=== memory_stage_flat ===
Fig. 1: memory_stage_flat, the metal 3 layer
Scale: 1 px per um.
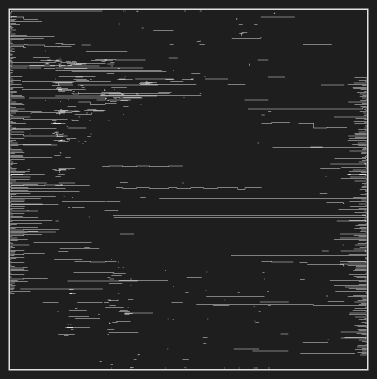

<file path="config.mk">
export PLATFORM = sky130hd
export DESIGN_NAME = memory_stage_flat
export DESIGN_NICKNAME = d
export VERILOG_FILES = /design/src/rtl/memory_stage.sv /design/src/rtl/memory_stage_if.sv /design/src/flat_wrapper.sv
export SDC_FILE = /design/constraint.sdc
export NUM_CORES = 1
export LEC_CHECK = 0
export ABC_CLOCK_PERIOD_IN_PS = 2900
export CAP_MARGIN = 20
export CORE_AREA = 2 2 355 357
export DETAILED_ROUTE_END_ITERATION = 12
export DIE_AREA = 0 0 357 359
export PLACE_DENSITY = 0.5
export SLEW_MARGIN = 20
export SYNTH_ARGS = -nofsm -noshare
export SYNTH_HDL_FRONTEND = slang
export SYNTH_SLANG_ARGS = --single-unit
</file>
<file path="constraint.sdc">
create_clock -name clk -period 2.9 [get_ports clk]
set_clock_uncertainty 0.1 [all_clocks]
set_input_delay 0.435 -clock clk [delete_from_list [all_inputs] [get_ports clk]]
set_output_delay 0.435 -clock clk [all_outputs]
set_load 0.05 [all_outputs]
</file>
<file path="src/rtl/memory_stage.sv">
// Pipeline record types shared by the core, and the MEM stage: issues loads/stores
// on the data bus, stalls the front of the pipe while waiting, formats load data for WB.
package common;
  typedef logic [63:0] word_t;
  typedef logic [4:0]  creg_addr_t;
endpackage

package pipes;
  import common::*;

  typedef struct packed {
    logic regwrite;
    logic memread;
    logic memwrite;
    logic csrwrite;
  } ctl_t;

  typedef struct packed {
    logic        valid;
    word_t       pc;
    logic [31:0] instr;
    ctl_t        ctl;
    creg_addr_t  dst;
    logic [11:0] csrdst;
    word_t       csr;
    logic        error;
    word_t       result;
    word_t       rd2;
  } excute_data_t;

  typedef struct packed {
    logic        valid;
    word_t       pc;
    logic [31:0] instr;
    ctl_t        ctl;
    creg_addr_t  dst;
    logic [11:0] csrdst;
    word_t       csr;
    logic        error;
    word_t       addr;
    word_t       result;
  } memory_data_t;

  typedef struct packed {
    logic       ismem;
    creg_addr_t dst;
    word_t      data;
  } tran_t;
endpackage

module memory_stage
  import common::*;
  import pipes::*;
(
  input  logic                clk,
  input  logic                resetn,
  input  excute_data_t        in,
  output logic                stall,
  output memory_data_t        out,
  output tran_t               fwd,
  output logic                misalign,
  memory_stage_if.master      dbus
);

  typedef enum logic [1:0] {IDLE, WAIT_ADDR, WAIT_DATA} state_t;

  state_t       state, state_n;
  excute_data_t cur;
  logic [2:0]   f3;
  logic [2:0]   a;
  logic         is_load, is_store, is_mem, aligned, memreq, done;
  word_t        shifted, ldata;

  assign f3       = cur.instr[14:12];
  assign a        = cur.result[2:0];
  assign is_load  = (cur.instr[6:0] == 7'b0000011);
  assign is_store = (cur.instr[6:0] == 7'b0100011);
  assign is_mem   = is_load | is_store;

  always_comb begin
    aligned = 1'b1;
    unique case (f3[1:0])
      2'd0: aligned = 1'b1;
      2'd1: aligned = ~a[0];
      2'd2: aligned = (a[1:0] == 2'b00);
      2'd3: aligned = (a == 3'b000);
    endcase
  end

  assign memreq   = cur.valid & is_mem & aligned;
  assign misalign = cur.valid & is_mem & ~aligned;

  // memreq is a pure function of cur, which is frozen while stalled, so the
  // request and its fields stay stable until the data_ok cycle.
  assign dbus.dreq_valid = memreq;
  assign dbus.dreq_addr  = cur.result;
  assign dbus.dreq_size  = {1'b0, f3[1:0]};
  assign dbus.dreq_data  = cur.rd2 << {a, 3'b000};

  always_comb begin
    dbus.dreq_strobe = '0;
    if (is_store) begin
      unique case (f3[1:0])
        2'd0: dbus.dreq_strobe = 8'h01 << a;
        2'd1: dbus.dreq_strobe = 8'h03 << a;
        2'd2: dbus.dreq_strobe = 8'h0F << a;
        2'd3: dbus.dreq_strobe = 8'hFF;
      endcase
    end
  end

  always_comb begin
    state_n = state;
    done    = 1'b0;
    unique case (state)
      IDLE: begin
        if (memreq) begin
          if (dbus.dresp_addr_ok && dbus.dresp_data_ok) done = 1'b1;
          else if (dbus.dresp_addr_ok)                  state_n = WAIT_DATA;
          else                                          state_n = WAIT_ADDR;
        end
      end
      WAIT_ADDR: begin
        if (dbus.dresp_addr_ok) begin
          if (dbus.dresp_data_ok) begin
            done    = 1'b1;
            state_n = IDLE;
          end else begin
            state_n = WAIT_DATA;
          end
        end
      end
      WAIT_DATA: begin
        if (dbus.dresp_data_ok) begin
          done    = 1'b1;
          state_n = IDLE;
        end
      end
      default: state_n = IDLE;
    endcase
  end

  assign stall = memreq & ~done;

  always_ff @(posedge clk or negedge resetn) begin
    if (!resetn) state <= IDLE;
    else         state <= state_n;
  end

  assign shifted = dbus.dresp_data >> {a, 3'b000};

  always_comb begin
    ldata = shifted;
    unique case (f3)
      3'b000:  ldata = {{56{shifted[7]}},  shifted[7:0]};
      3'b001:  ldata = {{48{shifted[15]}}, shifted[15:0]};
      3'b010:  ldata = {{32{shifted[31]}}, shifted[31:0]};
      3'b100:  ldata = {56'd0, shifted[7:0]};
      3'b101:  ldata = {48'd0, shifted[15:0]};
      3'b110:  ldata = {32'd0, shifted[31:0]};
      default: ldata = shifted;
    endcase
  end

  always_ff @(posedge clk or negedge resetn) begin
    if (!resetn)     cur <= '0;
    else if (!stall) cur <= in;
  end

  always_ff @(posedge clk or negedge resetn) begin
    if (!resetn) begin
      out <= '0;
    end else if (stall) begin
      out.valid <= 1'b0;
    end else begin
      out.valid        <= cur.valid;
      out.pc           <= cur.pc;
      out.instr        <= cur.instr;
      out.ctl          <= cur.ctl;
      out.ctl.regwrite <= cur.ctl.regwrite & ~misalign;
      out.dst          <= cur.dst;
      out.csrdst       <= cur.csrdst;
      out.csr          <= cur.csr;
      out.error        <= cur.error;
      out.addr         <= cur.result;
      out.result       <= (is_load && aligned) ? ldata : cur.result;
    end
  end

  always_comb begin
    fwd       = '0;
    fwd.ismem = is_load;
    fwd.dst   = (cur.valid && cur.ctl.regwrite) ? cur.dst : '0;
    fwd.data  = cur.result;
  end

endmodule
</file>
<file path="src/rtl/memory_stage_if.sv">
// Data-bus request/response bundle between the MEM stage (master) and the memory system.
interface memory_stage_if;
  logic        dreq_valid;
  logic [63:0] dreq_addr;
  logic [2:0]  dreq_size;
  logic [7:0]  dreq_strobe;
  logic [63:0] dreq_data;
  logic        dresp_addr_ok;
  logic        dresp_data_ok;
  logic [63:0] dresp_data;

  modport master (
    output dreq_valid, dreq_addr, dreq_size, dreq_strobe, dreq_data,
    input  dresp_addr_ok, dresp_data_ok, dresp_data
  );

  modport slave (
    input  dreq_valid, dreq_addr, dreq_size, dreq_strobe, dreq_data,
    output dresp_addr_ok, dresp_data_ok, dresp_data
  );
endinterface

</file>
<file path="src/flat_wrapper.sv">
// flat-port wrapper written by rule: the top's interface ports become plain ports
module memory_stage_flat import common::*; import pipes::*;
  (clk, resetn, in, stall, out, fwd, misalign, dbus_dreq_valid, dbus_dreq_addr, dbus_dreq_size, dbus_dreq_strobe, dbus_dreq_data, dbus_dresp_addr_ok, dbus_dresp_data_ok, dbus_dresp_data);
  memory_stage_if dbus_i ();
  input  logic clk;
  input  logic resetn;
  input  excute_data_t in;
  output logic stall;
  output memory_data_t out;
  output tran_t fwd;
  output logic misalign;
  output wire logic [$bits(dbus_i.dreq_valid)-1:0] dbus_dreq_valid;
  output wire logic [$bits(dbus_i.dreq_addr)-1:0] dbus_dreq_addr;
  output wire logic [$bits(dbus_i.dreq_size)-1:0] dbus_dreq_size;
  output wire logic [$bits(dbus_i.dreq_strobe)-1:0] dbus_dreq_strobe;
  output wire logic [$bits(dbus_i.dreq_data)-1:0] dbus_dreq_data;
  input wire logic [$bits(dbus_i.dresp_addr_ok)-1:0] dbus_dresp_addr_ok;
  input wire logic [$bits(dbus_i.dresp_data_ok)-1:0] dbus_dresp_data_ok;
  input wire logic [$bits(dbus_i.dresp_data)-1:0] dbus_dresp_data;
  assign dbus_dreq_valid = dbus_i.dreq_valid;
  assign dbus_dreq_addr = dbus_i.dreq_addr;
  assign dbus_dreq_size = dbus_i.dreq_size;
  assign dbus_dreq_strobe = dbus_i.dreq_strobe;
  assign dbus_dreq_data = dbus_i.dreq_data;
  assign dbus_i.dresp_addr_ok = dbus_dresp_addr_ok;
  assign dbus_i.dresp_data_ok = dbus_dresp_data_ok;
  assign dbus_i.dresp_data = dbus_dresp_data;
  memory_stage u_core (.clk(clk), .resetn(resetn), .in(in), .stall(stall), .out(out), .fwd(fwd), .misalign(misalign), .dbus(dbus_i));
endmodule
</file>
=== stopwatch_counter ===
### src/rtl/stopwatch_counter.sv
// stopwatch_counter
//   Stopwatch timing core. Resynchronises the 100 Hz clk_div square wave and
//   the debounced buttons into the clk100MHz domain, runs an IDLE/RUN/STOP
//   state machine and counts hundredths of a second as four BCD digits
//   (00.00 .. 99.99), wrapping back to 00.00.
//
// Parameters
//   SYNC_STAGES     flops per input synchroniser (2 or 3)
//
// Ports
//   clk100MHz       system clock
//   rst             asynchronous, active-high reset
//   clk_div         100 Hz tick source, asynchronous
//   btn_start_stop  debounced level, rising edge toggles run/stop
//   btn_clear       debounced level, rising edge clears the count when not running
//   btn_lap         debounced level, rising edge freezes/unfreezes the display
//   sec_tens, sec_ones, csec_tens, csec_ones   BCD display digits
//   running         high while in RUN
//   wrap            one-cycle pulse on rollover 99.99 -> 00.00
//   lap_active      high while the displayed value is frozen
//
// Build option
//   STOPWATCH_LAP_EN  when defined, builds the lap register and display freeze;
//                     otherwise btn_lap has no effect and lap_active is 0.

module stopwatch_counter #(
   parameter int SYNC_STAGES = 2
) (
   input  logic       clk100MHz,
   input  logic       rst,
   input  logic       clk_div,
   input  logic       btn_start_stop,
   input  logic       btn_clear,
   input  logic       btn_lap,
   output logic [3:0] sec_tens,
   output logic [3:0] sec_ones,
   output logic [3:0] csec_tens,
   output logic [3:0] csec_ones,
   output logic       running,
   output logic       wrap,
   output logic       lap_active
);

   typedef enum logic [1:0] {
      IDLE = 2'd0,
      RUN  = 2'd1,
      STOP = 2'd2
   } state_t;

   // Bit positions of each input inside the synchroniser vectors
   localparam int unsigned IN_TICK = 0;
   localparam int unsigned IN_SS   = 1;
   localparam int unsigned IN_CLR  = 2;
   localparam int unsigned IN_LAP  = 3;

   // ------------------------------------------------------------------
   // Input synchronisers + history flop, all four inputs side by side.
   // sync_q[0] is the first stage, sync_q[SYNC_STAGES-1] the last.
   // ------------------------------------------------------------------
   logic [3:0]                    in_raw;
   logic [SYNC_STAGES-1:0][3:0]   sync_q, sync_d;
   logic [3:0]                    hist_q, hist_d;
   logic [3:0]                    edge_w;

   always_comb begin
      in_raw = {btn_lap, btn_clear, btn_start_stop, clk_div};
      sync_d = {sync_q[SYNC_STAGES-2:0], in_raw};
      hist_d = sync_q[SYNC_STAGES-1];
      edge_w = sync_q[SYNC_STAGES-1] & ~hist_q;
   end

   logic tick_e, ss_e, clr_e;
   assign tick_e = edge_w[IN_TICK];
   assign ss_e   = edge_w[IN_SS];
   assign clr_e  = edge_w[IN_CLR];

   // ------------------------------------------------------------------
   // State machine and BCD counter
   // ------------------------------------------------------------------
   state_t          state_q, state_d;
   logic [3:0][3:0] cnt_q, cnt_d;     // [0] = hundredths ... [3] = seconds tens
   logic            running_q, running_d;
   logic            wrap_q, wrap_d;
   logic            inc;
   logic            clr_cnt;
   logic            carry;

   always_comb begin
      state_d = state_q;
      case (state_q)
         IDLE: begin
            // clear beats start_stop outside RUN; IDLE just stays IDLE
            if (!clr_e && ss_e) state_d = RUN;
         end
         RUN: begin
            // clear is ignored while running
            if (ss_e) state_d = STOP;
         end
         STOP: begin
            if (clr_e)     state_d = IDLE;
            else if (ss_e) state_d = RUN;
         end
         default: state_d = IDLE;
      endcase

      // Count only on the registered state: a tick coinciding with a stop
      // edge is counted, one coinciding with a start edge is not.
      inc     = tick_e && (state_q == RUN);
      clr_cnt = clr_e && (state_q != RUN);

      cnt_d = cnt_q;
      carry = inc;
      for (int unsigned i = 0; i < 4; i++) begin
         if (carry) begin
            if (cnt_q[i] >= 4'd9) begin
               cnt_d[i] = '0;
            end else begin
               cnt_d[i] = cnt_q[i] + 4'd1;
               carry    = 1'b0;
            end
         end
      end
      // carry surviving past the top digit means 99.99 -> 00.00
      wrap_d = carry;
      if (clr_cnt) cnt_d = '0;

      running_d = (state_d == RUN);
   end

   always_ff @(posedge clk100MHz or posedge rst) begin
      if (rst) begin
         sync_q    <= '0;
         hist_q    <= '0;
         state_q   <= IDLE;
         cnt_q     <= '0;
         running_q <= 1'b0;
         wrap_q    <= 1'b0;
      end else begin
         sync_q    <= sync_d;
         hist_q    <= hist_d;
         state_q   <= state_d;
         cnt_q     <= cnt_d;
         running_q <= running_d;
         wrap_q    <= wrap_d;
      end
   end

   assign running = running_q;
   assign wrap    = wrap_q;

   // ------------------------------------------------------------------
   // Display path
   // ------------------------------------------------------------------
   logic [3:0][3:0] disp;

`ifdef STOPWATCH_LAP_EN
   logic [3:0][3:0] lap_cnt_q, lap_cnt_d;
   logic            lap_active_q, lap_active_d;
   logic            lap_e;

   assign lap_e = edge_w[IN_LAP];

   always_comb begin
      lap_cnt_d    = lap_cnt_q;
      lap_active_d = lap_active_q;
      // Leaving RUN (including start_stop beating a lap edge) always
      // releases the freeze so the stopped total is visible.
      if (state_d != RUN) begin
         lap_active_d = 1'b0;
      end else if ((state_q == RUN) && lap_e) begin
         if (!lap_active_q) begin
            lap_cnt_d    = cnt_q;
            lap_active_d = 1'b1;
         end else begin
            lap_active_d = 1'b0;
         end
      end
   end

   always_ff @(posedge clk100MHz or posedge rst) begin
      if (rst) begin
         lap_cnt_q    <= '0;
         lap_active_q <= 1'b0;
      end else begin
         lap_cnt_q    <= lap_cnt_d;
         lap_active_q <= lap_active_d;
      end
   end

   always_comb begin
      disp = lap_active_q ? lap_cnt_q : cnt_q;
   end
   assign lap_active = lap_active_q;
`else
   // Lap input is still synchronised but nothing consumes its edge
   logic unused_lap;
   assign unused_lap = edge_w[IN_LAP];

   always_comb begin
      disp = cnt_q;
   end
   assign lap_active = 1'b0;
`endif

   assign csec_ones = disp[0];
   assign csec_tens = disp[1];
   assign sec_ones  = disp[2];
   assign sec_tens  = disp[3];

endmodule

### config.mk
export PLATFORM = sky130hd
export DESIGN_NAME = stopwatch_counter
export DESIGN_NICKNAME = d
export VERILOG_FILES = /design/src/rtl/stopwatch_counter.sv
export SDC_FILE = /design/constraint.sdc
export NUM_CORES = 1
export LEC_CHECK = 0
export CORE_UTILIZATION = 40
export DETAILED_ROUTE_END_ITERATION = 8
export PLACE_DENSITY = 0.66
export SETUP_SLACK_MARGIN = 0.3
export SYNTH_ARGS = -nofsm -noshare
export SYNTH_HDL_FRONTEND = slang
export SYNTH_SLANG_ARGS = --single-unit
### constraint.sdc
create_clock -name clk100MHz -period 2.05 [get_ports clk100MHz]
set_clock_uncertainty 0.15 [all_clocks]
set_input_delay 0.41 -clock clk100MHz [delete_from_list [all_inputs] [get_ports clk100MHz]]
set_output_delay 0.41 -clock clk100MHz [all_outputs]
set_load 0.02 [all_outputs]
=== load_store_unit_flat ===
**src/rtl/lsu_pkg.sv**
```systemverilog
`default_nettype none
// ============================================================================
// Module      : lsu_pkg
// Description : Shared types, error codes and request-check helper for the
//               load/store unit.
// Revision    : 1.0  initial release
// ============================================================================
package lsu_pkg;

  typedef enum logic [1:0] {
    SZ_BYTE = 2'b00,
    SZ_HALF = 2'b01,
    SZ_WORD = 2'b10,
    SZ_RSVD = 2'b11
  } size_e;

  typedef enum logic [1:0] {
    IDLE = 2'b00,
    RD   = 2'b01,
    WR   = 2'b10,
    RESP = 2'b11
  } state_e;

  localparam logic [1:0] ERR_OK       = 2'b00;
  localparam logic [1:0] ERR_MISALIGN = 2'b01;
  localparam logic [1:0] ERR_RANGE    = 2'b10;
  localparam logic [1:0] ERR_SIZE     = 2'b11;

  // Classify a request: bad size wins over misalignment, which wins over range.
  function automatic logic [1:0] req_error(input logic [1:0] size,
                                           input logic [1:0] addr_lo,
                                           input logic       in_range);
    logic [1:0] err;
    err = ERR_OK;
    if (size == SZ_RSVD)
      err = ERR_SIZE;
    else if ((size == SZ_HALF && addr_lo[0]) || (size == SZ_WORD && addr_lo != 2'b00))
      err = ERR_MISALIGN;
    else if (!in_range)
      err = ERR_RANGE;
    return err;
  endfunction

endpackage
`default_nettype wire

```
**src/rtl/lsu_if.sv**
```systemverilog
`default_nettype none
// ============================================================================
// Module      : lsu_if
// Description : Request/response channel between the execute stage and the
//               load/store unit.
// Revision    : 1.0  initial release
// ============================================================================
interface lsu_if #(
  parameter int ADDR_WIDTH = 32
);
  logic                  req_valid;
  logic                  req_ready;
  logic                  req_write;
  logic [1:0]            req_size;
  logic                  req_signed;
  logic [ADDR_WIDTH-1:0] req_addr;
  logic [31:0]           req_wdata;
  logic                  resp_valid;
  logic [31:0]           resp_rdata;
  logic [1:0]            resp_err;

  // Datapath side: issues requests, receives responses.
  modport master (
    output req_valid, req_write, req_size, req_signed, req_addr, req_wdata,
    input  req_ready, resp_valid, resp_rdata, resp_err
  );

  // Load/store unit side.
  modport slave (
    input  req_valid, req_write, req_size, req_signed, req_addr, req_wdata,
    output req_ready, resp_valid, resp_rdata, resp_err
  );
endinterface
`default_nettype wire

```
**src/rtl/lsu_lane_align.sv**
```systemverilog
`default_nettype none
// ============================================================================
// Module      : lsu_lane_align
// Description : Little-endian lane extraction/extension for loads and lane
//               merge for sub-word stores over a 32-bit memory word.
// Revision    : 1.0  initial release
// ============================================================================
module lsu_lane_align
  import lsu_pkg::*;
(
  input  logic [31:0] word,
  input  logic [1:0]  addr_lo,
  input  logic [1:0]  size,
  input  logic        sign_ext,
  input  logic [31:0] wdata,
  output logic [31:0] load_val,
  output logic [31:0] store_word
);

  logic [7:0]  w_byte;
  logic [15:0] w_half;

  // Select the addressed byte and halfword lanes of the memory word.
  always_comb begin
    w_byte = word[7:0];
    case (addr_lo)
      2'b00:   w_byte = word[7:0];
      2'b01:   w_byte = word[15:8];
      2'b10:   w_byte = word[23:16];
      default: w_byte = word[31:24];
    endcase
    w_half = addr_lo[1] ? word[31:16] : word[15:0];
  end

  // Extend the selected lane; word accesses pass through untouched.
  always_comb begin
    load_val = word;
    case (size)
      SZ_BYTE: load_val = {{24{sign_ext & w_byte[7]}}, w_byte};
      SZ_HALF: load_val = {{16{sign_ext & w_half[15]}}, w_half};
      default: load_val = word;
    endcase
  end

  // Replace the addressed lane(s) with the right-justified store data.
  always_comb begin
    store_word = word;
    case (size)
      SZ_BYTE: begin
        case (addr_lo)
          2'b00:   store_word[7:0]   = wdata[7:0];
          2'b01:   store_word[15:8]  = wdata[7:0];
          2'b10:   store_word[23:16] = wdata[7:0];
          default: store_word[31:24] = wdata[7:0];
        endcase
      end
      SZ_HALF: begin
        if (addr_lo[1])
          store_word[31:16] = wdata[15:0];
        else
          store_word[15:0]  = wdata[15:0];
      end
      default: store_word = wdata;
    endcase
  end

endmodule
`default_nettype wire

```
**src/rtl/load_store_unit.sv**
```systemverilog
`default_nettype none
// ============================================================================
// Module      : load_store_unit
// Description : Sequences a word-addressed data memory for byte/half/word
//               loads and stores; sub-word stores use read-modify-write.
//               Bad requests are flagged and never touch memory.
// Revision    : 1.0  initial release
// ============================================================================
module load_store_unit
  import lsu_pkg::*;
#(
  parameter int MEM_WORDS  = 512,
  parameter int ADDR_WIDTH = 32
) (
  input  logic                  clk,
  input  logic                  rst,
  lsu_if.slave                  lsu,
  output logic [ADDR_WIDTH-1:0] mem_address,
  output logic [31:0]           mem_write_data,
  output logic                  mem_read,
  output logic                  mem_write,
  input  logic [31:0]           mem_read_data
);

  localparam logic [1:0] c_st_idle = IDLE;
  localparam logic [1:0] c_st_rd   = RD;
  localparam logic [1:0] c_st_wr   = WR;
  localparam logic [1:0] c_st_resp = RESP;

  // First byte address past the end of the attached memory.
  localparam logic [ADDR_WIDTH:0] c_addr_limit = (ADDR_WIDTH+1)'(64'(MEM_WORDS) * 64'd4);

  logic [1:0]            r_state;
  logic                  r_write;
  logic [1:0]            r_size;
  logic                  r_signed;
  logic [ADDR_WIDTH-1:0] r_addr;
  logic [31:0]           r_wdata;
  logic [1:0]            r_err;
  logic [31:0]           r_rd_q;

  logic                  w_accept;
  logic                  w_in_range;
  logic [1:0]            w_req_err;
  logic [31:0]           w_load_val;
  logic [31:0]           w_store_word;
  logic                  w_mem_active;

  assign w_accept   = lsu.req_valid && (r_state == c_st_idle);
  assign w_in_range = ({1'b0, lsu.req_addr} < c_addr_limit);
  assign w_req_err  = req_error(lsu.req_size, lsu.req_addr[1:0], w_in_range);

  // Request latch, memory word capture and state sequencing.
  always_ff @(posedge clk) begin
    if (rst) begin
      r_state  <= c_st_idle;
      r_write  <= 1'b0;
      r_size   <= 2'b00;
      r_signed <= 1'b0;
      r_addr   <= '0;
      r_wdata  <= 32'h0;
      r_err    <= ERR_OK;
      r_rd_q   <= 32'h0;
    end else begin
      case (r_state)
        c_st_idle: begin
          if (w_accept) begin
            r_write  <= lsu.req_write;
            r_size   <= lsu.req_size;
            r_signed <= lsu.req_signed;
            r_addr   <= lsu.req_addr;
            r_wdata  <= lsu.req_wdata;
            r_err    <= w_req_err;
            if (w_req_err != ERR_OK)
              r_state <= c_st_resp;
            else if (lsu.req_write && lsu.req_size == SZ_WORD)
              r_state <= c_st_wr;
            else
              r_state <= c_st_rd;
          end
        end
        c_st_rd: begin
          r_rd_q  <= mem_read_data;
          r_state <= r_write ? c_st_wr : c_st_resp;
        end
        c_st_wr:   r_state <= c_st_resp;
        default:   r_state <= c_st_idle;
      endcase
    end
  end

  lsu_lane_align u_lane_align (
    .word       (r_rd_q),
    .addr_lo    (r_addr[1:0]),
    .size       (r_size),
    .sign_ext   (r_signed),
    .wdata      (r_wdata),
    .load_val   (w_load_val),
    .store_word (w_store_word)
  );

  assign w_mem_active = (r_state == c_st_rd) || (r_state == c_st_wr);

  // Memory-side outputs are held at zero outside the RD/WR states.
  always_comb begin
    mem_read       = (r_state == c_st_rd);
    mem_write      = (r_state == c_st_wr);
    mem_address    = w_mem_active ? {r_addr[ADDR_WIDTH-1:2], 2'b00} : '0;
    mem_write_data = (r_state == c_st_wr) ? w_store_word : 32'h0;
  end

  // Handshake and response outputs; load data only for successful loads.
  always_comb begin
    lsu.req_ready  = (r_state == c_st_idle);
    lsu.resp_valid = (r_state == c_st_resp);
    lsu.resp_err   = (r_state == c_st_resp) ? r_err : ERR_OK;
    lsu.resp_rdata = (r_state == c_st_resp && !r_write && r_err == ERR_OK) ? w_load_val : 32'h0;
  end

endmodule
`default_nettype wire
```
**src/flat_wrapper.sv**
```systemverilog
// flat-port wrapper written by rule: the top's interface ports become plain ports
module load_store_unit_flat import lsu_pkg::*;
#(
  parameter int MEM_WORDS  = 512,
  parameter int ADDR_WIDTH = 32
)
  (clk, rst, mem_address, mem_write_data, mem_read, mem_write, mem_read_data, lsu_req_valid, lsu_req_write, lsu_req_size, lsu_req_signed, lsu_req_addr, lsu_req_wdata, lsu_req_ready, lsu_resp_valid, lsu_resp_rdata, lsu_resp_err);
  lsu_if #(.ADDR_WIDTH(ADDR_WIDTH)) lsu_i ();
  input  logic clk;
  input  logic rst;
  output logic [ADDR_WIDTH-1:0] mem_address;
  output logic [31:0] mem_write_data;
  output logic mem_read;
  output logic mem_write;
  input  logic [31:0] mem_read_data;
  input wire logic [$bits(lsu_i.req_valid)-1:0] lsu_req_valid;
  input wire logic [$bits(lsu_i.req_write)-1:0] lsu_req_write;
  input wire logic [$bits(lsu_i.req_size)-1:0] lsu_req_size;
  input wire logic [$bits(lsu_i.req_signed)-1:0] lsu_req_signed;
  input wire logic [$bits(lsu_i.req_addr)-1:0] lsu_req_addr;
  input wire logic [$bits(lsu_i.req_wdata)-1:0] lsu_req_wdata;
  output wire logic [$bits(lsu_i.req_ready)-1:0] lsu_req_ready;
  output wire logic [$bits(lsu_i.resp_valid)-1:0] lsu_resp_valid;
  output wire logic [$bits(lsu_i.resp_rdata)-1:0] lsu_resp_rdata;
  output wire logic [$bits(lsu_i.resp_err)-1:0] lsu_resp_err;
  assign lsu_i.req_valid = lsu_req_valid;
  assign lsu_i.req_write = lsu_req_write;
  assign lsu_i.req_size = lsu_req_size;
  assign lsu_i.req_signed = lsu_req_signed;
  assign lsu_i.req_addr = lsu_req_addr;
  assign lsu_i.req_wdata = lsu_req_wdata;
  assign lsu_req_ready = lsu_i.req_ready;
  assign lsu_resp_valid = lsu_i.resp_valid;
  assign lsu_resp_rdata = lsu_i.resp_rdata;
  assign lsu_resp_err = lsu_i.resp_err;
  load_store_unit #(.MEM_WORDS(MEM_WORDS), .ADDR_WIDTH(ADDR_WIDTH)) u_core (.clk(clk), .rst(rst), .lsu(lsu_i), .mem_address(mem_address), .mem_write_data(mem_write_data), .mem_read(mem_read), .mem_write(mem_write), .mem_read_data(mem_read_data));
endmodule
```
**config.mk**
```make
export PLATFORM = sky130hd
export DESIGN_NAME = load_store_unit_flat
export DESIGN_NICKNAME = d
export VERILOG_FILES = /design/src/rtl/lsu_pkg.sv /design/src/rtl/lsu_if.sv /design/src/rtl/lsu_lane_align.sv /design/src/rtl/load_store_unit.sv /design/src/flat_wrapper.sv
export SDC_FILE = /design/constraint.sdc
export NUM_CORES = 1
export LEC_CHECK = 0
export ABC_AREA = 1
export ABC_CLOCK_PERIOD_IN_PS = 4019
export CAP_MARGIN = 0
export CORE_MARGIN = 5
export CORE_UTILIZATION = 51
export DETAILED_ROUTE_END_ITERATION = 10
export PLACE_DENSITY = 0.87
export SLEW_MARGIN = 20
export SYNTH_ARGS = -nofsm -noshare
export SYNTH_HDL_FRONTEND = slang
export SYNTH_HIERARCHICAL = 1
export SYNTH_SLANG_ARGS = --single-unit
```
**constraint.sdc**
```tcl
create_clock -name clk -period 4.02 [get_ports clk]
set_input_delay 0.804 -clock clk [delete_from_list [all_inputs] [get_ports clk]]
set_output_delay 0.804 -clock clk [all_outputs]
set_load 0.1 [all_outputs]
```
=== memory_data_buffer ===
### src/rtl/memory_data_buffer.sv
// Formatting FIFO for memory read data: each load is reshaped by MODE on entry,
// stored, and presented in order on D_OUT with a ready/valid handshake on both sides.
module memory_data_buffer #(
    parameter int WIDTH = 16,
    parameter int DEPTH = 4
) (
    input  logic                       clk,
    input  logic                       rst_n,
    input  logic [WIDTH-1:0]           D_IN,
    input  logic [1:0]                 MODE,
    input  logic                       in_valid,
    output logic                       in_ready,
    output logic [WIDTH-1:0]           D_OUT,
    output logic                       out_valid,
    input  logic                       out_ready,
    input  logic                       flush,
    output logic [$clog2(DEPTH+1)-1:0] count,
    output logic                       drop
);

    localparam int PW = $clog2(DEPTH);
    localparam int CW = $clog2(DEPTH+1);
    localparam logic [CW-1:0] FULL_CNT = CW'(DEPTH);

    logic [WIDTH-1:0] mem_q [DEPTH];
    logic [PW-1:0]    wr_ptr_q, wr_ptr_d;
    logic [PW-1:0]    rd_ptr_q, rd_ptr_d;
    logic [CW-1:0]    count_q, count_d;
    logic             drop_q, drop_d;
    logic             push, pop;
    logic [WIDTH-1:0] fmt_data;

    assign in_ready  = (count_q < FULL_CNT);
    assign out_valid = (count_q != '0);
    assign push      = in_valid && in_ready;
    assign pop       = out_valid && out_ready;

    // Byte loads only ever look at the low 16 bits of the read word.
    always_comb begin
        fmt_data = D_IN;
        unique case (MODE)
            2'b00: fmt_data = D_IN;
            2'b01: fmt_data = {{(WIDTH-8){1'b0}}, D_IN[7:0]};
            2'b10: fmt_data = {{(WIDTH-8){D_IN[7]}}, D_IN[7:0]};
            2'b11: fmt_data = {{(WIDTH-8){1'b0}}, D_IN[15:8]};
        endcase
    end

    always_comb begin
        wr_ptr_d = wr_ptr_q;
        rd_ptr_d = rd_ptr_q;
        count_d  = count_q;
        drop_d   = drop_q;
        if (flush) begin
            wr_ptr_d = '0;
            rd_ptr_d = '0;
            count_d  = '0;
            drop_d   = 1'b0;
        end else begin
            if (push) wr_ptr_d = wr_ptr_q + PW'(1);
            if (pop)  rd_ptr_d = rd_ptr_q + PW'(1);
            unique case ({push, pop})
                2'b10:   count_d = count_q + CW'(1);
                2'b01:   count_d = count_q - CW'(1);
                default: count_d = count_q;
            endcase
            if (in_valid && !in_ready) drop_d = 1'b1;
        end
    end

    always_ff @(posedge clk or negedge rst_n) begin
        if (!rst_n) begin
            wr_ptr_q <= '0;
            rd_ptr_q <= '0;
            count_q  <= '0;
            drop_q   <= 1'b0;
        end else begin
            wr_ptr_q <= wr_ptr_d;
            rd_ptr_q <= rd_ptr_d;
            count_q  <= count_d;
            drop_q   <= drop_d;
        end
    end

    // Storage is not reset; occupancy alone decides what is visible.
    always_ff @(posedge clk) begin
        if (push && !flush) mem_q[wr_ptr_q] <= fmt_data;
    end

    assign D_OUT = out_valid ? mem_q[rd_ptr_q] : '0;
    assign count = count_q;
    assign drop  = drop_q;

endmodule
### config.mk
export PLATFORM = sky130hd
export DESIGN_NAME = memory_data_buffer
export DESIGN_NICKNAME = d
export VERILOG_FILES = /design/src/rtl/memory_data_buffer.sv
export SDC_FILE = /design/constraint.sdc
export NUM_CORES = 1
export LEC_CHECK = 0
export CAP_MARGIN = 25
export CELL_PAD_IN_SITES_DETAIL_PLACEMENT = 1
export CELL_PAD_IN_SITES_GLOBAL_PLACEMENT = 2
export CORE_ASPECT_RATIO = 1.1
export CORE_MARGIN = 5
export CORE_UTILIZATION = 42
export DETAILED_ROUTE_END_ITERATION = 7
export GPL_TIMING_DRIVEN = 0
export HOLD_SLACK_MARGIN = 0.12
export MAX_ROUTING_LAYER = met4
export PLACE_DENSITY_LB_ADDON = 0.08
export RECOVER_POWER = 50
export SLEW_MARGIN = 30
export SYNTH_ARGS = -nofsm -noshare
export SYNTH_HDL_FRONTEND = slang
export SYNTH_SLANG_ARGS = --single-unit
### constraint.sdc
create_clock -name clk -period 5.1 [get_ports clk]
set_input_delay 1.02 -clock clk [delete_from_list [all_inputs] [get_ports clk]]
set_output_delay 1.02 -clock clk [all_outputs]
set_load 0.02 [all_outputs]

==> gallery <==
Selected gate families.
image #1
Scale: 1.5 px per um.
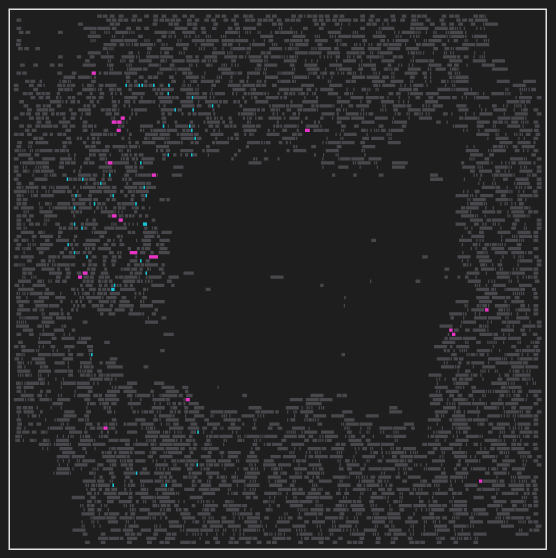
image #2
Scale: 8 px per um.
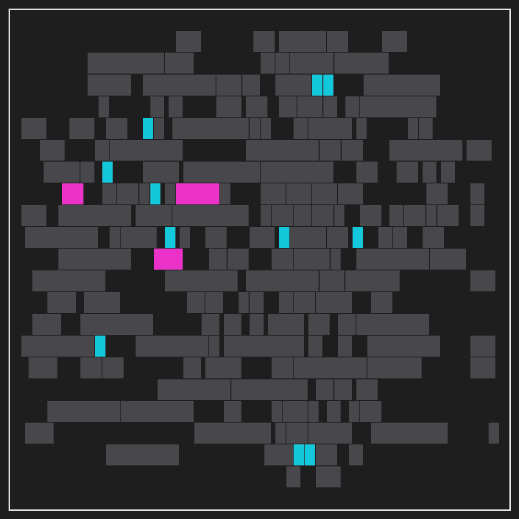
image #3
Scale: 4 px per um.
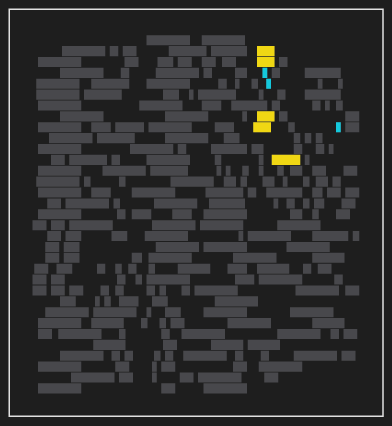
image #4
Scale: 4 px per um.
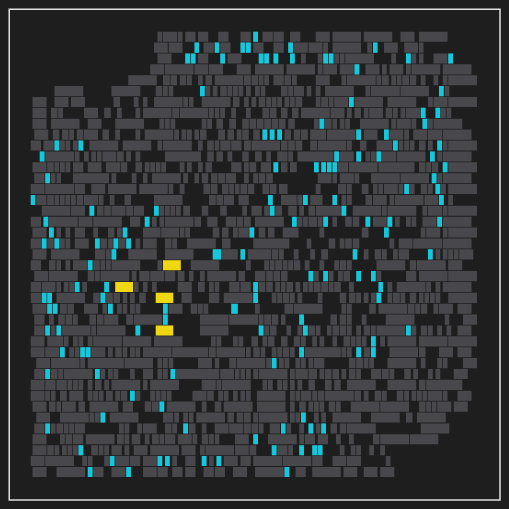
memory_data_buffer: image #3
stopwatch_counter: image #2
load_store_unit_flat: image #4
memory_stage_flat: image #1
The one with the smallest die is image #2.

Key to image #4:
color	family	cells	most used
cyan	inv cells	141	inv_1
yellow	fa/ha/maj cells	4	ha_1

Fig. 2: load_store_unit_flat, metal 2
Scale: 2 px per um. Cells faint in the background.
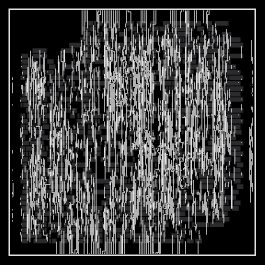
nets with wire on the layer	1015
longest straight run	45.2 um
share of all routed wire	47%
wire length on this layer	9770 um
drt total wl: 20.7 mm
met2 global-route usage: 0.461
via count: 7219

==> results_dict.tcl, load_store_unit_flat <==
# metrics dict for downstream scripts
set metrics [dict create \
    cp-start-kind "register" \
    top_area_frac 0.324 \
    critPathBufInv 3 \
    inv_count 141 \
    power.internal_mw 2.85 \
    core_area_um2 12500 \
    grt_max_degree 64 \
    maxSlewHeadroom 0.289 \
    postSynthSeqShare 0.324 \
    lay_top_cells "264 x nor2_1, 198 x nand2_1, 131 x inv_1, 109 x o21ai_0, 106 x clkdlybuf4s50_1" \
    cts.sinks 104 \
    syn-cell-area_um2 6430 \
    dominant_cells "logic gates" \
    ys_sh_mux 0 \
    stdcell_area_um2 8910 \
    setup_violations 0 \
    syn_inst 1061 \
    clock_power_share 0.140 \
    ff_type "dfxtp_1" \
    fin_hold_ws_ns 0.488 \
    status "finished clean" \
    topCellsByArea "dfxtp_1 32%, nor2_1 15%, nand2_1 12%" \
    ys_sh_simple 0.368 \
    clock_buffers 10 \
    most_common_cell "nor2_1" \
    cts_tree "done" \
    rr_worst_depth 7 \
    arrival_ns 2.35 \
    period_minus_slack_ns 3.15 \
    drc 0 \
    portBuffers 202 \
    cts_resized 0 \
    grt_use_total 0.275 \
    path_max_fanout 27 \
    cp.required_ns 3.22 \
    comb_area_um2 3440 \
    path_delay_family "simple AND/OR/NAND/NOR gates" \
    ys_ff 104 \
    ir_worst_vdd_mv 0.701 \
    seqCellArea_um2 2080 \
    finalSetupTns_ns 0 \
    clock_latency_ns 0.35 \
    total_power_mw 6.50 \
    place_congestion 0.965 \
    buffers 212 \
    final_cells 1395 \
    comb_power_share 0.594 \
    p_clk_uw 909 \
    maxPowerGroup "combinational logic" \
    flops 104 \
    clock_cell_area_share 0.0340 \
    worstHoldPathCells 2 \
    wl_met2_mm 9.77 \
    ys_async_sr_fraction 0 \
    fmax_mhz 317 \
    endpoint_kind "primary output" \
    die_height_um 122 \
    grt_pass1_wl_mm 32.7 \
    post_cts.repair.setup_buffers 0 \
    rows 41 \
]
-- load_store_unit_flat: how the worst max path moves through the flow --
stage / start / end / slack (ns) / depth (start not counted)
after floorplan: u_core/r_state[0] / lsu_resp_rdata[10] / 0.26 / 4
after global placement: lsu_req_valid / u_core/r_addr[11] / 1.27 / 6
after detailed placement: lsu_req_valid / u_core/r_err[0] / 1.22 / 6
after CTS: u_core/r_addr[1] / lsu_resp_rdata[17] / 0.85 / 9
after global routing: u_core/r_addr[1] / lsu_resp_rdata[30] / 0.66 / 9
final: u_core/r_addr[1] / lsu_resp_rdata[17] / 0.87 / 9
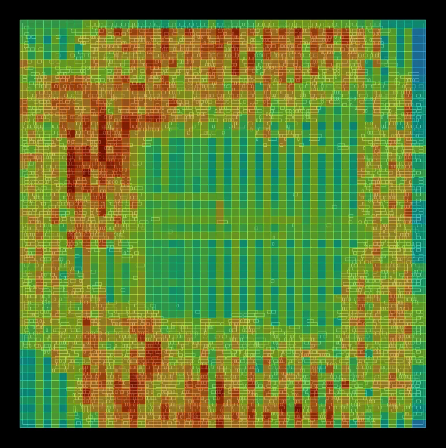
Fig. 3. Track usage over the die (memory_stage_flat).
Tot GR Track Use: 0.197
wire per inst: 21.8 um
GR Util met3: 0.0558
busiest grt layer: met2
final core utilization: 0.362

About Fig. 1:
share of all routed wire	7.7%
main direction	horizontal
nets with wire on the layer	596
wire length on this layer	10000 um
longest straight run	253 um
drt total wl: 131 mm
via count: 26793

==> results_dict.tcl, memory_stage_flat <==
# metrics dict for downstream scripts
set metrics [dict create \
    fin_crit_sh 1.02 \
    routed_via_density 4.46 \
    setup_slack_ns -0.0474 \
    wirelength_met1_mm 54.9 \
    syn_inst 3428 \
    logic_gate_count 2405 \
    seq-cell-share 0.347 \
    status "complete, but fails checks" \
    endpoint_kind "primary output" \
    leakagePower_nw 20.8 \
    grt_pass1_vias 26539 \
    comb_share 0.265 \
    power.internal_mw 17.8 \
    largest_register "u_core.out" \
    largest_reg_flops 311 \
    synth_cell_type_count 58 \
    comb_area_um2 12000 \
    dpl_cell_area_um2 41200 \
    logic_family "simple AND/OR/NAND/NOR gates" \
    floorplan.core_util 0.235 \
    final_cells 6001 \
    crit_path_cell_trace "buf_16 > buf_4 > nand2b_2 > nor2_1 > nor3_1 > nor2_1 > buf_12" \
    grt_max_degree 78 \
    violations "negative setup slack" \
    slew_viol_final 0 \
    finalNetCount 4663 \
    rr_worst_depth 8 \
    clock_buffers 106 \
    hp-class "input port to register" \
    reg2reg_from "u_core.dbus.dreq_addr[1]" \
    setup_violations 5 \
    worstHoldPathCells 3 \
]
memory_stage_flat: cells in the final DEF (no fill, tap or decap), types with 19 or more instances in the layout:
cell | netlist | final
mux2i_1 | 88 | 78
buf_12 | 0 | 119
o21ai_0 | 82 | 64
and3_1 | 20 | 19
inv_1 | 42 | 34
nor2_1 | 89 | 71
dfrtp_1 | 624 | 620
o2111ai_1 | 32 | 32
a21oi_1 | 95 | 87
nand2_1 | 1706 | 1705
clkdlybuf4s50_1 | 0 | 808
mux2_2 | 38 | 38
o31ai_1 | 38 | 38
buf_4 | 148 | 159
clkbuf_16 | 0 | 86
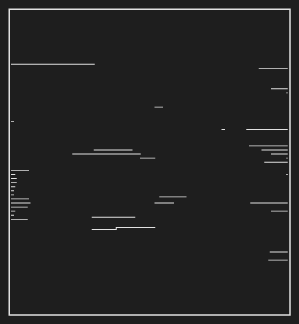
Fig. 4. The metal 3 layer (memory_data_buffer).
Scale: 3 px per um.
longest straight run	27.6 um
nets with wire on the layer	33
wire length on this layer	252 um
main direction	horizontal
share of all routed wire	3.8%
via count: 1747
drt total wl: 6.70 mm

==> results_dict.tcl, memory_data_buffer <==
# metrics dict for downstream scripts
set metrics [dict create \
    fin_hold_ws_ns 0.497 \
    post_cts.repair.setup_buffers 0 \
    dp_slack_ns 1.62 \
    die_width_um 93.1 \
    cts-htree-levels 3 \
    clk_pin_slew_ns 0.07 \
    synth_nets 218 \
    firstDrtPassIters 4 \
    cts_tree "done" \
    rows 33 \
    portBuffers 40 \
    yosysWarnings 0 \
    startpoint "count[0]" \
    cts_max_path_buffers 2 \
    synth_area_per_cell_um2 16.8 \
    tightest_slew_ns 0.937 \
    grt_max_degree 17 \
    arrival_ns 2.47 \
    grt_pass1_wl_mm 10.9 \
    setup_violations 0 \
    drt_iter0_drc 70 \
    syn-cell-area_um2 3190 \
    fin_crit_sh 0.685 \
    cp_slowest_stage_delay_ns 0.61 \
    ys_area_um2 3190 \
    comb_share 0.254 \
    ff_type "edfxtp_1" \
    crit_path_cell_trace "or3_1 > clkbuf_1 > buf_2 > and2_1 > clkdlybuf4s50_1" \
    logic_family "multiplexers" \
    path_max_fanout 10 \
    gr-total-overflow 0 \
    finalNetCount 271 \
    grt_use_met2 0.282 \
    final_cells 334 \
    p_seq_frac 0.519 \
    status "finished clean" \
    hp-class "register to register" \
    cp.required_ns 4.08 \
]
-- memory_data_buffer: flip-flops by register name, summed over array words and instances (netlist names) --
register and count:
count 3, wr_ptr_q 2, drop 1, mem_q 64, rd_ptr_q 2
-- memory_data_buffer: final timing paths --
path                                     to  slack, ns  cells past startpoint
max in group asynchronous       wr_ptr_q[0]       3.75                      1
worst max register to register  mem_q[0][2]       2.71                      4
worst min-delay path                   drop       0.50                      2
worst min register to register         drop       0.50                      2
worst max-delay path               D_OUT[6]       1.61                      5
min in group asynchronous       wr_ptr_q[1]       1.05                      1
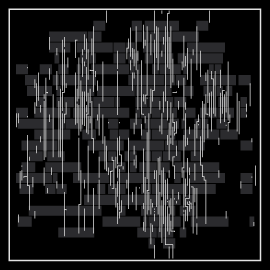
Fig. 5. Metal 2 (stopwatch_counter).
Scale: 4 px per um. Cells faint in the background.
longest straight run	19.7 um
wire length on this layer	1510 um
share of all routed wire	49%
nets with wire on the layer	174
main direction	vertical
via count: 1190
met2 global-route usage: 0.288

==> results_dict.tcl, stopwatch_counter <==
# metrics dict for downstream scripts
set metrics [dict create \
    place_congestion 0.766 \
    min-delay-start "sync_d[5]" \
    comb_power_share 0.291 \
    inv_count 11 \
    hold_viol 0 \
    endpoint_kind "register" \
    flops 29 \
    cp-start-kind "register" \
    ir_worst_vdd_mv 0.484 \
    wire_per_inst_um 13.5 \
    power.density_nw_per_um2 728 \
    cts-htree-levels 2 \
    status "finished clean" \
    cp.required_ns 2.17 \
    comb-power_uw 422 \
    setup_violations 0 \
    wirelength_mm 3.10 \
    cts.sinks 29 \
    ys_async_sr_fraction 1.00 \
    pg_seq_uw 689 \
    fin_crit_sh 0.923 \
]
-- stopwatch_counter: flip-flops by register name, summed over array words and instances, names as in the netlist --
signal     cells
csec_ones      4
csec_tens      4
sec_ones       4
sec_tens       4
hist_d         3
hist_q         3
sync_d         3
state_q        2
running        1
wrap           1
-- stopwatch_counter: per-layer routing --
layer | track usage | vias up
li1 | - | 564
met2 | 0.288 | 38
met1 | 0.217 | 581
met5 | 0 | -
met4 | 0.0640 | 0
met3 | 0.0566 | 7

=== mux_rr_arb ===
## src/rtl/mux_rr_arb.sv

```systemverilog
// -----------------------------------------------------------------------------
// mux_rr_arb
//
// Purpose:
//   N-channel, W-bit stream multiplexer. It has a valid/ready handshake on
//   every input and on the single output. The output is a one-entry
//   registered buffer.
//   Two select modes:
//     - fixed: the channel comes from i_sel.
//     - round-robin: fair arbitration among the valid channels. The search
//       starts at the channel after the last one granted.
//   The buffer can drain and reload in the same cycle, so full throughput is
//   one beat per clock.
//
// Optional feature (compile-time macro MUX_RR_ARB_LOCK_EN):
//   Adds i_in_last. In round-robin mode a beat with last=0 locks the grant
//   to its channel until a beat with last=1 goes through on that channel.
//   Fixed mode ignores the lock.
//
// Parameters:
//   P_NCH   number of input channels (>= 2)
//   P_DW    data width per channel
//   P_SELW  channel index width (derived from P_NCH)
//
// Ports:
//   i_clk        clock, rising edge
//   i_rstn       asynchronous active-low reset
//   i_mode       0 = fixed select via i_sel, 1 = round-robin
//   i_sel        channel index used in fixed mode
//   i_in_data    packed input data; channel k at [k*P_DW +: P_DW]
//   i_in_valid   per-channel valid
//   i_in_last    per-channel end-of-packet (only with MUX_RR_ARB_LOCK_EN)
//   o_in_ready   per-channel ready (combinational, at most one bit set)
//   o_out_data   registered output data
//   o_out_ch     index of the channel that produced o_out_data
//   o_out_valid  output valid
//   i_out_ready  consumer ready
// -----------------------------------------------------------------------------
module mux_rr_arb #(
    parameter int unsigned  P_NCH  = 4,
    parameter int unsigned  P_DW   = 8,
    localparam int unsigned P_SELW = $clog2(P_NCH)
) (
    input  logic                    i_clk,
    input  logic                    i_rstn,
    input  logic                    i_mode,
    input  logic [P_SELW-1:0]       i_sel,
    input  logic [P_NCH*P_DW-1:0]   i_in_data,
    input  logic [P_NCH-1:0]        i_in_valid,
`ifdef MUX_RR_ARB_LOCK_EN
    input  logic [P_NCH-1:0]        i_in_last,
`endif
    output logic [P_NCH-1:0]        o_in_ready,
    output logic [P_DW-1:0]         o_out_data,
    output logic [P_SELW-1:0]       o_out_ch,
    output logic                    o_out_valid,
    input  logic                    i_out_ready
);

    // -------------------------------------------------------------------------
    // State
    // -------------------------------------------------------------------------
    logic [P_DW-1:0]   data_q,  data_d;
    logic [P_SELW-1:0] ch_q,    ch_d;
    logic              valid_q, valid_d;
    logic [P_SELW-1:0] ptr_q,   ptr_d;   // last channel granted in RR mode

`ifdef MUX_RR_ARB_LOCK_EN
    logic              lock_q,    lock_d;
    logic [P_SELW-1:0] lock_ch_q, lock_ch_d;
`endif

    // -------------------------------------------------------------------------
    // Grant logic
    // -------------------------------------------------------------------------
    logic              load_en;
    logic              sel_in_range;
    logic              fix_gnt_valid;
    logic              rr_gnt_valid;
    logic [P_SELW-1:0] rr_gnt;
    logic              gnt_valid;
    logic [P_SELW-1:0] gnt;
    logic              in_xfer;

    // Buffer takes a beat when empty or when it drains in this same cycle.
    assign load_en = !valid_q || i_out_ready;

    // A non-power-of-two P_NCH leaves some i_sel codes unused. Those codes
    // must never grant.
    assign sel_in_range  = (32'(i_sel) < P_NCH);
    assign fix_gnt_valid = sel_in_range && i_in_valid[i_sel];

    // Rotating priority search. It starts one past the last granted channel.
    always_comb begin
        int unsigned idx;
        rr_gnt_valid = 1'b0;
        rr_gnt       = '0;
        idx          = 0;
        for (int unsigned i = 1; i <= P_NCH; i++) begin
            idx = (32'(ptr_q) + i) % P_NCH;
            if (!rr_gnt_valid && i_in_valid[idx]) begin
                rr_gnt_valid = 1'b1;
                rr_gnt       = idx[P_SELW-1:0];
            end
        end
    end

    always_comb begin
        gnt_valid = 1'b0;
        gnt       = '0;
        if (!i_mode) begin
            gnt_valid = fix_gnt_valid;
            gnt       = i_sel;
        end else begin
`ifdef MUX_RR_ARB_LOCK_EN
            if (lock_q) begin
                // Mid-packet: only the owning channel may continue.
                gnt_valid = i_in_valid[lock_ch_q];
                gnt       = lock_ch_q;
            end else begin
                gnt_valid = rr_gnt_valid;
                gnt       = rr_gnt;
            end
`else
            gnt_valid = rr_gnt_valid;
            gnt       = rr_gnt;
`endif
        end
    end

    // One-hot ready. All bits are zero while the buffer is stalled.
    always_comb begin
        o_in_ready = '0;
        for (int unsigned k = 0; k < P_NCH; k++) begin
            if (load_en && gnt_valid && (32'(gnt) == k)) begin
                o_in_ready[k] = 1'b1;
            end
        end
    end

    // Any granted channel is valid by construction, so a grant under
    // load_en is a transfer.
    assign in_xfer = load_en && gnt_valid;

    // -------------------------------------------------------------------------
    // Next state
    // -------------------------------------------------------------------------
    always_comb begin
        data_d  = data_q;
        ch_d    = ch_q;
        valid_d = valid_q;
        ptr_d   = ptr_q;
        if (in_xfer) begin
            data_d  = i_in_data[32'(gnt)*P_DW +: P_DW];
            ch_d    = gnt;
            valid_d = 1'b1;
            if (i_mode) begin
                ptr_d = gnt;
            end
        end else if (valid_q && i_out_ready) begin
            // Drain only: data and channel keep their last values.
            valid_d = 1'b0;
        end
    end

`ifdef MUX_RR_ARB_LOCK_EN
    always_comb begin
        lock_d    = lock_q;
        lock_ch_d = lock_ch_q;
        if (in_xfer && i_mode) begin
            lock_d    = !i_in_last[gnt];
            lock_ch_d = gnt;
        end
    end
`endif

    // -------------------------------------------------------------------------
    // Registers
    // -------------------------------------------------------------------------
    always_ff @(posedge i_clk or negedge i_rstn) begin
        if (!i_rstn) begin
            data_q  <= '0;
            ch_q    <= '0;
            valid_q <= 1'b0;
            // Pointing at the last channel gives channel 0 first priority.
            ptr_q   <= P_SELW'(P_NCH - 1);
        end else begin
            data_q  <= data_d;
            ch_q    <= ch_d;
            valid_q <= valid_d;
            ptr_q   <= ptr_d;
        end
    end

`ifdef MUX_RR_ARB_LOCK_EN
    always_ff @(posedge i_clk or negedge i_rstn) begin
        if (!i_rstn) begin
            lock_q    <= 1'b0;
            lock_ch_q <= '0;
        end else begin
            lock_q    <= lock_d;
            lock_ch_q <= lock_ch_d;
        end
    end
`endif

    // -------------------------------------------------------------------------
    // Outputs
    // -------------------------------------------------------------------------
    assign o_out_data  = data_q;
    assign o_out_ch    = ch_q;
    assign o_out_valid = valid_q;

endmodule

```

## config.mk

```make
export PLATFORM = sky130hd
export DESIGN_NAME = mux_rr_arb
export DESIGN_NICKNAME = d
export VERILOG_FILES = /design/src/rtl/mux_rr_arb.sv
export SDC_FILE = /design/constraint.sdc
export NUM_CORES = 1
export LEC_CHECK = 0
export ABC_AREA = 1
export CAP_MARGIN = 20
export CORE_ASPECT_RATIO = 0.6
export CORE_MARGIN = 3
export CORE_UTILIZATION = 43
export CTS_CLUSTER_DIAMETER = 30
export DETAILED_ROUTE_END_ITERATION = 10
export PLACE_DENSITY = 0.88
export SETUP_SLACK_MARGIN = 0.1
export SLEW_MARGIN = 15
export SYNTH_ARGS = -nofsm -noshare
export SYNTH_HDL_FRONTEND = slang
export SYNTH_SLANG_ARGS = --single-unit
```

## constraint.sdc

```tcl
create_clock -name i_clk -period 2.35 [get_ports i_clk]
set_clock_uncertainty 0.1 [all_clocks]
set_input_delay 0.3525 -clock i_clk [delete_from_list [all_inputs] [get_ports i_clk]]
set_output_delay 0.3525 -clock i_clk [all_outputs]
set_load 0.01 [all_outputs]
```

=== cache_op_ctrl ===
--- config.mk ---
export PLATFORM = sky130hd
export DESIGN_NAME = cache_op_ctrl
export DESIGN_NICKNAME = d
export VERILOG_FILES = /design/src/rtl/cache_op_ctrl.sv
export SDC_FILE = /design/constraint.sdc
export NUM_CORES = 1
export LEC_CHECK = 0
export CORE_AREA = 2 2 114 72
export CTS_BUF_LIST = sky130_fd_sc_hd__clkbuf_4
export DETAILED_ROUTE_END_ITERATION = 16
export DIE_AREA = 0 0 116 74
export HOLD_SLACK_MARGIN = 0.08
export PLACE_DENSITY = 0.75
export SKIP_CTS_REPAIR_TIMING = 1
export SLEW_MARGIN = 5
export SYNTH_ARGS = -nofsm -noshare
export SYNTH_HDL_FRONTEND = slang
export SYNTH_SLANG_ARGS = --single-unit
--- constraint.sdc ---
create_clock -name clk -period 2.19 [get_ports clk]
set_clock_uncertainty 0.2 [all_clocks]
set_input_delay 0.5475 -clock clk [delete_from_list [all_inputs] [get_ports clk]]
set_output_delay 0.5475 -clock clk [all_outputs]
set_load 0.02 [all_outputs]
--- src/rtl/cache_op_ctrl.sv ---
// Sequences one CACHE op from WB to the I- or D-cache maintenance port, holding WB until ack.
// Latency: req 1 cycle after sampling, done/flush 1 cycle after ack; watchdog aborts stuck requests.
module cache_op_ctrl #(
  parameter int unsigned TIMEOUT = 1024,
  parameter int unsigned ADDR_W  = 32
) (
  input  logic              clk,
  input  logic              resetn,
  input  logic              req_valid,
  input  logic [2:0]        req_op,
  input  logic [ADDR_W-1:0] req_vaddr,
  input  logic [ADDR_W-1:0] req_paddr,
  output logic              req_done,
  output logic              busy,
  output logic              ic_req,
  output logic [1:0]        ic_op,
  output logic [ADDR_W-1:0] ic_addr,
  input  logic              ic_ack,
  output logic              dc_req,
  output logic [1:0]        dc_op,
  output logic [ADDR_W-1:0] dc_addr,
  input  logic              dc_ack,
  output logic              flush_req,
  output logic              timeout_err
);

  localparam int unsigned CNT_W = (TIMEOUT == 0) ? 1 : $clog2(TIMEOUT + 1);
  localparam logic [CNT_W-1:0] CNT_MAX  = '1;
  localparam logic [CNT_W-1:0] CNT_LAST = CNT_W'((TIMEOUT == 0) ? 0 : TIMEOUT - 1);

  typedef enum logic [1:0] {S_IDLE, S_REQ, S_DONE} state_t;

  state_t            state_q, state_d;
  logic [2:0]        op_q, op_d;
  logic [ADDR_W-1:0] addr_q, addr_d;
  logic [CNT_W-1:0]  cnt_q, cnt_d;
  logic              terr_q, terr_d;
  logic              is_index;
  logic              tgt_ack;

  always_ff @(posedge clk or negedge resetn) begin
    if (!resetn) begin
      state_q <= S_IDLE;
      op_q    <= '0;
      addr_q  <= '0;
      cnt_q   <= '0;
      terr_q  <= 1'b0;
    end else begin
      state_q <= state_d;
      op_q    <= op_d;
      addr_q  <= addr_d;
      cnt_q   <= cnt_d;
      terr_q  <= terr_d;
    end
  end

  // op_q[2] doubles as the target select: ops 4-7 go to the D-cache.
  always_comb begin
    state_d  = state_q;
    op_d     = op_q;
    addr_d   = addr_q;
    cnt_d    = cnt_q;
    terr_d   = terr_q;
    is_index = 1'b0;
    tgt_ack  = op_q[2] ? dc_ack : ic_ack;
    case (req_op)
      3'd1, 3'd3, 3'd4, 3'd7: is_index = 1'b1;
      default:                is_index = 1'b0;
    endcase
    case (state_q)
      S_IDLE: begin
        if (req_valid && (req_op != 3'd0)) begin
          op_d    = req_op;
          addr_d  = is_index ? req_vaddr : req_paddr;
          cnt_d   = '0;
          state_d = S_REQ;
        end
      end
      S_REQ: begin
        if (tgt_ack) begin
          state_d = S_DONE;
        end else begin
          if (cnt_q != CNT_MAX) cnt_d = cnt_q + 1'b1;
          if ((TIMEOUT != 0) && (cnt_q == CNT_LAST)) begin
            terr_d  = 1'b1;
            state_d = S_DONE;
          end
        end
      end
      S_DONE:  state_d = S_IDLE;
      default: state_d = S_IDLE;
    endcase
  end

  // Outputs come from registers only; non-target op/addr are forced to zero.
  assign busy        = (state_q != S_IDLE);
  assign ic_req      = (state_q == S_REQ) && !op_q[2];
  assign dc_req      = (state_q == S_REQ) &&  op_q[2];
  assign ic_op       = ic_req ? (op_q[1:0] - 2'd1) : 2'd0;
  assign dc_op       = dc_req ? op_q[1:0] : 2'd0;
  assign ic_addr     = ic_req ? addr_q : '0;
  assign dc_addr     = dc_req ? addr_q : '0;
  assign req_done    = (state_q == S_DONE);
  assign flush_req   = (state_q == S_DONE);
  assign timeout_err = terr_q;

endmodule

=== fpu_unpack_stage ===
==> src/rtl/fpu_unpack_stage.sv <==
// ============================================================================
// Module   : fpu_unpack_stage
// Brief    : FPU front stage. Unpacks and classifies two IEEE-754 operands
//            behind a 2-entry skid buffer. Optional FPU_UNPACK_DAZ_EN macro
//            makes subnormal operands read as zero.
// Revision : 1.0 - initial release
// ============================================================================
`default_nettype none

module fpu_unpack_stage #(
  parameter int EXP_W  = 8,
  parameter int MANT_W = 23
) (
  input  logic                    clk_i,
  input  logic                    rst_ni,
  input  logic                    valid_i,
  output logic                    ready_o,
  input  logic [EXP_W+MANT_W:0]   a_i,
  input  logic [EXP_W+MANT_W:0]   b_i,
  output logic                    valid_o,
  input  logic                    ready_i,
  output logic                    a_sign_o,
  output logic                    b_sign_o,
  output logic [EXP_W-1:0]        a_exp_o,
  output logic [EXP_W-1:0]        b_exp_o,
  output logic [MANT_W:0]         a_mant_o,
  output logic [MANT_W:0]         b_mant_o,
  output logic [2:0]              a_class_o,
  output logic [2:0]              b_class_o,
  output logic [1:0]              num_status_o
);

  localparam int OP_W   = EXP_W + MANT_W + 5;
  localparam int PAIR_W = 2 * OP_W + 2;

  localparam logic [2:0] CLS_ZERO = 3'b000;
  localparam logic [2:0] CLS_SUB  = 3'b001;
  localparam logic [2:0] CLS_NORM = 3'b010;
  localparam logic [2:0] CLS_INF  = 3'b011;
  localparam logic [2:0] CLS_QNAN = 3'b100;
  localparam logic [2:0] CLS_SNAN = 3'b101;

  localparam logic [1:0] ST_OK   = 2'b00;
  localparam logic [1:0] ST_ZERO = 2'b01;
  localparam logic [1:0] ST_INF  = 2'b10;
  localparam logic [1:0] ST_NAN  = 2'b11;

  // Operand record layout, LSB first: sign, exp, {hidden, frac}, class.
  function automatic logic [OP_W-1:0] unpack_op(input logic [EXP_W+MANT_W:0] x);
    logic              sign;
    logic [EXP_W-1:0]  e;
    logic [EXP_W-1:0]  eo;
    logic [MANT_W-1:0] f;
    logic              hid;
    logic [2:0]        cls;
    sign = x[EXP_W+MANT_W];
    e    = x[EXP_W+MANT_W-1:MANT_W];
    f    = x[MANT_W-1:0];
    eo   = e;
    hid  = 1'b1;
    cls  = CLS_NORM;
    if (e == '0) begin
      hid = 1'b0;
      if (f == '0) begin
        cls = CLS_ZERO;
        eo  = '0;
      end else begin
`ifdef FPU_UNPACK_DAZ_EN
        cls = CLS_ZERO;
        eo  = '0;
        f   = '0;
`else
        // Subnormals share the exponent of the smallest normal.
        cls = CLS_SUB;
        eo  = {{(EXP_W-1){1'b0}}, 1'b1};
`endif
      end
    end else if (e == '1) begin
      if (f == '0)              cls = CLS_INF;
      else if (f[MANT_W-1])     cls = CLS_QNAN;
      else                      cls = CLS_SNAN;
    end
    return {cls, hid, f, eo, sign};
  endfunction

  function automatic logic [1:0] pair_status(input logic [2:0] ca, input logic [2:0] cb);
    logic [1:0] st;
    if (ca == CLS_QNAN || ca == CLS_SNAN || cb == CLS_QNAN || cb == CLS_SNAN)
      st = ST_NAN;
    else if (ca == CLS_INF || cb == CLS_INF)
      st = ST_INF;
    else if (ca == CLS_ZERO && cb == CLS_ZERO)
      st = ST_ZERO;
    else
      st = ST_OK;
    return st;
  endfunction

  logic [OP_W-1:0]   a_op;
  logic [OP_W-1:0]   b_op;
  logic [PAIR_W-1:0] in_pair;

  always_comb begin
    a_op    = unpack_op(a_i);
    b_op    = unpack_op(b_i);
    in_pair = {pair_status(a_op[OP_W-1:OP_W-3], b_op[OP_W-1:OP_W-3]), b_op, a_op};
  end

  logic              main_valid_q, main_valid_d;
  logic              skid_valid_q, skid_valid_d;
  logic [PAIR_W-1:0] main_q, main_d;
  logic [PAIR_W-1:0] skid_q, skid_d;
  logic              accept;
  logic              drain;

  always_comb begin
    main_valid_d = main_valid_q;
    skid_valid_d = skid_valid_q;
    main_d       = main_q;
    skid_d       = skid_q;
    accept       = valid_i && !skid_valid_q;
    drain        = main_valid_q && ready_i;

    if (!main_valid_q || drain) begin
      // Skid full implies no accept this cycle, so it always refills main first.
      if (skid_valid_q) begin
        main_d       = skid_q;
        main_valid_d = 1'b1;
        skid_valid_d = 1'b0;
      end else if (accept) begin
        main_d       = in_pair;
        main_valid_d = 1'b1;
      end else begin
        main_valid_d = 1'b0;
      end
    end else if (accept) begin
      skid_d       = in_pair;
      skid_valid_d = 1'b1;
    end
  end

  always_ff @(posedge clk_i or negedge rst_ni) begin
    if (!rst_ni) begin
      main_valid_q <= 1'b0;
      skid_valid_q <= 1'b0;
      main_q       <= '0;
      skid_q       <= '0;
    end else begin
      main_valid_q <= main_valid_d;
      skid_valid_q <= skid_valid_d;
      main_q       <= main_d;
      skid_q       <= skid_d;
    end
  end

  assign ready_o      = !skid_valid_q;
  assign valid_o      = main_valid_q;

  assign a_sign_o     = main_q[0];
  assign a_exp_o      = main_q[EXP_W:1];
  assign a_mant_o     = main_q[EXP_W+MANT_W+1:EXP_W+1];
  assign a_class_o    = main_q[OP_W-1:OP_W-3];
  assign b_sign_o     = main_q[OP_W];
  assign b_exp_o      = main_q[OP_W+EXP_W:OP_W+1];
  assign b_mant_o     = main_q[OP_W+EXP_W+MANT_W+1:OP_W+EXP_W+1];
  assign b_class_o    = main_q[2*OP_W-1:2*OP_W-3];
  assign num_status_o = main_q[PAIR_W-1:PAIR_W-2];

endmodule

`default_nettype wire

==> config.mk <==
export PLATFORM = sky130hd
export DESIGN_NAME = fpu_unpack_stage
export DESIGN_NICKNAME = d
export VERILOG_FILES = /design/src/rtl/fpu_unpack_stage.sv
export SDC_FILE = /design/constraint.sdc
export NUM_CORES = 1
export LEC_CHECK = 0
export CORE_ASPECT_RATIO = 0.5
export CORE_MARGIN = 4
export CORE_UTILIZATION = 55
export DETAILED_ROUTE_END_ITERATION = 8
export GPL_ROUTABILITY_DRIVEN = 1
export GPL_TIMING_DRIVEN = 1
export PLACE_DENSITY_LB_ADDON = 0.15
export SLEW_MARGIN = 20
export SYNTH_ARGS = -nofsm -noshare
export SYNTH_HDL_FRONTEND = slang
export SYNTH_SLANG_ARGS = --single-unit
==> constraint.sdc <==
create_clock -name clk_i -period 3 [get_ports clk_i]
set_clock_uncertainty 0.05 [all_clocks]
set_input_delay 0.75 -clock clk_i [delete_from_list [all_inputs] [get_ports clk_i]]
set_output_delay 0.75 -clock clk_i [all_outputs]
set_load 0.005 [all_outputs]
=== seq_piso ===
==> config.mk <==
export PLATFORM = sky130hd
export DESIGN_NAME = seq_piso
export DESIGN_NICKNAME = d
export VERILOG_FILES = /design/src/rtl/seq_piso.sv
export SDC_FILE = /design/constraint.sdc
export NUM_CORES = 1
export LEC_CHECK = 0
export CAP_MARGIN = 0
export CORE_AREA = 4 4 47 49
export DETAILED_ROUTE_END_ITERATION = 12
export DIE_AREA = 0 0 51 53
export PLACE_DENSITY = 0.78
export SYNTH_ARGS = -nofsm -noshare
export SYNTH_HDL_FRONTEND = slang
export SYNTH_SLANG_ARGS = --single-unit
==> constraint.sdc <==
create_clock -name clk -period 3 [get_ports clk]
set_input_delay 0.45 -clock clk [delete_from_list [all_inputs] [get_ports clk]]
set_output_delay 0.45 -clock clk [all_outputs]
set_load 0.02 [all_outputs]
==> src/rtl/seq_piso.sv <==
// Purpose: parallel-in/serial-out shifter, MSB first, with a one-word holding buffer so words can stream back to back.
// Latency: the MSB of a word accepted into an idle block appears the cycle after the accepting edge; bit i follows i cycles later.
// Backpressure: in_ready = !hold_full, so the block takes a second word while shifting and stalls only while that word waits.
// Ports: clk/reset (sync, active-high) | in_data/in_valid/in_ready (word input handshake)
//        out/out_valid (serial bit stream, 0 when not valid) | busy (shifter or holding buffer occupied)
module seq_piso #(
    parameter int W = 8
) (
    input  logic         clk,
    input  logic         reset,
    input  logic [W-1:0] in_data,
    input  logic         in_valid,
    output logic         in_ready,
    output logic         out,
    output logic         out_valid,
    output logic         busy
);

    localparam int CW = $clog2(W);

    typedef enum logic {
        IDLE  = 1'b0,
        SHIFT = 1'b1
    } state_t;

    state_t         state_q, state_d;
    logic [W-1:0]   sreg_q, sreg_d;
    logic [CW-1:0]  cnt_q, cnt_d;
    logic [W-1:0]   hold_q, hold_d;
    logic           hold_full_q, hold_full_d;

    logic           accept;
    logic           last_bit;

    assign in_ready = !hold_full_q;
    assign accept   = in_valid && in_ready;
    assign last_bit = (cnt_q == CW'(W - 1));

    always_comb begin
        state_d     = state_q;
        sreg_d      = sreg_q;
        cnt_d       = cnt_q;
        hold_d      = hold_q;
        hold_full_d = hold_full_q;

        case (state_q)
            IDLE: begin
                if (accept) begin
                    sreg_d  = in_data;
                    cnt_d   = '0;
                    state_d = SHIFT;
                end
            end
            SHIFT: begin
                if (!last_bit) begin
                    sreg_d = {sreg_q[W-2:0], 1'b0};
                    cnt_d  = cnt_q + CW'(1);
                    // Mid-word arrivals park in the holding buffer.
                    if (accept) begin
                        hold_d      = in_data;
                        hold_full_d = 1'b1;
                    end
                end else if (hold_full_q) begin
                    // Buffered word follows the last bit with no gap.
                    // in_ready is low here, so no new word can collide.
                    sreg_d      = hold_q;
                    cnt_d       = '0;
                    hold_full_d = 1'b0;
                end else if (accept) begin
                    // Word arriving on the last bit bypasses the buffer.
                    sreg_d = in_data;
                    cnt_d  = '0;
                end else begin
                    cnt_d   = '0;
                    state_d = IDLE;
                end
            end
            default: begin
                state_d = IDLE;
            end
        endcase
    end

    always_ff @(posedge clk) begin
        if (reset) begin
            state_q     <= IDLE;
            sreg_q      <= '0;
            cnt_q       <= '0;
            hold_q      <= '0;
            hold_full_q <= 1'b0;
        end else begin
            state_q     <= state_d;
            sreg_q      <= sreg_d;
            cnt_q       <= cnt_d;
            hold_q      <= hold_d;
            hold_full_q <= hold_full_d;
        end
    end

    assign out_valid = (state_q == SHIFT);
    assign out       = (state_q == SHIFT) && sreg_q[W-1];
    assign busy      = (state_q == SHIFT) || hold_full_q;

endmodule


## Gallery

Track usage over the die.
picture 1
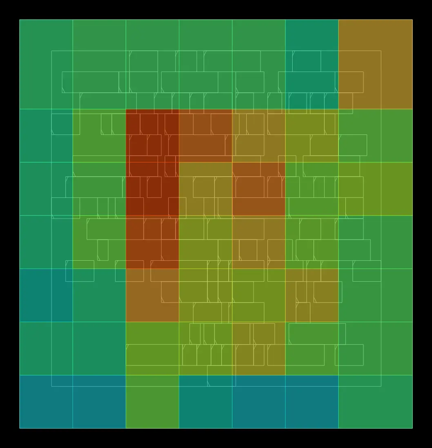
picture 2
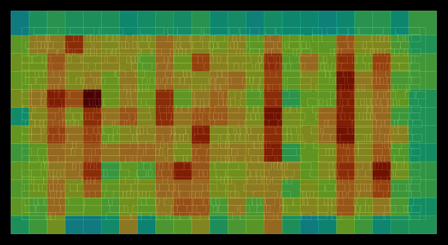
picture 3
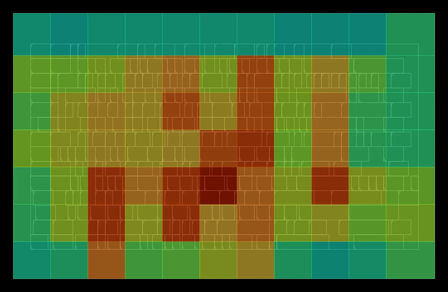
picture 4
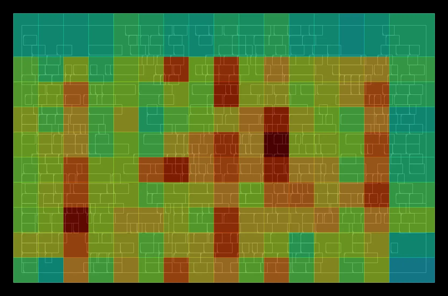
- fpu_unpack_stage = picture 2
- mux_rr_arb = picture 3
- cache_op_ctrl = picture 4
- seq_piso = picture 1
Of these, lowest track usage: picture 1

Fig. 6: seq_piso, metal 2
Scale: 4 px per um. Cells faint in the background.
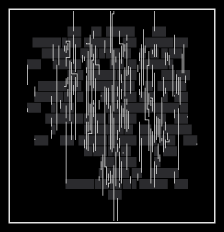
main direction	vertical
wire length on this layer	851 um
via count: 742
drt total wl: 1.85 mm
met2 global-route usage: 0.264

==> results_dict.tcl, seq_piso <==
# metrics dict for downstream scripts
set metrics [dict create \
    maxPowerGroup "sequential cells" \
    gr-total-overflow 0 \
    rr_worst_depth 5 \
    met3_usage 0.0423 \
    drv_cap 0 \
    holdBufCountCts 0 \
    grt_pass1_wl_mm 3.18 \
    cts_tree "done" \
    clock_power_share 0.263 \
    top_area_cell "dfxtp_1" \
    comb_power_share 0.156 \
    min_to "cnt_q[1]" \
    top_area_frac 0.437 \
    top_layer "met4" \
    slew_viol_final 0 \
    grt_max_degree 16 \
    finalNetCount 127 \
    place_inst 135 \
    ys_top_cells_by_count "21 x dfxtp_1, 16 x mux2i_1, 11 x a21oi_1" \
    rsz0062_at_grt "false" \
    antenna_cells 0 \
    cp.required_ns 2.55 \
    period_minus_slack_ns 2.13 \
    lay_top_cells "21 x dfxtp_1, 16 x mux2i_1, 14 x clkdlybuf4s50_1, 11 x a21oi_1, 9 x nor2_1" \
    status "finished clean" \
    hold_viol 0 \
    worst_path_max_delay_cell "clkdlybuf4s50_1" \
    topCellsByArea "dfxtp_1 44%, mux2i_1 17%, a21oi_1 5.7%" \
    worstHoldPathCells 2 \
    cts_resized 0 \
    firstDrtPassIters 4 \
    clk_pin_slew_ns 0.11 \
    most_common_cell "dfxtp_1" \
    cp_num_cells 3 \
    aoi_share 0.133 \
    warning_count 27 \
    power.internal_uw 390 \
    tightest_slew_ns 0.676 \
    rrSetupSlack_ns 1.22 \
    core_area_um2 1860 \
    total_power_uw 529 \
    crit_end "busy" \
    place_congestion 0.722 \
    grt_busiest_layer "met2" \
    leakagePower_nw 0.460 \
    wirelength_met1_um 876 \
    dpl.hpwl_mm 1.23 \
    dieArea_um2 2700 \
]
seq_piso: stage by stage:
step	utilization	hold WS [ns]
after floorplan	-	0.452
after global placement	0.583	0.459
final	0.597	0.486
after detailed placement	0.583	0.471
after global routing	0.597	0.505
after CTS	0.597	0.489
seq_piso: final cells by class:
cell class	instances	area [um^2]
fillers	157	751
well taps	27	33.8
repair buffers	14	140
clock buffers	4	26.3
flip-flops and latches	21	420
inverters	3	11.3
multi-input cells	70	479
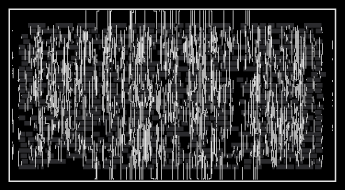
Fig. 7. Metal 2 (fpu_unpack_stage).
Scale: 2 px per um. Cells faint in the background.
share of all routed wire	46%
nets with wire on the layer	721
longest straight run	34.7 um
main direction	vertical
wire length on this layer	7430 um
met2 global-route usage: 0.396
drt total wl: 16.2 mm
via count: 5283

==> results_dict.tcl, fpu_unpack_stage <==
# metrics dict for downstream scripts
set metrics [dict create \
    status "finished clean" \
    comb_power_share 0.196 \
    setup_violations 0 \
    finalSetupTns_ns 0 \
    leakagePower_nw 3.94 \
    p_clk_mw 2.11 \
    clock_latency_ns 0.41 \
    grt_pass1_vias 5369 \
    largestRegisters "main_q (74), skid_q (74)" \
    synth-edff-count 0 \
    pg_seq_mw 2.64 \
    inv_count 1 \
    ys_ff 150 \
    wirelength_met1_mm 7.50 \
    ys_sh_simple 0.202 \
    crit_path_cell_trace "inv_2 > clkdlybuf4s50_1" \
    rrSetupSlack_ns 0.78 \
    power.internal_mw 4.29 \
    regToRegEndpoint "main_q[73]" \
    maxPowerGroup "sequential cells" \
    p_seq_frac 0.446 \
    cts_resized 0 \
    seq-cell-share 0.435 \
    buf_share 0.181 \
    firstDrtPassIters 5 \
    cts-htree-levels 4 \
    ff_type "dfrtp_1" \
    ys_async_sr_fraction 1.00 \
    fill_cells 803 \
    p_switching_mw 1.62 \
    grt_max_degree 77 \
    wl_met2_mm 7.43 \
    crit_end "ready_o" \
    met3_length_mm 1.06 \
    endpoint_kind "primary output" \
    place_congestion 0.848 \
    syn2layout_area_growth_pct 31.7 \
    rsz0062_at_grt "false" \
    cts_max_path_buffers 2 \
    path_delay_family "flip-flops" \
    clock_power_share 0.357 \
    dieArea_um2 13800 \
    use_met1 0.340 \
    arrival_ns 1.85 \
    antenna_cells 0 \
    floorplan.core_util 0.579 \
    fmax_mhz 377 \
]
[fpu_unpack_stage: cell usage in the layout, fill, tap and decap left out, drive strengths merged]
cell type / count
nor4: 14
clkinv: 4
nor3b: 1
nor2: 11
nand2b: 1
nor3: 2
mux2: 1
or3: 1
and3: 6
nand3b: 1
nand2: 270
dfrtp: 150
a31oi: 2
clkdlybuf4s50: 142
clkinvlp: 2
a21oi: 10
inv: 5
buf: 13
o21a: 2
bufinv: 2
and2: 3
o21ai: 88
mux2i: 62
nor2b: 1
o21ba: 2
clkbuf: 20
o32a: 2
nand4: 7
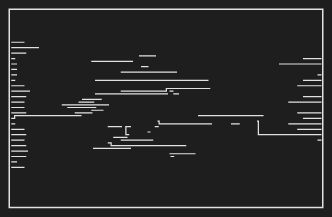
Fig. 8. The metal 3 layer (mux_rr_arb).
Scale: 4 px per um.
longest straight run	28.1 um
share of all routed wire	8.5%
drt total wl: 4.53 mm
GR Util met3: 0.0351
via count: 1659

==> results_dict.tcl, mux_rr_arb <==
# metrics dict for downstream scripts
set metrics [dict create \
    core_area_um2 2730 \
    status "complete, but fails checks" \
    power.density_nw_per_um2 1170 \
    violations "negative setup slack" \
    dpl_cell_area_um2 2050 \
    setup_slack_ns -0.150 \
    most_common_cell "nand2_1" \
    cts-htree-levels 1 \
    fin_crit_sh 1.06 \
    stdcell_area_um2 2260 \
    lay_top_cells "60 x nand2_1, 51 x clkdlybuf4s50_1, 42 x inv_1, 32 x nand2_2, 31 x nand3_1" \
    syn_inst 224 \
    ys_area_um2 1340 \
    syn2layout_area_growth_pct 69.0 \
    setup_violations 4 \
    fin_util 0.827 \
    worst_path_max_delay_cell "dfstp_2" \
    drtAntennaViolNets 0 \
    clock_power_share 0.071 \
    finalSetupTns_ns -0.472 \
]
[mux_rr_arb: tightest hold or removal path, cell delays in order (launching register included)]
cell and delay (ns):
dfrtp_1 0.34, nand2_1 0.05, nand2_1 0.05
[mux_rr_arb: cell families (layout without fill, tap and decap cells)]
family / after synthesis / in the layout / share of synthesized area
AND/OR/NAND/NOR: 149 / 149 / 0.537
AND-OR/OR-AND: 9 / 9 / 0.0383
buffers and inverters: 53 / 135 / 0.180
flip-flops: 13 / 13 / 0.245
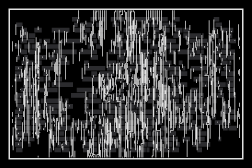
Fig. 9. Metal 2 (cache_op_ctrl).
Scale: 2 px per um. Cells faint in the background.
main direction	vertical
wire length on this layer	4420 um
longest straight run	39.8 um
met2 global-route usage: 0.331
via count: 2999
drt total wl: 9.61 mm

==> results_dict.tcl, cache_op_ctrl <==
# metrics dict for downstream scripts
set metrics [dict create \
    status "complete, but fails checks" \
    violations "negative setup slack" \
    pin_count 146 \
    critPathBufInv 3 \
    ys_area_um2 2930 \
    finalNetCount 551 \
    grt_pass1_wl_mm 13.8 \
    power.internal_mw 3.34 \
    largestRegisters "addr_q (32), cnt_q (11), op_q (3)" \
    grt_max_degree 35 \
    cts-htree-levels 2 \
    top_area_frac 0.418 \
    ys_sh_simple 0.262 \
    logic_gate_count 240 \
    fa_ha_area_frac 0.00427 \
    seq-cell-share 0.248 \
    total_power_mw 5.94 \
    setup_slack_ns -0.268 \
    ys_cells 320 \
    cts.sinks 49 \
    synth_area_per_cell_um2 9.17 \
    core_area_um2 7570 \
    numCtsBuffers 5 \
    fin_crit_sh 1.12 \
    antenna_cells 0 \
    cts-root-buf "clkbuf_4" \
    warning_count 27 \
    clock_latency_ns 0.37 \
    p_switching_mw 2.59 \
    final_cells 587 \
    largest_reg_flops 32 \
    rows 25 \
    tap-cell-count 108 \
    gr-total-overflow 0 \
    drive_gt1_frac 0.328 \
    firstDrtPassIters 4 \
    worstSetupPathType "register to primary output" \
    cp_num_cells 5 \
    regToRegEndpoint "cnt_q[8]" \
    setup_violations 70 \
    aoi_share 0.132 \
]
## cache_op_ctrl: per-layer routing
layer | vias to the layer above | part of all wire | global-route usage
met3 | 10 | 0.082 | 0.0505
met4 | 0 | 0.0095 | 0.0516
met5 | - | 0 | 0
met1 | 1435 | 0.45 | 0.275
li1 | 1433 | - | -
met2 | 121 | 0.46 | 0.331

=== approx_sweep_ctrl_flat ===
Fig. 10: approx_sweep_ctrl_flat, metal 2
Scale: 4 px per um. Cells faint in the background.
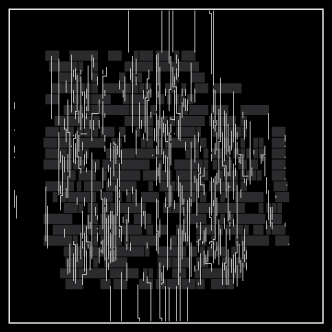

File: src/rtl/approx_sweep_ctrl_if.sv
// approx_sweep_ctrl_if: host/DUT-pair side of the sweep controller bundled as one bus.
interface approx_sweep_ctrl_if #(
    parameter int N_IN = 5,
    parameter int N_OUT = 2,
    parameter int CNT_W = N_IN + 1
);
    logic                   IN_start;
    logic                   IN_abort;
    logic [N_OUT-1:0]       IN_exact;
    logic [N_OUT-1:0]       IN_approx;
    logic [N_IN-1:0]        OUT_vec;
    logic                   OUT_busy;
    logic                   OUT_done;
    logic                   OUT_aborted;
    logic [N_OUT*CNT_W-1:0] OUT_err_cnt;
    logic [CNT_W-1:0]       OUT_any_cnt;
    logic [N_IN-1:0]        OUT_first_fail;
    logic                   OUT_first_valid;

    modport master (
        output IN_start, IN_abort, IN_exact, IN_approx,
        input  OUT_vec, OUT_busy, OUT_done, OUT_aborted, OUT_err_cnt, OUT_any_cnt,
               OUT_first_fail, OUT_first_valid
    );
    modport slave (
        input  IN_start, IN_abort, IN_exact, IN_approx,
        output OUT_vec, OUT_busy, OUT_done, OUT_aborted, OUT_err_cnt, OUT_any_cnt,
               OUT_first_fail, OUT_first_valid
    );
endinterface

File: src/rtl/approx_sweep_ctrl.sv
// approx_sweep_ctrl: exhaustive exact-vs-approximate sweep with mismatch statistics.
module approx_sweep_ctrl #(
    parameter int N_IN = 5,
    parameter int N_OUT = 2,
    parameter int SETTLE = 1,
    parameter int CNT_W = N_IN + 1
) (
    input logic CLK,
    input logic RST,
    approx_sweep_ctrl_if.slave bus
);
    typedef enum logic [1:0] {IDLE, HOLD, CMP, DONE} state_t;
    localparam logic [3:0] SL = 4'(SETTLE == 0 ? 0 : SETTLE - 1);
    localparam logic [CNT_W-1:0] MAX = CNT_W'(1) << N_IN;

    state_t state_q, state_d;
    logic [3:0] cnt;
    logic [N_IN-1:0] vec, first_fail;
    logic [N_OUT*CNT_W-1:0] err_cnt;
    logic [CNT_W-1:0] any_cnt;
    logic aborted, first_valid, busy, stop;
    logic [N_OUT-1:0] mm;

    assign busy = state_q == HOLD || state_q == CMP;
    assign stop = busy && bus.IN_abort;
    assign mm = bus.IN_exact ^ bus.IN_approx;

    always_ff @(posedge CLK) state_q <= RST ? IDLE : state_d;

    always_comb begin
        state_d = state_q;
        case (state_q)
            IDLE: state_d = bus.IN_start ? (SETTLE == 0 ? CMP : HOLD) : IDLE;
            HOLD: state_d = stop ? DONE : (cnt == SL ? CMP : HOLD);
            CMP: state_d = stop || &vec ? DONE : (SETTLE == 0 ? CMP : HOLD);
            default: state_d = IDLE;
        endcase
    end

    always_ff @(posedge CLK) begin
        if (RST) begin
            cnt <= '0;
            vec <= '0;
            err_cnt <= '0;
            any_cnt <= '0;
            first_fail <= '0;
            first_valid <= 1'b0;
            aborted <= 1'b0;
        end else begin
            cnt <= (state_q == HOLD && state_d == HOLD) ? cnt + 4'd1 : 4'd0;
            if (state_q == IDLE && bus.IN_start) begin
                vec <= '0;
                err_cnt <= '0;
                any_cnt <= '0;
                first_fail <= '0;
                first_valid <= 1'b0;
                aborted <= 1'b0;
            end else if (stop) begin
                vec <= '0;
                aborted <= 1'b1;
            end else if (state_q == CMP) begin
                // the last vector wraps to 0, which is what IDLE/DONE must show
                vec <= vec + 1'b1;
                for (int i = 0; i < N_OUT; i++)
                    if (mm[i] && err_cnt[i*CNT_W +: CNT_W] != MAX)
                        err_cnt[i*CNT_W +: CNT_W] <= err_cnt[i*CNT_W +: CNT_W] + 1'b1;
                if (|mm) begin
                    if (any_cnt != MAX) any_cnt <= any_cnt + 1'b1;
                    if (!first_valid) begin
                        first_fail <= vec;
                        first_valid <= 1'b1;
                    end
                end
            end
        end
    end

    assign bus.OUT_vec = vec;
    assign bus.OUT_busy = busy;
    assign bus.OUT_done = state_q == DONE;
    assign bus.OUT_aborted = aborted;
    assign bus.OUT_err_cnt = err_cnt;
    assign bus.OUT_any_cnt = any_cnt;
    assign bus.OUT_first_fail = first_fail;
    assign bus.OUT_first_valid = first_valid;
endmodule

File: src/flat_wrapper.sv
// flat-port wrapper written by rule: the top's interface ports become plain ports
module approx_sweep_ctrl_flat 
#(
    parameter int N_IN = 5,
    parameter int N_OUT = 2,
    parameter int SETTLE = 1,
    parameter int CNT_W = N_IN + 1
)
  (CLK, RST, bus_IN_start, bus_IN_abort, bus_IN_exact, bus_IN_approx, bus_OUT_vec, bus_OUT_busy, bus_OUT_done, bus_OUT_aborted, bus_OUT_err_cnt, bus_OUT_any_cnt, bus_OUT_first_fail, bus_OUT_first_valid);
  approx_sweep_ctrl_if #(.N_IN(N_IN), .N_OUT(N_OUT), .CNT_W(CNT_W)) bus_i ();
  input logic CLK;
  input logic RST;
  input wire logic [$bits(bus_i.IN_start)-1:0] bus_IN_start;
  input wire logic [$bits(bus_i.IN_abort)-1:0] bus_IN_abort;
  input wire logic [$bits(bus_i.IN_exact)-1:0] bus_IN_exact;
  input wire logic [$bits(bus_i.IN_approx)-1:0] bus_IN_approx;
  output wire logic [$bits(bus_i.OUT_vec)-1:0] bus_OUT_vec;
  output wire logic [$bits(bus_i.OUT_busy)-1:0] bus_OUT_busy;
  output wire logic [$bits(bus_i.OUT_done)-1:0] bus_OUT_done;
  output wire logic [$bits(bus_i.OUT_aborted)-1:0] bus_OUT_aborted;
  output wire logic [$bits(bus_i.OUT_err_cnt)-1:0] bus_OUT_err_cnt;
  output wire logic [$bits(bus_i.OUT_any_cnt)-1:0] bus_OUT_any_cnt;
  output wire logic [$bits(bus_i.OUT_first_fail)-1:0] bus_OUT_first_fail;
  output wire logic [$bits(bus_i.OUT_first_valid)-1:0] bus_OUT_first_valid;
  assign bus_i.IN_start = bus_IN_start;
  assign bus_i.IN_abort = bus_IN_abort;
  assign bus_i.IN_exact = bus_IN_exact;
  assign bus_i.IN_approx = bus_IN_approx;
  assign bus_OUT_vec = bus_i.OUT_vec;
  assign bus_OUT_busy = bus_i.OUT_busy;
  assign bus_OUT_done = bus_i.OUT_done;
  assign bus_OUT_aborted = bus_i.OUT_aborted;
  assign bus_OUT_err_cnt = bus_i.OUT_err_cnt;
  assign bus_OUT_any_cnt = bus_i.OUT_any_cnt;
  assign bus_OUT_first_fail = bus_i.OUT_first_fail;
  assign bus_OUT_first_valid = bus_i.OUT_first_valid;
  approx_sweep_ctrl #(.N_IN(N_IN), .N_OUT(N_OUT), .SETTLE(SETTLE), .CNT_W(CNT_W)) u_core (.CLK(CLK), .RST(RST), .bus(bus_i));
endmodule
File: config.mk
export PLATFORM = sky130hd
export DESIGN_NAME = approx_sweep_ctrl_flat
export DESIGN_NICKNAME = d
export VERILOG_FILES = /design/src/rtl/approx_sweep_ctrl_if.sv /design/src/rtl/approx_sweep_ctrl.sv /design/src/flat_wrapper.sv
export SDC_FILE = /design/constraint.sdc
export NUM_CORES = 1
export LEC_CHECK = 0
export ABC_AREA = 1
export CORE_MARGIN = 8
export CORE_UTILIZATION = 49
export DETAILED_ROUTE_END_ITERATION = 8
export PLACE_DENSITY = 0.79
export SYNTH_ARGS = -nofsm -noshare
export SYNTH_HDL_FRONTEND = slang
export SYNTH_SLANG_ARGS = --single-unit
File: constraint.sdc
create_clock -name CLK -period 2.4 [get_ports CLK]
set_input_delay 0.72 -clock CLK [delete_from_list [all_inputs] [get_ports CLK]]
set_output_delay 0.72 -clock CLK [all_outputs]
set_load 0.05 [all_outputs]
=== rep_timer_ctrl ===
$ cat src/rtl/rep_timer_ctrl.sv
// Workout session controller: debounced rep counter plus a seconds countdown,
// sequenced through idle/run/pause/done, driving the display's Cn/Ti inputs.
module rep_timer_ctrl #(
  parameter int TICK_DIV   = 50000000,
  parameter int DEB_CYCLES = 500000,
  parameter int TIME_LIMIT = 60,
  parameter int REP_GOAL   = 30
) (
  input  logic       Clk,
  input  logic       Rst_n,
  input  logic       Start,
  input  logic       Pause,
  input  logic       Clear,
  input  logic       Rep,
  output logic [6:0] Cn,
  output logic [6:0] Ti,
  output logic       Running,
  output logic       Done
);

  localparam int PW = $clog2(TICK_DIV);
  localparam int DW = $clog2(DEB_CYCLES + 1);
  localparam logic [PW-1:0] PRESC_MAX = PW'(TICK_DIV - 1);
  localparam logic [DW-1:0] DEB_LAST  = DW'(DEB_CYCLES - 1);
  localparam logic [6:0]    TL7       = 7'(TIME_LIMIT);
  localparam logic [6:0]    GOAL7     = 7'(REP_GOAL);
  localparam logic [6:0]    CN_MAX    = 7'd99;

  typedef enum logic [1:0] {S_IDLE, S_RUN, S_PAUSE, S_DONE} state_t;

  logic          sync1_q, sync2_q;
  logic [DW-1:0] deb_cnt_q, deb_cnt_d;
  logic          deb_lvl_q, deb_lvl_d;
  logic          deb_prev_q;
  logic          rep_evt;
  state_t        state_q, state_d;
  logic [PW-1:0] presc_q, presc_d;
  logic [6:0]    cn_q, cn_d;
  logic [6:0]    ti_q, ti_d;
  logic          running_q, done_q;

  // The level flips on the edge the counter would reach DEB_CYCLES, so the
  // count never actually holds that value.
  always_comb begin
    deb_cnt_d = '0;
    deb_lvl_d = deb_lvl_q;
    if (sync2_q != deb_lvl_q) begin
      if (deb_cnt_q == DEB_LAST) begin
        deb_lvl_d = ~deb_lvl_q;
      end else begin
        deb_cnt_d = deb_cnt_q + 1'b1;
      end
    end
  end

  assign rep_evt = deb_lvl_q & ~deb_prev_q;

  always_comb begin
    logic tick;
    tick    = 1'b0;
    state_d = state_q;
    presc_d = presc_q;
    cn_d    = cn_q;
    ti_d    = ti_q;
    if (Clear) begin
      state_d = S_IDLE;
      presc_d = '0;
      cn_d    = '0;
      ti_d    = TL7;
    end else begin
      case (state_q)
        S_IDLE, S_DONE: begin
          if (Start) begin
            state_d = S_RUN;
            presc_d = '0;
            cn_d    = '0;
            ti_d    = TL7;
          end
        end
        S_PAUSE: begin
          if (Start) state_d = S_RUN;
        end
        S_RUN: begin
          // Start outranks Pause, and a Start while running changes nothing.
          if (Pause && !Start) begin
            state_d = S_PAUSE;
          end else begin
            tick    = (presc_q == PRESC_MAX);
            presc_d = tick ? '0 : presc_q + 1'b1;
            if (tick && ti_q != 7'd0) ti_d = ti_q - 7'd1;
            if (rep_evt && cn_q != CN_MAX) cn_d = cn_q + 7'd1;
            if (ti_d == 7'd0 || cn_d == GOAL7) state_d = S_DONE;
          end
        end
        default: state_d = S_IDLE;
      endcase
    end
  end

  always_ff @(posedge Clk or negedge Rst_n) begin
    if (!Rst_n) begin
      sync1_q    <= 1'b0;
      sync2_q    <= 1'b0;
      deb_cnt_q  <= '0;
      deb_lvl_q  <= 1'b0;
      deb_prev_q <= 1'b0;
      state_q    <= S_IDLE;
      presc_q    <= '0;
      cn_q       <= '0;
      ti_q       <= TL7;
      running_q  <= 1'b0;
      done_q     <= 1'b0;
    end else begin
      sync1_q    <= Rep;
      sync2_q    <= sync1_q;
      deb_cnt_q  <= deb_cnt_d;
      deb_lvl_q  <= deb_lvl_d;
      deb_prev_q <= deb_lvl_q;
      state_q    <= state_d;
      presc_q    <= presc_d;
      cn_q       <= cn_d;
      ti_q       <= ti_d;
      running_q  <= (state_d == S_RUN);
      done_q     <= (state_d == S_DONE);
    end
  end

  assign Cn      = cn_q;
  assign Ti      = ti_q;
  assign Running = running_q;
  assign Done    = done_q;

endmodule

$ cat config.mk
export PLATFORM = sky130hd
export DESIGN_NAME = rep_timer_ctrl
export DESIGN_NICKNAME = d
export VERILOG_FILES = /design/src/rtl/rep_timer_ctrl.sv
export SDC_FILE = /design/constraint.sdc
export NUM_CORES = 1
export LEC_CHECK = 0
export ABC_AREA = 0
export CAP_MARGIN = 30
export CORE_MARGIN = 4
export CORE_UTILIZATION = 60
export CTS_CLUSTER_DIAMETER = 200
export DETAILED_ROUTE_END_ITERATION = 16
export HOLD_SLACK_MARGIN = 0.08
export PLACE_DENSITY_LB_ADDON = 0.08
export SLEW_MARGIN = 10
export SYNTH_ARGS = -nofsm -noshare
export SYNTH_HDL_FRONTEND = slang
export SYNTH_SLANG_ARGS = --single-unit
$ cat constraint.sdc
create_clock -name Clk -period 3.29 [get_ports Clk]
set_input_delay 0.658 -clock Clk [delete_from_list [all_inputs] [get_ports Clk]]
set_output_delay 0.658 -clock Clk [all_outputs]
set_load 0.05 [all_outputs]
=== g02_pattern_stepper ===
===== src/rtl/g02_pattern_stepper_pkg.sv =====
// Shared types and widths for the g02 pattern stepper.
package g02_pattern_stepper_pkg;

  localparam int STIM_W  = 4;
  localparam int TABLE_W = 16;

  localparam logic [TABLE_W-1:0] TABLE_FULL = {TABLE_W{1'b1}};

  // Stepping mode; the encoding doubles as the auto_mode output bit.
  typedef enum logic {
    MODE_MANUAL = 1'b0,
    MODE_AUTO   = 1'b1
  } mode_e;

endpackage


===== src/rtl/btn_debounce_pulse.sv =====
// Raw push-button conditioning: 2-FF synchronizer, debounce counter that
// accepts a new level only after DEBOUNCE_CYCLES consecutive samples of it,
// and a one-cycle pulse on every accepted released->pressed change.
module btn_debounce_pulse #(
  parameter int DEBOUNCE_CYCLES = 240000
) (
  input  logic clk,
  input  logic rst_n,
  input  logic btn_i,
  output logic pulse_o
);

  localparam int CNT_W = (DEBOUNCE_CYCLES > 2) ? $clog2(DEBOUNCE_CYCLES) : 1;
  localparam logic [CNT_W-1:0] CNT_LAST = CNT_W'(DEBOUNCE_CYCLES - 1);

  logic [1:0]       sync_q;
  logic             level_q, level_d;
  logic [CNT_W-1:0] cnt_q, cnt_d;
  logic             pulse_q, pulse_d;

  // Count consecutive samples that disagree with the accepted level; any
  // agreeing sample restarts the count, so short glitches are discarded.
  always_comb begin
    level_d = level_q;
    cnt_d   = '0;
    pulse_d = 1'b0;
    if (sync_q[1] != level_q) begin
      if (cnt_q == CNT_LAST) begin
        level_d = sync_q[1];
        pulse_d = sync_q[1];
      end else begin
        cnt_d = cnt_q + CNT_W'(1);
      end
    end
  end

  // Synchronizer and debounce state registers.
  always_ff @(posedge clk or negedge rst_n) begin
    if (!rst_n) begin
      sync_q  <= '0;
      level_q <= 1'b0;
      cnt_q   <= '0;
      pulse_q <= 1'b0;
    end else begin
      sync_q  <= {sync_q[0], btn_i};
      level_q <= level_d;
      cnt_q   <= cnt_d;
      pulse_q <= pulse_d;
    end
  end

  assign pulse_o = pulse_q;

endmodule


===== src/rtl/g02_pattern_stepper.sv =====
// Stimulus stage for the g02 combinational exercises: steps a_out through
// 0..15 (manual button or fixed-rate auto), samples z_in one cycle after each
// change of a_out and assembles the 16-entry truth table.
// The mode FSM state is visible directly on auto_mode.
module g02_pattern_stepper
  import g02_pattern_stepper_pkg::*;
#(
  parameter int DEBOUNCE_CYCLES = 240000,
  parameter int AUTO_PERIOD     = 6000000
) (
  input  logic               clk,
  input  logic               rst_n,
  input  logic               btn_step,
  input  logic               btn_mode,
  input  logic               z_in,
  output logic [STIM_W-1:0]  a_out,
  output logic               auto_mode,
  output logic [TABLE_W-1:0] table_out,
  output logic               table_valid
);

  localparam int TICK_W = (AUTO_PERIOD > 2) ? $clog2(AUTO_PERIOD) : 1;
  localparam logic [TICK_W-1:0] TICK_LAST = TICK_W'(AUTO_PERIOD - 1);

  logic step_p;
  logic mode_p;

  mode_e              state_q, state_d;
  logic [TICK_W-1:0]  tick_q, tick_d;
  logic [STIM_W-1:0]  a_q, a_d;
  logic               pend_q, pend_d;
  logic [TABLE_W-1:0] table_q, table_d;
  logic [TABLE_W-1:0] mask_q, mask_d;
  logic               valid_q, valid_d;

  logic tick_term;
  logic step_evt;
  logic step_go;

  btn_debounce_pulse #(.DEBOUNCE_CYCLES(DEBOUNCE_CYCLES)) u_step_btn (
    .clk     (clk),
    .rst_n   (rst_n),
    .btn_i   (btn_step),
    .pulse_o (step_p)
  );

  btn_debounce_pulse #(.DEBOUNCE_CYCLES(DEBOUNCE_CYCLES)) u_mode_btn (
    .clk     (clk),
    .rst_n   (rst_n),
    .btn_i   (btn_mode),
    .pulse_o (mode_p)
  );

  // A mode toggle in the same cycle as a step event suppresses the step.
  assign tick_term = (state_q == MODE_AUTO) && (tick_q == TICK_LAST);
  assign step_evt  = (state_q == MODE_MANUAL) ? step_p : tick_term;
  assign step_go   = step_evt && !mode_p;

  // Mode FSM next state: each debounced mode press toggles MANUAL/AUTO.
  always_comb begin
    state_d = state_q;
    if (mode_p) begin
      state_d = (state_q == MODE_MANUAL) ? MODE_AUTO : MODE_MANUAL;
    end
  end

  // Tick counter, stimulus counter and truth-table capture next state.
  always_comb begin
    tick_d  = '0;
    a_d     = a_q;
    pend_d  = pend_q;
    table_d = table_q;
    mask_d  = mask_q;
    valid_d = (mask_q == TABLE_FULL);

    if (!mode_p && (state_q == MODE_AUTO) && !tick_term) begin
      tick_d = tick_q + TICK_W'(1);
    end

    // A pending capture always uses the current (pre-increment) a_q.
    if (pend_q) begin
      table_d[a_q] = z_in;
      mask_d[a_q]  = 1'b1;
      pend_d       = 1'b0;
    end

    if (step_go) begin
      a_d    = a_q + STIM_W'(1);
      pend_d = 1'b1;
    end

    // A mode transition restarts collection but keeps the old table visible.
    if (mode_p) begin
      mask_d  = '0;
      valid_d = 1'b0;
    end
  end

  // State registers; entry 0 is captured on the first clock after reset.
  always_ff @(posedge clk or negedge rst_n) begin
    if (!rst_n) begin
      state_q <= MODE_MANUAL;
      tick_q  <= '0;
      a_q     <= '0;
      pend_q  <= 1'b1;
      table_q <= '0;
      mask_q  <= '0;
      valid_q <= 1'b0;
    end else begin
      state_q <= state_d;
      tick_q  <= tick_d;
      a_q     <= a_d;
      pend_q  <= pend_d;
      table_q <= table_d;
      mask_q  <= mask_d;
      valid_q <= valid_d;
    end
  end

  assign a_out       = a_q;
  assign auto_mode   = (state_q == MODE_AUTO);
  assign table_out   = table_q;
  assign table_valid = valid_q;

endmodule


===== config.mk =====
export PLATFORM = sky130hd
export DESIGN_NAME = g02_pattern_stepper
export DESIGN_NICKNAME = d
export VERILOG_FILES = /design/src/rtl/g02_pattern_stepper_pkg.sv /design/src/rtl/btn_debounce_pulse.sv /design/src/rtl/g02_pattern_stepper.sv
export SDC_FILE = /design/constraint.sdc
export NUM_CORES = 1
export LEC_CHECK = 0
export ABC_AREA = 1
export CORE_ASPECT_RATIO = 1.2
export CORE_MARGIN = 4
export CORE_UTILIZATION = 55
export DETAILED_ROUTE_END_ITERATION = 10
export GPL_TIMING_DRIVEN = 0
export PLACE_DENSITY = 0.74
export SLEW_MARGIN = 20
export SYNTH_ARGS = -nofsm -noshare
export SYNTH_HDL_FRONTEND = slang
export SYNTH_SLANG_ARGS = --single-unit

===== constraint.sdc =====
create_clock -name clk -period 2 [get_ports clk]
set_input_delay 0.3 -clock clk [delete_from_list [all_inputs] [get_ports clk]]
set_output_delay 0.3 -clock clk [all_outputs]
set_load 0.01 [all_outputs]

=== otp_decryptor ===
==> config.mk <==
export PLATFORM = sky130hd
export DESIGN_NAME = otp_decryptor
export DESIGN_NICKNAME = d
export VERILOG_FILES = /design/src/rtl/otp_pkg.sv /design/src/rtl/otp_pad_mem.sv /design/src/rtl/otp_decryptor.sv
export SDC_FILE = /design/constraint.sdc
export NUM_CORES = 1
export LEC_CHECK = 0
export ABC_AREA = 0
export CAP_MARGIN = 30
export CORE_MARGIN = 2
export CORE_UTILIZATION = 60
export DETAILED_ROUTE_END_ITERATION = 10
export PLACE_DENSITY = 0.79
export SLEW_MARGIN = 30
export SYNTH_ARGS = -nofsm -noshare
export SYNTH_HDL_FRONTEND = slang
export SYNTH_HIERARCHICAL = 1
export SYNTH_SLANG_ARGS = --single-unit
==> constraint.sdc <==
create_clock -name clk -period 4.85 [get_ports clk]
set_input_delay 0.7275 -clock clk [delete_from_list [all_inputs] [get_ports clk]]
set_output_delay 0.7275 -clock clk [all_outputs]
set_load 0.03 [all_outputs]
==> src/rtl/otp_pkg.sv <==
// Types and constants shared by the one-time-pad encryptor and decryptor.
package otp_pkg;

    localparam int OTP_DATA_W = 8;

    typedef enum logic [1:0] {
        IDLE      = 2'd0,
        LOAD      = 2'd1,
        DECRYPT   = 2'd2,
        EXHAUSTED = 2'd3
    } otp_state_e;

endpackage

==> src/rtl/otp_pad_mem.sv <==
// Pad storage: one synchronous write port, one combinational read port, no reset.
module otp_pad_mem #(
    parameter int DEPTH  = 16,
    parameter int DATA_W = 8,
    parameter int AW     = $clog2(DEPTH)
) (
    input  logic              clk,
    input  logic              wr_en,
    input  logic [AW-1:0]     wr_addr,
    input  logic [DATA_W-1:0] wr_data,
    input  logic [AW-1:0]     rd_addr,
    output logic [DATA_W-1:0] rd_data
);

    logic [DATA_W-1:0] words [DEPTH];

    genvar gi;
    generate
        for (gi = 0; gi < DEPTH; gi++) begin : g_word
            logic [DATA_W-1:0] word_reg;

            always_ff @(posedge clk) begin
                if (wr_en && (wr_addr == AW'(gi))) begin
                    word_reg <= wr_data;
                end
            end

            assign words[gi] = word_reg;
        end
    endgenerate

    assign rd_data = words[rd_addr];

endmodule

==> src/rtl/otp_decryptor.sv <==
// One-time-pad decryptor: XORs each ciphertext byte with the next unused pad byte.
// Build option: define OTP_CHECKSUM_EN for a running XOR checksum of emitted plaintext.
module otp_decryptor
    import otp_pkg::*;
#(
    parameter int PAD_DEPTH = 16,
    parameter int DATA_W    = OTP_DATA_W
) (
    input  logic                           clk,
    input  logic                           rst,
    input  logic                           ena,
    input  logic                           key_start,
    input  logic                           key_valid,
    input  logic [DATA_W-1:0]              key_data,
    input  logic                           key_done,
    input  logic                           ct_valid,
    input  logic [DATA_W-1:0]              ct_data,
    output logic                           ct_ready,
    output logic                           pt_valid,
    output logic [DATA_W-1:0]              pt_data,
    input  logic                           pt_ready,
    output logic [$clog2(PAD_DEPTH+1)-1:0] pad_level,
    output logic                           pad_exhausted,
    output logic                           busy,
    output logic [DATA_W-1:0]              checksum
);

    localparam int AW = $clog2(PAD_DEPTH);
    localparam int CW = $clog2(PAD_DEPTH + 1);
    localparam logic [CW-1:0] FULL = CW'(PAD_DEPTH);

    otp_state_e        state_reg, state_next;
    logic [CW-1:0]     wr_cnt_reg, wr_cnt_next;
    logic [CW-1:0]     rd_ptr_reg, rd_ptr_next;
    logic              pt_valid_reg, pt_valid_next;
    logic [DATA_W-1:0] pt_data_reg, pt_data_next;
    logic              pad_wr_en;
    logic              accept;
    logic [DATA_W-1:0] pad_rd_data;
    logic [DATA_W-1:0] plain;

    otp_pad_mem #(
        .DEPTH  (PAD_DEPTH),
        .DATA_W (DATA_W),
        .AW     (AW)
    ) u_pad_mem (
        .clk     (clk),
        .wr_en   (pad_wr_en),
        .wr_addr (wr_cnt_reg[AW-1:0]),
        .wr_data (key_data),
        .rd_addr (rd_ptr_reg[AW-1:0]),
        .rd_data (pad_rd_data)
    );

    assign pad_level     = wr_cnt_reg - rd_ptr_reg;
    assign plain         = ct_data ^ pad_rd_data;
    // The output slot counts as free in the same cycle it drains.
    assign ct_ready      = ena && (state_reg == DECRYPT) && (pad_level != '0)
                           && (!pt_valid_reg || pt_ready);
    assign accept        = ct_valid && ct_ready;
    assign pt_valid      = pt_valid_reg;
    assign pt_data       = pt_data_reg;
    assign pad_exhausted = (state_reg == EXHAUSTED);
    assign busy          = (state_reg == LOAD) || (state_reg == DECRYPT);

    always_comb begin
        state_next    = state_reg;
        wr_cnt_next   = wr_cnt_reg;
        rd_ptr_next   = rd_ptr_reg;
        pt_valid_next = pt_valid_reg;
        pt_data_next  = pt_data_reg;
        pad_wr_en     = 1'b0;
        if (ena) begin
            if (pt_valid_reg && pt_ready) begin
                pt_valid_next = 1'b0;
            end
            case (state_reg)
                IDLE: begin
                    if (key_start) begin
                        state_next  = LOAD;
                        wr_cnt_next = '0;
                        rd_ptr_next = '0;
                    end
                end
                LOAD: begin
                    if (key_valid) begin
                        pad_wr_en   = 1'b1;
                        wr_cnt_next = wr_cnt_reg + CW'(1);
                    end
                    if ((key_valid && (wr_cnt_reg + CW'(1) == FULL)) ||
                        (key_done && (key_valid || (wr_cnt_reg != '0)))) begin
                        state_next = DECRYPT;
                    end
                end
                DECRYPT: begin
                    if (accept) begin
                        pt_valid_next = 1'b1;
                        pt_data_next  = plain;
                        rd_ptr_next   = rd_ptr_reg + CW'(1);
                        if (rd_ptr_reg + CW'(1) == wr_cnt_reg) begin
                            state_next = EXHAUSTED;
                        end
                    end
                end
                EXHAUSTED: begin
                    if (key_start && !pt_valid_reg) begin
                        state_next  = LOAD;
                        wr_cnt_next = '0;
                        rd_ptr_next = '0;
                    end
                end
                default: state_next = IDLE;
            endcase
        end
    end

    always_ff @(posedge clk) begin
        if (rst) begin
            state_reg    <= IDLE;
            wr_cnt_reg   <= '0;
            rd_ptr_reg   <= '0;
            pt_valid_reg <= 1'b0;
            pt_data_reg  <= '0;
        end else begin
            state_reg    <= state_next;
            wr_cnt_reg   <= wr_cnt_next;
            rd_ptr_reg   <= rd_ptr_next;
            pt_valid_reg <= pt_valid_next;
            pt_data_reg  <= pt_data_next;
        end
    end

`ifdef OTP_CHECKSUM_EN
    logic [DATA_W-1:0] checksum_reg;
    logic              ck_clear;

    assign ck_clear = (state_next == LOAD) && (state_reg != LOAD);

    always_ff @(posedge clk) begin
        if (rst) begin
            checksum_reg <= '0;
        end else if (ck_clear) begin
            checksum_reg <= '0;
        end else if (accept) begin
            checksum_reg <= checksum_reg ^ plain;
        end
    end

    assign checksum = checksum_reg;
`else
    assign checksum = '0;
`endif

endmodule

Fig. 11: rep_timer_ctrl, selected gate families
Scale: 6 px per um.
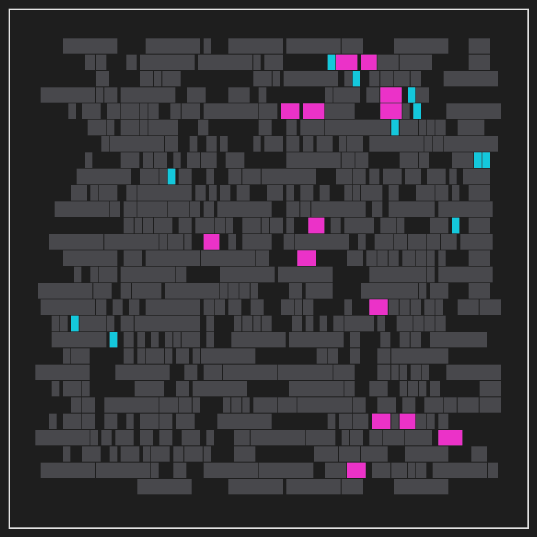
color	family	cells	most used
cyan	inv cells	11	inv_1
magenta	non-inverting ao/oa cells	14	a21o_1
fin cells: 506
multi-input combinational area share: 0.453
most frequent logic cell in the layout: dfrtp_1

==> results_dict.tcl, rep_timer_ctrl <==
# metrics dict for downstream scripts
set metrics [dict create \
    status "finished clean" \
    finalNetCount 438 \
    flops 67 \
    ir_worst_vdd_mv 0.258 \
    cts-root-buf "clkbuf_8" \
    dpl_cell_area_um2 3960 \
    dieArea_um2 7440 \
    dp_slack_ns 0.551 \
    most_common_cell "dfrtp_1" \
    aoi_share 0.157 \
    comb_area_um2 1900 \
    numCtsBuffers 9 \
    top_area_frac 0.429 \
    worstSetupPathType "register to register" \
    seqCellArea_um2 1680 \
    die_width_um 86.2 \
    hp-class "input port to async pin" \
    firstDrtPassIters 5 \
    drive_gt1_frac 0.0882 \
    antenna_cells 0 \
    place_congestion 0.852 \
    holdBufCountCts 0 \
    cts-htree-levels 3 \
    warning_count 27 \
    path_max_fanout 9 \
    total_power_mw 1.73 \
    cp_num_cells 7 \
    arrival_ns 2.78 \
    setup_violations 0 \
    maxSlewHeadroom 0.565 \
    synth_cell_type_count 59 \
    fa_ha_area_frac 0.0204 \
    regToRegEndpoint "state_q[1]" \
    wire_per_inst_um 15.4 \
    ys_sh_simple 0.262 \
    topCellsByArea "dfrtp_1 43%, xor2_1 5.2%, nand2_1 4.8%" \
    worst_path_max_delay_cell "or4b_1" \
    grt_busiest_layer "met2" \
    critPathBufInv 0 \
    met3_usage 0.0390 \
    rr_worst_depth 7 \
    clk_pin_slew_ns 0.07 \
    rows 28 \
    portBuffers 21 \
    drc 0 \
    inv_count 11 \
    power.density_nw_per_um2 413 \
    lay_top_cells "63 x dfrtp_1, 47 x nand2_1, 45 x nor2_1, 30 x o21ai_0, 22 x xor2_1" \
    dpl.hpwl_mm 5.28 \
    syn-cell-area_um2 3670 \
    grt_use_total 0.228 \
    floorplan.core_util 0.620 \
    cts.sinks 67 \
]
==> rep_timer_ctrl: flip-flops by register name (all words and copies together) (netlist names) <==
name	cells
Running	1
Ti	7
state_q	2
Cn	7
deb_cnt_q	19
deb_prev_q	1
Done	1
sync1_q	1
presc_q	26
deb_lvl_q	1
sync2_q	1
==> rep_timer_ctrl: power breakdown <==
part,switching [mW],total [mW],internal (mW)
clock network,0.318,0.743,0.425
registers,0.00977,0.844,0.834
logic,0.0961,0.143,0.0471
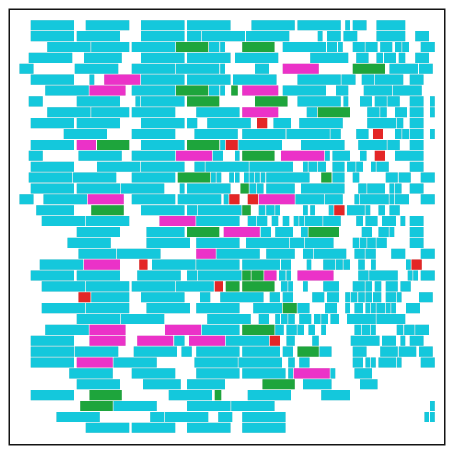
Fig. 12. Sizing map (otp_decryptor).
Scale: 4 px per um.
color	size	cells
red	_3 and _4 cells	12
magenta	_6 and larger	23
green	_2 cells	29
cyan	_0 and _1 cells	406
area grow syn2layout: 16.3%
fin area: 7630 um^2
Non-CTS buffers: 47
Final WS setup: 0.764 ns

==> results_dict.tcl, otp_decryptor <==
# metrics dict for downstream scripts
set metrics [dict create \
    synth_cell_type_count 51 \
    maxSlewHeadroom 0.343 \
    drt_iter0_drc 441 \
    cp_slowest_stage_delay_ns 0.59 \
    finalSetupTns_ns 0 \
    syn-cell-area_um2 6560 \
    drive_gt1_frac 0.136 \
    status "finished clean" \
    power.internal_mw 2.22 \
    fin_hold_ws_ns 0.517 \
    worst_path_max_delay_cell "clkdlybuf4s50_1" \
    fin_util 0.710 \
    cts.sinks 149 \
    holdBufCountCts 0 \
    fa_ha_area_frac 0.0279 \
    endpoint_kind "primary output" \
    top_area_cell "edfxtp_1" \
]
-- otp_decryptor: logic make-up (layout without fill, tap and decap cells) --
kind of cell,count (synthesis),count (layout)
compound gates,68,68
xor+xnor,15,15
fa+ha+maj,14,14
buf+inv,43,94
flops,149,149
mux,34,34
other cells,1,8
simple gates,88,88
-- otp_decryptor: per-layer routing --
| metal | global-route usage | up-vias | routed length, um |
|---|---|---|---|
| met3 | 0.0741 | 40 | 954 |
| met2 | 0.430 | 180 | 7100 |
| li1 | - | 1717 | - |
| met1 | 0.305 | 1915 | 5600 |
| met5 | 0 | - | 0 |
| met4 | 0.139 | 0 | 573 |
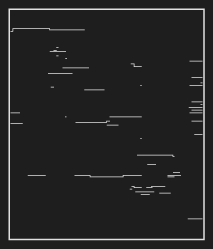
Fig. 13. The metal 3 layer (g02_pattern_stepper).
Scale: 2 px per um.
main direction	horizontal
wire length on this layer	316 um
drt total wl: 10.1 mm
via count: 4153
GR Util met3: 0.0378

==> results_dict.tcl, g02_pattern_stepper <==
# metrics dict for downstream scripts
set metrics [dict create \
    p_seq_frac 0.609 \
    startpoint "auto_mode" \
    syn_inst 638 \
    final_cells 802 \
    drv_cap 0 \
    critPathBufInv 1 \
    top_area_frac 0.507 \
    cts_resized 0 \
    comb_share 0.374 \
    finalSetupTns_ns 0 \
    leakagePower_nw 2.57 \
    stdcell_area_um2 5830 \
    synth_cell_type_count 31 \
    grt_max_degree 55 \
    worstHoldPathCells 1 \
    place_inst 785 \
    pg_seq_mw 2.16 \
    postSynthSeqShare 0.512 \
    routed_via_density 5.18 \
    comb_area_um2 2180 \
    power.internal_mw 2.69 \
    comb-power_uw 95.0 \
    xor_area_frac 0.0456 \
    ys_cells 638 \
    largest_reg_flops 23 \
    wirelength_met1_mm 4.64 \
    core_area_um2 9130 \
    synth-edff-count 0 \
    dieArea_um2 11000 \
    grt_pass1_vias 4102 \
    seqCellArea_um2 2650 \
    min_to "u_step_btn.sync_q[0]" \
    total_power_mw 3.55 \
    cts-root-buf "clkbuf_8" \
    synth_nets 650 \
    p_switching_uw 855 \
    p_clk_mw 1.29 \
    crit_end "auto_mode" \
    drtAntennaViolNets 0 \
    aoi_share 0.0476 \
    status "finished clean" \
    rsz0062_at_grt "false" \
    finalNetCount 689 \
    rr_worst_depth 8 \
    min-delay-start "btn_step" \
    hp-class "input port to register" \
    cts_tree "done" \
    dpl.hpwl_mm 7.55 \
    fin_hold_ws_ns 0.355 \
]
==> g02_pattern_stepper: layout by cell type, fill, tap and decap left out, drive strengths merged, types with 2 or more instances in the layout <==
cell	count
a21oi	25
or2	2
nand3	34
nor3b	2
buf	6
nand4	19
o21bai	2
clkbuf	13
clkdlybuf4s50	25
clkinv	2
nor3	29
nor2	129
nor4	3
xnor2	2
a31oi	2
xor2	25
o21ai	18
dfrtp	105
and3	4
nand2	140
inv	84
ha	7
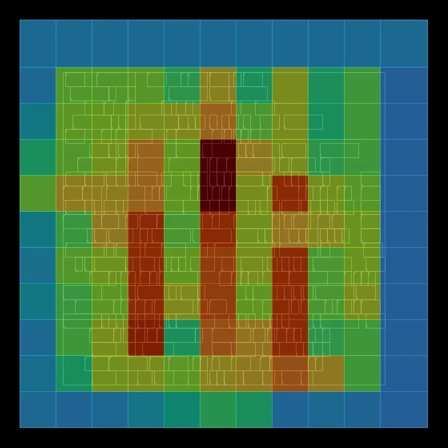
Fig. 14. Track usage over the die (approx_sweep_ctrl_flat).
busiest grt layer: met2
GR Util met3: 0.0615
Tot GR Track Use: 0.142

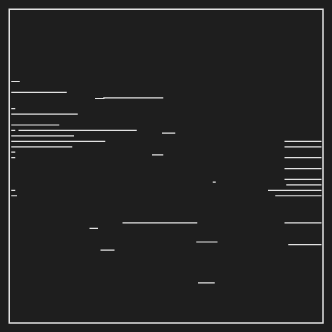
Fig. 15. The metal 3 layer (approx_sweep_ctrl_flat).
Scale: 4 px per um.
main direction	horizontal
share of all routed wire	6.8%
longest straight run	29.2 um
via count: 1699
drt total wl: 4.16 mm

Notes on Fig. 10 above:
main direction	vertical
longest straight run	26.5 um
share of all routed wire	46%
nets with wire on the layer	265
wire length on this layer	1900 um
met2 global-route usage: 0.239

==> results_dict.tcl, approx_sweep_ctrl_flat <==
# metrics dict for downstream scripts
set metrics [dict create \
    dieArea_um2 6090 \
    use_met1 0.154 \
    flops 36 \
    clock_cell_area_share 0.0398 \
    mostFrequentLayoutCell "nand2_1" \
    power.internal_uw 926 \
    rsz0062_at_grt "false" \
    routed_via_density 4.88 \
    clock_latency_ns 0.28 \
    slew_viol_final 0 \
    portBuffers 39 \
    cts-root-buf "clkbuf_8" \
    comb_share 0.415 \
    finalSetupTns_ns 0 \
    fa_ha_area_frac 0.0928 \
    ys_sh_mux 0 \
    startpoint "u_core.bus.OUT_err_cnt[6]" \
    yosysWarnings 0 \
    top_layer "met4" \
    p_seq_frac 0.491 \
    inv_count 33 \
    place_inst 341 \
    dpl.hpwl_mm 3.05 \
    syn2layout_area_growth_pct 28.2 \
    core_area_um2 3690 \
    dominant_cells "logic gates" \
    ys_area_um2 1890 \
    topCellsByArea "dfxtp_1 38%, nand2_1 12%, ha_1 9.3%" \
    pin_count 40 \
    synth_nets 277 \
    antenna_found_initial 0 \
    regToRegEndpoint "u_core.bus.OUT_first_fail[4]" \
    clk_pin_slew_ns 0.07 \
    status "finished clean" \
    drive_gt1_frac 0.0867 \
    fmax_mhz 434 \
]
==> approx_sweep_ctrl_flat: per-stage QoR <==
stage | total power [mW] | hold WS [ns] | util
after CTS | 1.27 | 0.471 | 0.656
after global placement | 0.804 | 0.452 | 0.630
after global routing | 1.31 | 0.490 | 0.656
after floorplan | 0.751 | 0.430 | -
after detailed placement | 0.806 | 0.458 | 0.630
final | 1.26 | 0.466 | 0.656

=== fetch_stage ===
Fig. 16: fetch_stage, sizing map
Scale: 3 px per um.
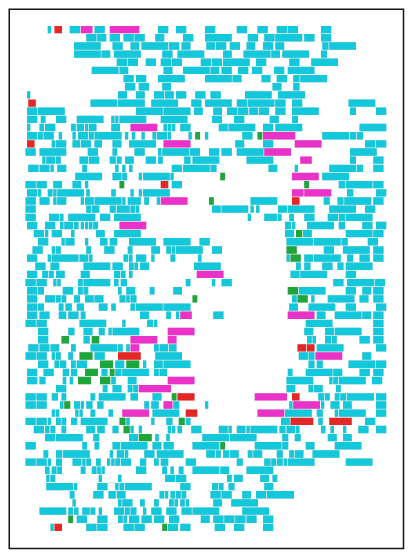
Fig. 17: fetch_stage, the metal 3 layer
Scale: 1.5 px per um.
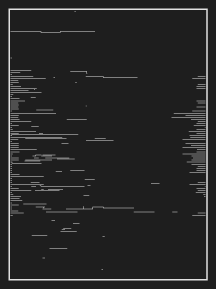
$ cat config.mk
export PLATFORM = sky130hd
export DESIGN_NAME = fetch_stage
export DESIGN_NICKNAME = d
export VERILOG_FILES = /design/src/rtl/mips_pkg.sv /design/src/rtl/ifid_register.sv /design/src/rtl/fetch_stage.sv
export SDC_FILE = /design/constraint.sdc
export NUM_CORES = 1
export LEC_CHECK = 0
export CORE_ASPECT_RATIO = 1.4
export CORE_MARGIN = 5
export CORE_UTILIZATION = 30
export DETAILED_ROUTE_END_ITERATION = 10
export GPL_TIMING_DRIVEN = 0
export PLACE_DENSITY_LB_ADDON = 0.25
export SLEW_MARGIN = 20
export SYNTH_ARGS = -nofsm -noshare
export SYNTH_HDL_FRONTEND = slang
export SYNTH_SLANG_ARGS = --single-unit
$ cat constraint.sdc
create_clock -name clk -period 4.4 [get_ports clk]
set_input_delay 0.44 -clock clk [delete_from_list [all_inputs] [get_ports clk]]
set_output_delay 0.44 -clock clk [all_outputs]
set_load 0.05 [all_outputs]
$ cat src/rtl/mips_pkg.sv
// Constants shared by the MIPS32 front end (fetch, instruction memory, decode).
// Provides the bubble word, reset PC, instruction width, word-address shift and next-PC select.
package mips_pkg;

  localparam int          INSTR_W    = 32;
  localparam int          WORD_SHIFT = 2;
  localparam logic [31:0] NOP_WORD   = 32'h0000_0000;  // sll $0,$0,0
  localparam logic [31:0] RESET_PC   = 32'h0000_0000;

  typedef enum logic [1:0] {
    PC_ADV    = 2'd0,
    PC_HOLD   = 2'd1,
    PC_BRANCH = 2'd2,
    PC_JUMP   = 2'd3
  } pc_sel_e;

  function automatic logic [31:0] word_index(input logic [31:0] byte_addr);
    return byte_addr >> WORD_SHIFT;
  endfunction

endpackage

$ cat src/rtl/ifid_register.sv
// IF/ID pipeline register: 1-cycle capture of instruction, PC+4 and valid.
// bubble overrides load and leaves PC+4 untouched; with neither set every field holds.
module ifid_register
  import mips_pkg::*;
#(
  parameter logic [INSTR_W-1:0] BUBBLE_WORD = NOP_WORD
) (
  input  logic               clk,
  input  logic               rst,
  input  logic               load,
  input  logic               bubble,
  input  logic [INSTR_W-1:0] instr_next,
  input  logic [31:0]        pc_plus4_next,
  output logic [INSTR_W-1:0] instruction,
  output logic [31:0]        pc_plus4,
  output logic               valid
);

  always_ff @(posedge clk or posedge rst) begin
    if (rst) begin
      instruction <= BUBBLE_WORD;
      pc_plus4    <= 32'h0;
      valid       <= 1'b0;
    end else if (bubble) begin
      instruction <= BUBBLE_WORD;
      valid       <= 1'b0;
    end else if (load) begin
      instruction <= instr_next;
      pc_plus4    <= pc_plus4_next;
      valid       <= 1'b1;
    end
  end

endmodule

$ cat src/rtl/fetch_stage.sv
// MIPS32 IF stage: PC register, next-PC mux (redirect > stall > advance), IF/ID capture.
// Fetch latency 1 cycle; stall holds PC, IF/ID and count; a redirect squashes the fetched word.
module fetch_stage
  import mips_pkg::pc_sel_e;
  import mips_pkg::PC_ADV;
  import mips_pkg::PC_HOLD;
  import mips_pkg::PC_BRANCH;
  import mips_pkg::PC_JUMP;
  import mips_pkg::word_index;
#(
  parameter logic [31:0] RESET_PC  = mips_pkg::RESET_PC,
  parameter int          MEM_DEPTH = 256,
  parameter logic [31:0] NOP_WORD  = mips_pkg::NOP_WORD
) (
  input  logic        clk,
  input  logic        rst,
  input  logic        stall,
  input  logic        branchTaken,
  input  logic [31:0] branchTarget,
  input  logic        jump,
  input  logic [31:0] jumpTarget,
  input  logic [31:0] instrIn,
  output logic [31:0] pcOut,
  output logic [31:0] ifidInstruction,
  output logic [31:0] ifidPcPlus4,
  output logic        ifidValid,
  output logic        alignErr,
  output logic        rangeErr,
  output logic [31:0] fetchCount
);

  logic [31:0] pc;
  logic [31:0] pc_plus4;
  logic [31:0] pc_next;
  logic [31:0] target;
  logic        redirect;
  logic        range_err;
  logic        load;
  logic        bubble;
  pc_sel_e     sel;

  assign pc_plus4  = pc + 32'd4;
  assign range_err = word_index(pc) >= 32'(MEM_DEPTH);
  assign redirect  = branchTaken | jump;
  // branch belongs to the older instruction, so it wins over a simultaneous jump
  assign target    = branchTaken ? branchTarget : jumpTarget;

  always_comb begin
    sel = PC_ADV;
    if (branchTaken)  sel = PC_BRANCH;
    else if (jump)    sel = PC_JUMP;
    else if (stall)   sel = PC_HOLD;
  end

  always_comb begin
    pc_next = pc;
    case (sel)
      PC_BRANCH, PC_JUMP: pc_next = target & ~32'h3;
      PC_ADV:             pc_next = pc_plus4;
      default:            pc_next = pc;
    endcase
  end

  // out-of-range words are never forwarded: they become bubbles while pc keeps moving
  assign bubble = redirect | (~stall & range_err);
  assign load   = (sel == PC_ADV) & ~range_err;

  always_ff @(posedge clk or posedge rst) begin
    if (rst) begin
      pc         <= RESET_PC;
      alignErr   <= 1'b0;
      fetchCount <= 32'h0;
    end else begin
      pc         <= pc_next;
      alignErr   <= redirect & (target[1:0] != 2'b00);
      if (load) fetchCount <= fetchCount + 32'd1;
    end
  end

  ifid_register #(
    .BUBBLE_WORD(NOP_WORD)
  ) u_ifid (
    .clk          (clk),
    .rst          (rst),
    .load         (load),
    .bubble       (bubble),
    .instr_next   (instrIn),
    .pc_plus4_next(pc_plus4),
    .instruction  (ifidInstruction),
    .pc_plus4     (ifidPcPlus4),
    .valid        (ifidValid)
  );

  assign pcOut    = pc;
  assign rangeErr = range_err;

endmodule

==> results_dict.tcl <==
# metrics dict for downstream scripts
set metrics [dict create \
    die_height_um 179 \
    lay_top_cells "226 x clkdlybuf4s50_1, 126 x dfrtp_1, 70 x nand2_1, 37 x o21ai_0, 37 x a22o_1" \
    clock_skew_ns 0.0117 \
    power.density_nw_per_um2 345 \
    core_area_um2 20300 \
    logic_gate_count 431 \
    p_clk_mw 1.44 \
    ys_sh_mux 0 \
    seq-cell-share 0.337 \
    wl_met2_mm 10.7 \
    worstSetupPathType "register to primary output" \
    mostFrequentLayoutCell "clkdlybuf4s50_1" \
    status "finished clean" \
    clock_buffers 18 \
    ys_area_um2 6140 \
    cts-htree-levels 4 \
    worst_path_max_delay_cell "clkdlybuf4s50_1" \
    firstDrtPassIters 5 \
    drtAntennaViolNets 0 \
    cts_max_path_buffers 2 \
    cp-start-kind "register" \
    routed_via_density 4.98 \
    comb_area_um2 2750 \
    cp_slowest_stage_delay_ns 0.71 \
    met3_length_mm 1.45 \
    grt_busiest_layer "met2" \
    dpl.hpwl_mm 15.8 \
    p_switching_uw 933 \
    finalSetupTns_ns 0 \
    grt_pass1_vias 5684 \
    fin_util 0.461 \
    ys_async_sr_fraction 1.00 \
    use_met1 0.222 \
    buf_share 0.266 \
    drc 0 \
    path_max_fanout 8 \
    regToRegEndpoint "fetchCount[30]" \
    synth-edff-count 0 \
    topCellsByArea "dfrtp_1 51%, a22o_1 5.3%, xnor2_1 4.6%" \
    top_area_cell "dfrtp_1" \
    dominant_cells "sequential cells" \
    syn_inst 607 \
    clock_power_share 0.447 \
    ys_sh_simple 0.215 \
    numCtsBuffers 17 \
    finalNetCount 960 \
    warning_count 28 \
    grt_use_total 0.179 \
    grt_pass1_wl_mm 32.2 \
    hold_viol 0 \
    maxSlewHeadroom 0.499 \
    period_minus_slack_ns 3.04 \
    gr-total-overflow 0 \
    syn2layout_area_growth_pct 52.5 \
]
## Picture notes: Fig. 16
color	size	cells
magenta	_6 and larger	28
red	_3 and _4 cells	14
cyan	_0 and _1 cells	796
green	_2 cells	30
Final WS setup: 1.36 ns
fin area: 9360 um^2
Non-CTS buffers: 268

## Picture notes: Fig. 17
share of all routed wire	6.9%
nets with wire on the layer	155
main direction	horizontal
longest straight run	44.2 um
via count: 5597
drt total wl: 21.1 mm
GR Util met3: 0.0465

[critical path: cells and delay by family (launching register included)]
kind,cells,cell delay (ns)
buf+inv,1,0.71
flops,1,0.50
simple gates,3,0.96
[stage by stage]
| stage | std cells | power, mW | setup WS, ns |
|---|---|---|---|
| floorplan | 610 | 1.56 | 0.604 |
| global placement | 1092 | 1.80 | -1.52 |
| detailed placement | 1093 | 1.81 | 1.42 |
| CTS | 1124 | 3.27 | 1.32 |
| global route | 1124 | 3.36 | 1.29 |
| finish | 1124 | 3.23 | 1.36 |


==> screenshots <==
Track usage over the die.
(a)
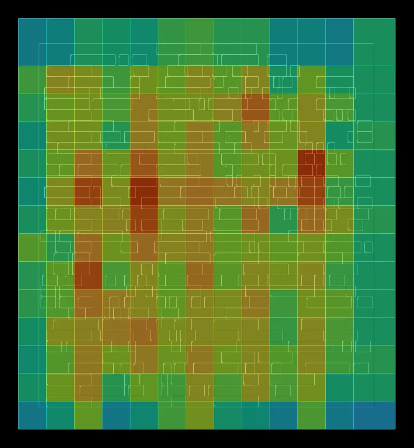
(b)
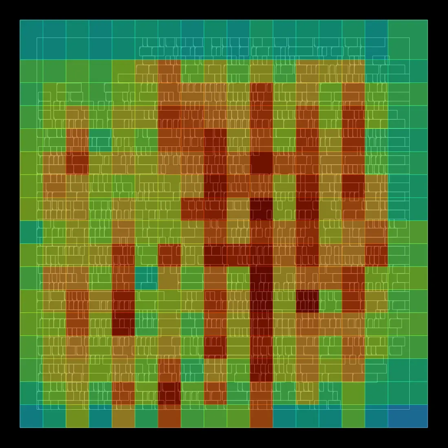
(c)
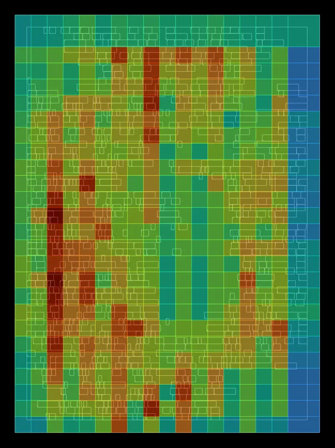
(d)
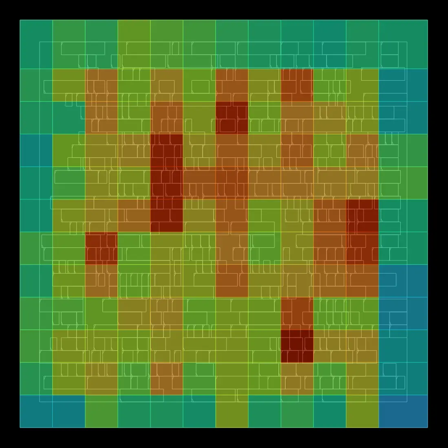
(e)
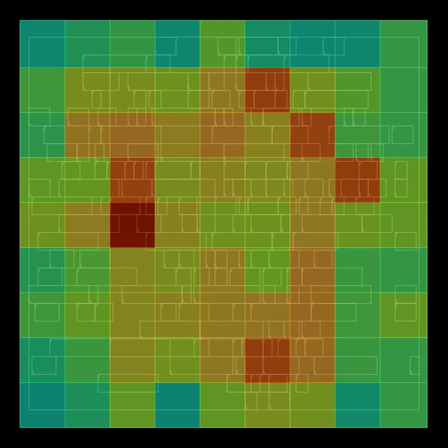
(f)
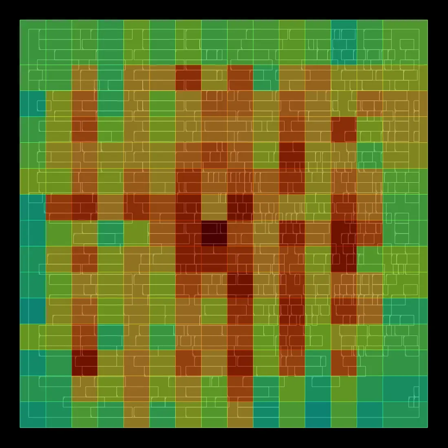
- most wire per cell: (f)
otp_decryptor: (f)
stopwatch_counter: (e)
load_store_unit_flat: (b)
memory_data_buffer: (a)
rep_timer_ctrl: (d)
fetch_stage: (c)


==> notes/layouts.md <==
Pictures saved along the way, in no particular order.

Sizing map.
shot_01.png
Scale: 6 px per um.
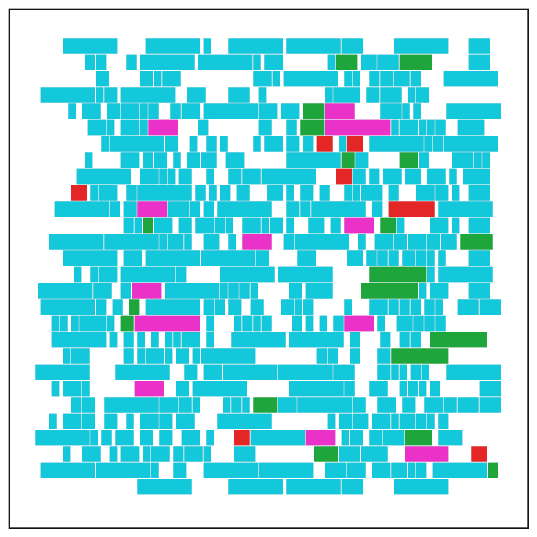
shot_02.png
Scale: 4 px per um.
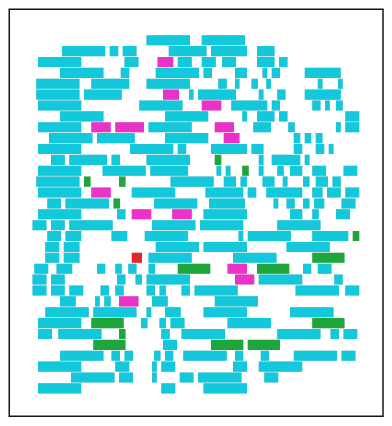
shot_03.png
Scale: 4 px per um.
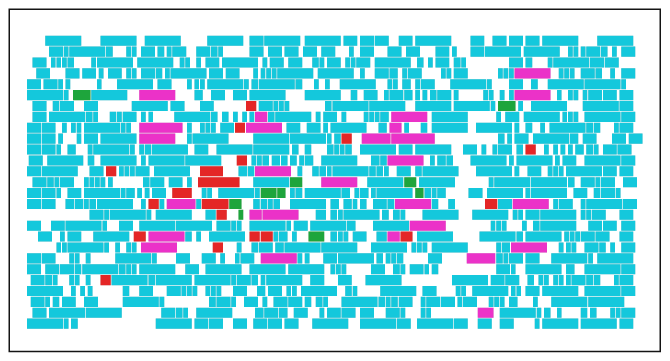
shot_04.png
Scale: 8 px per um.
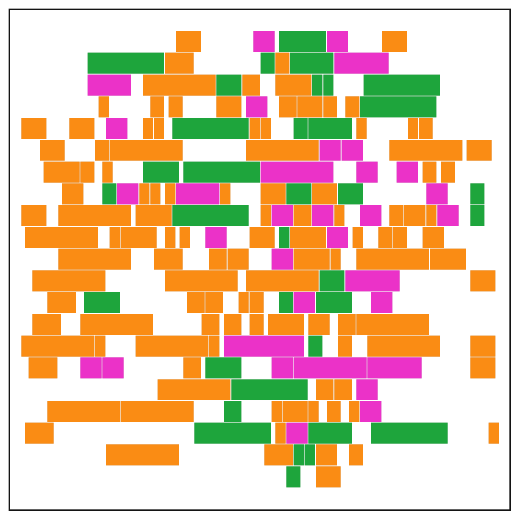
shot_05.png
Scale: 6 px per um.
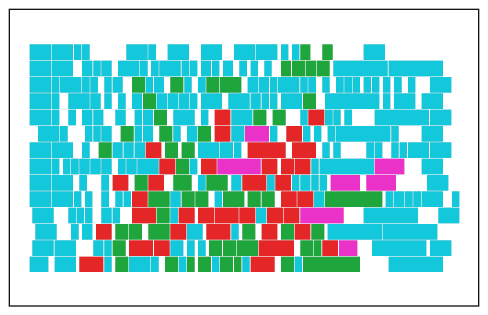
shot_06.png
Scale: 4 px per um.
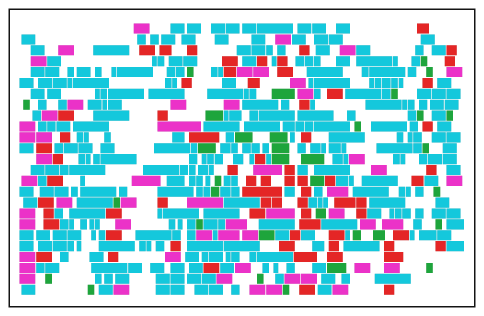
shot_01.png is rep_timer_ctrl.
shot_06.png is cache_op_ctrl.
shot_05.png is mux_rr_arb.
shot_03.png is fpu_unpack_stage.
shot_04.png is stopwatch_counter.
shot_02.png is memory_data_buffer.

Key to shot_06.png:
color	size	cells
magenta	_6 and larger	54
red	_3 and _4 cells	69
green	_2 cells	34
cyan	_0 and _1 cells	322

Power figures rest on the tool's default switching activity, not on a simulated workload.
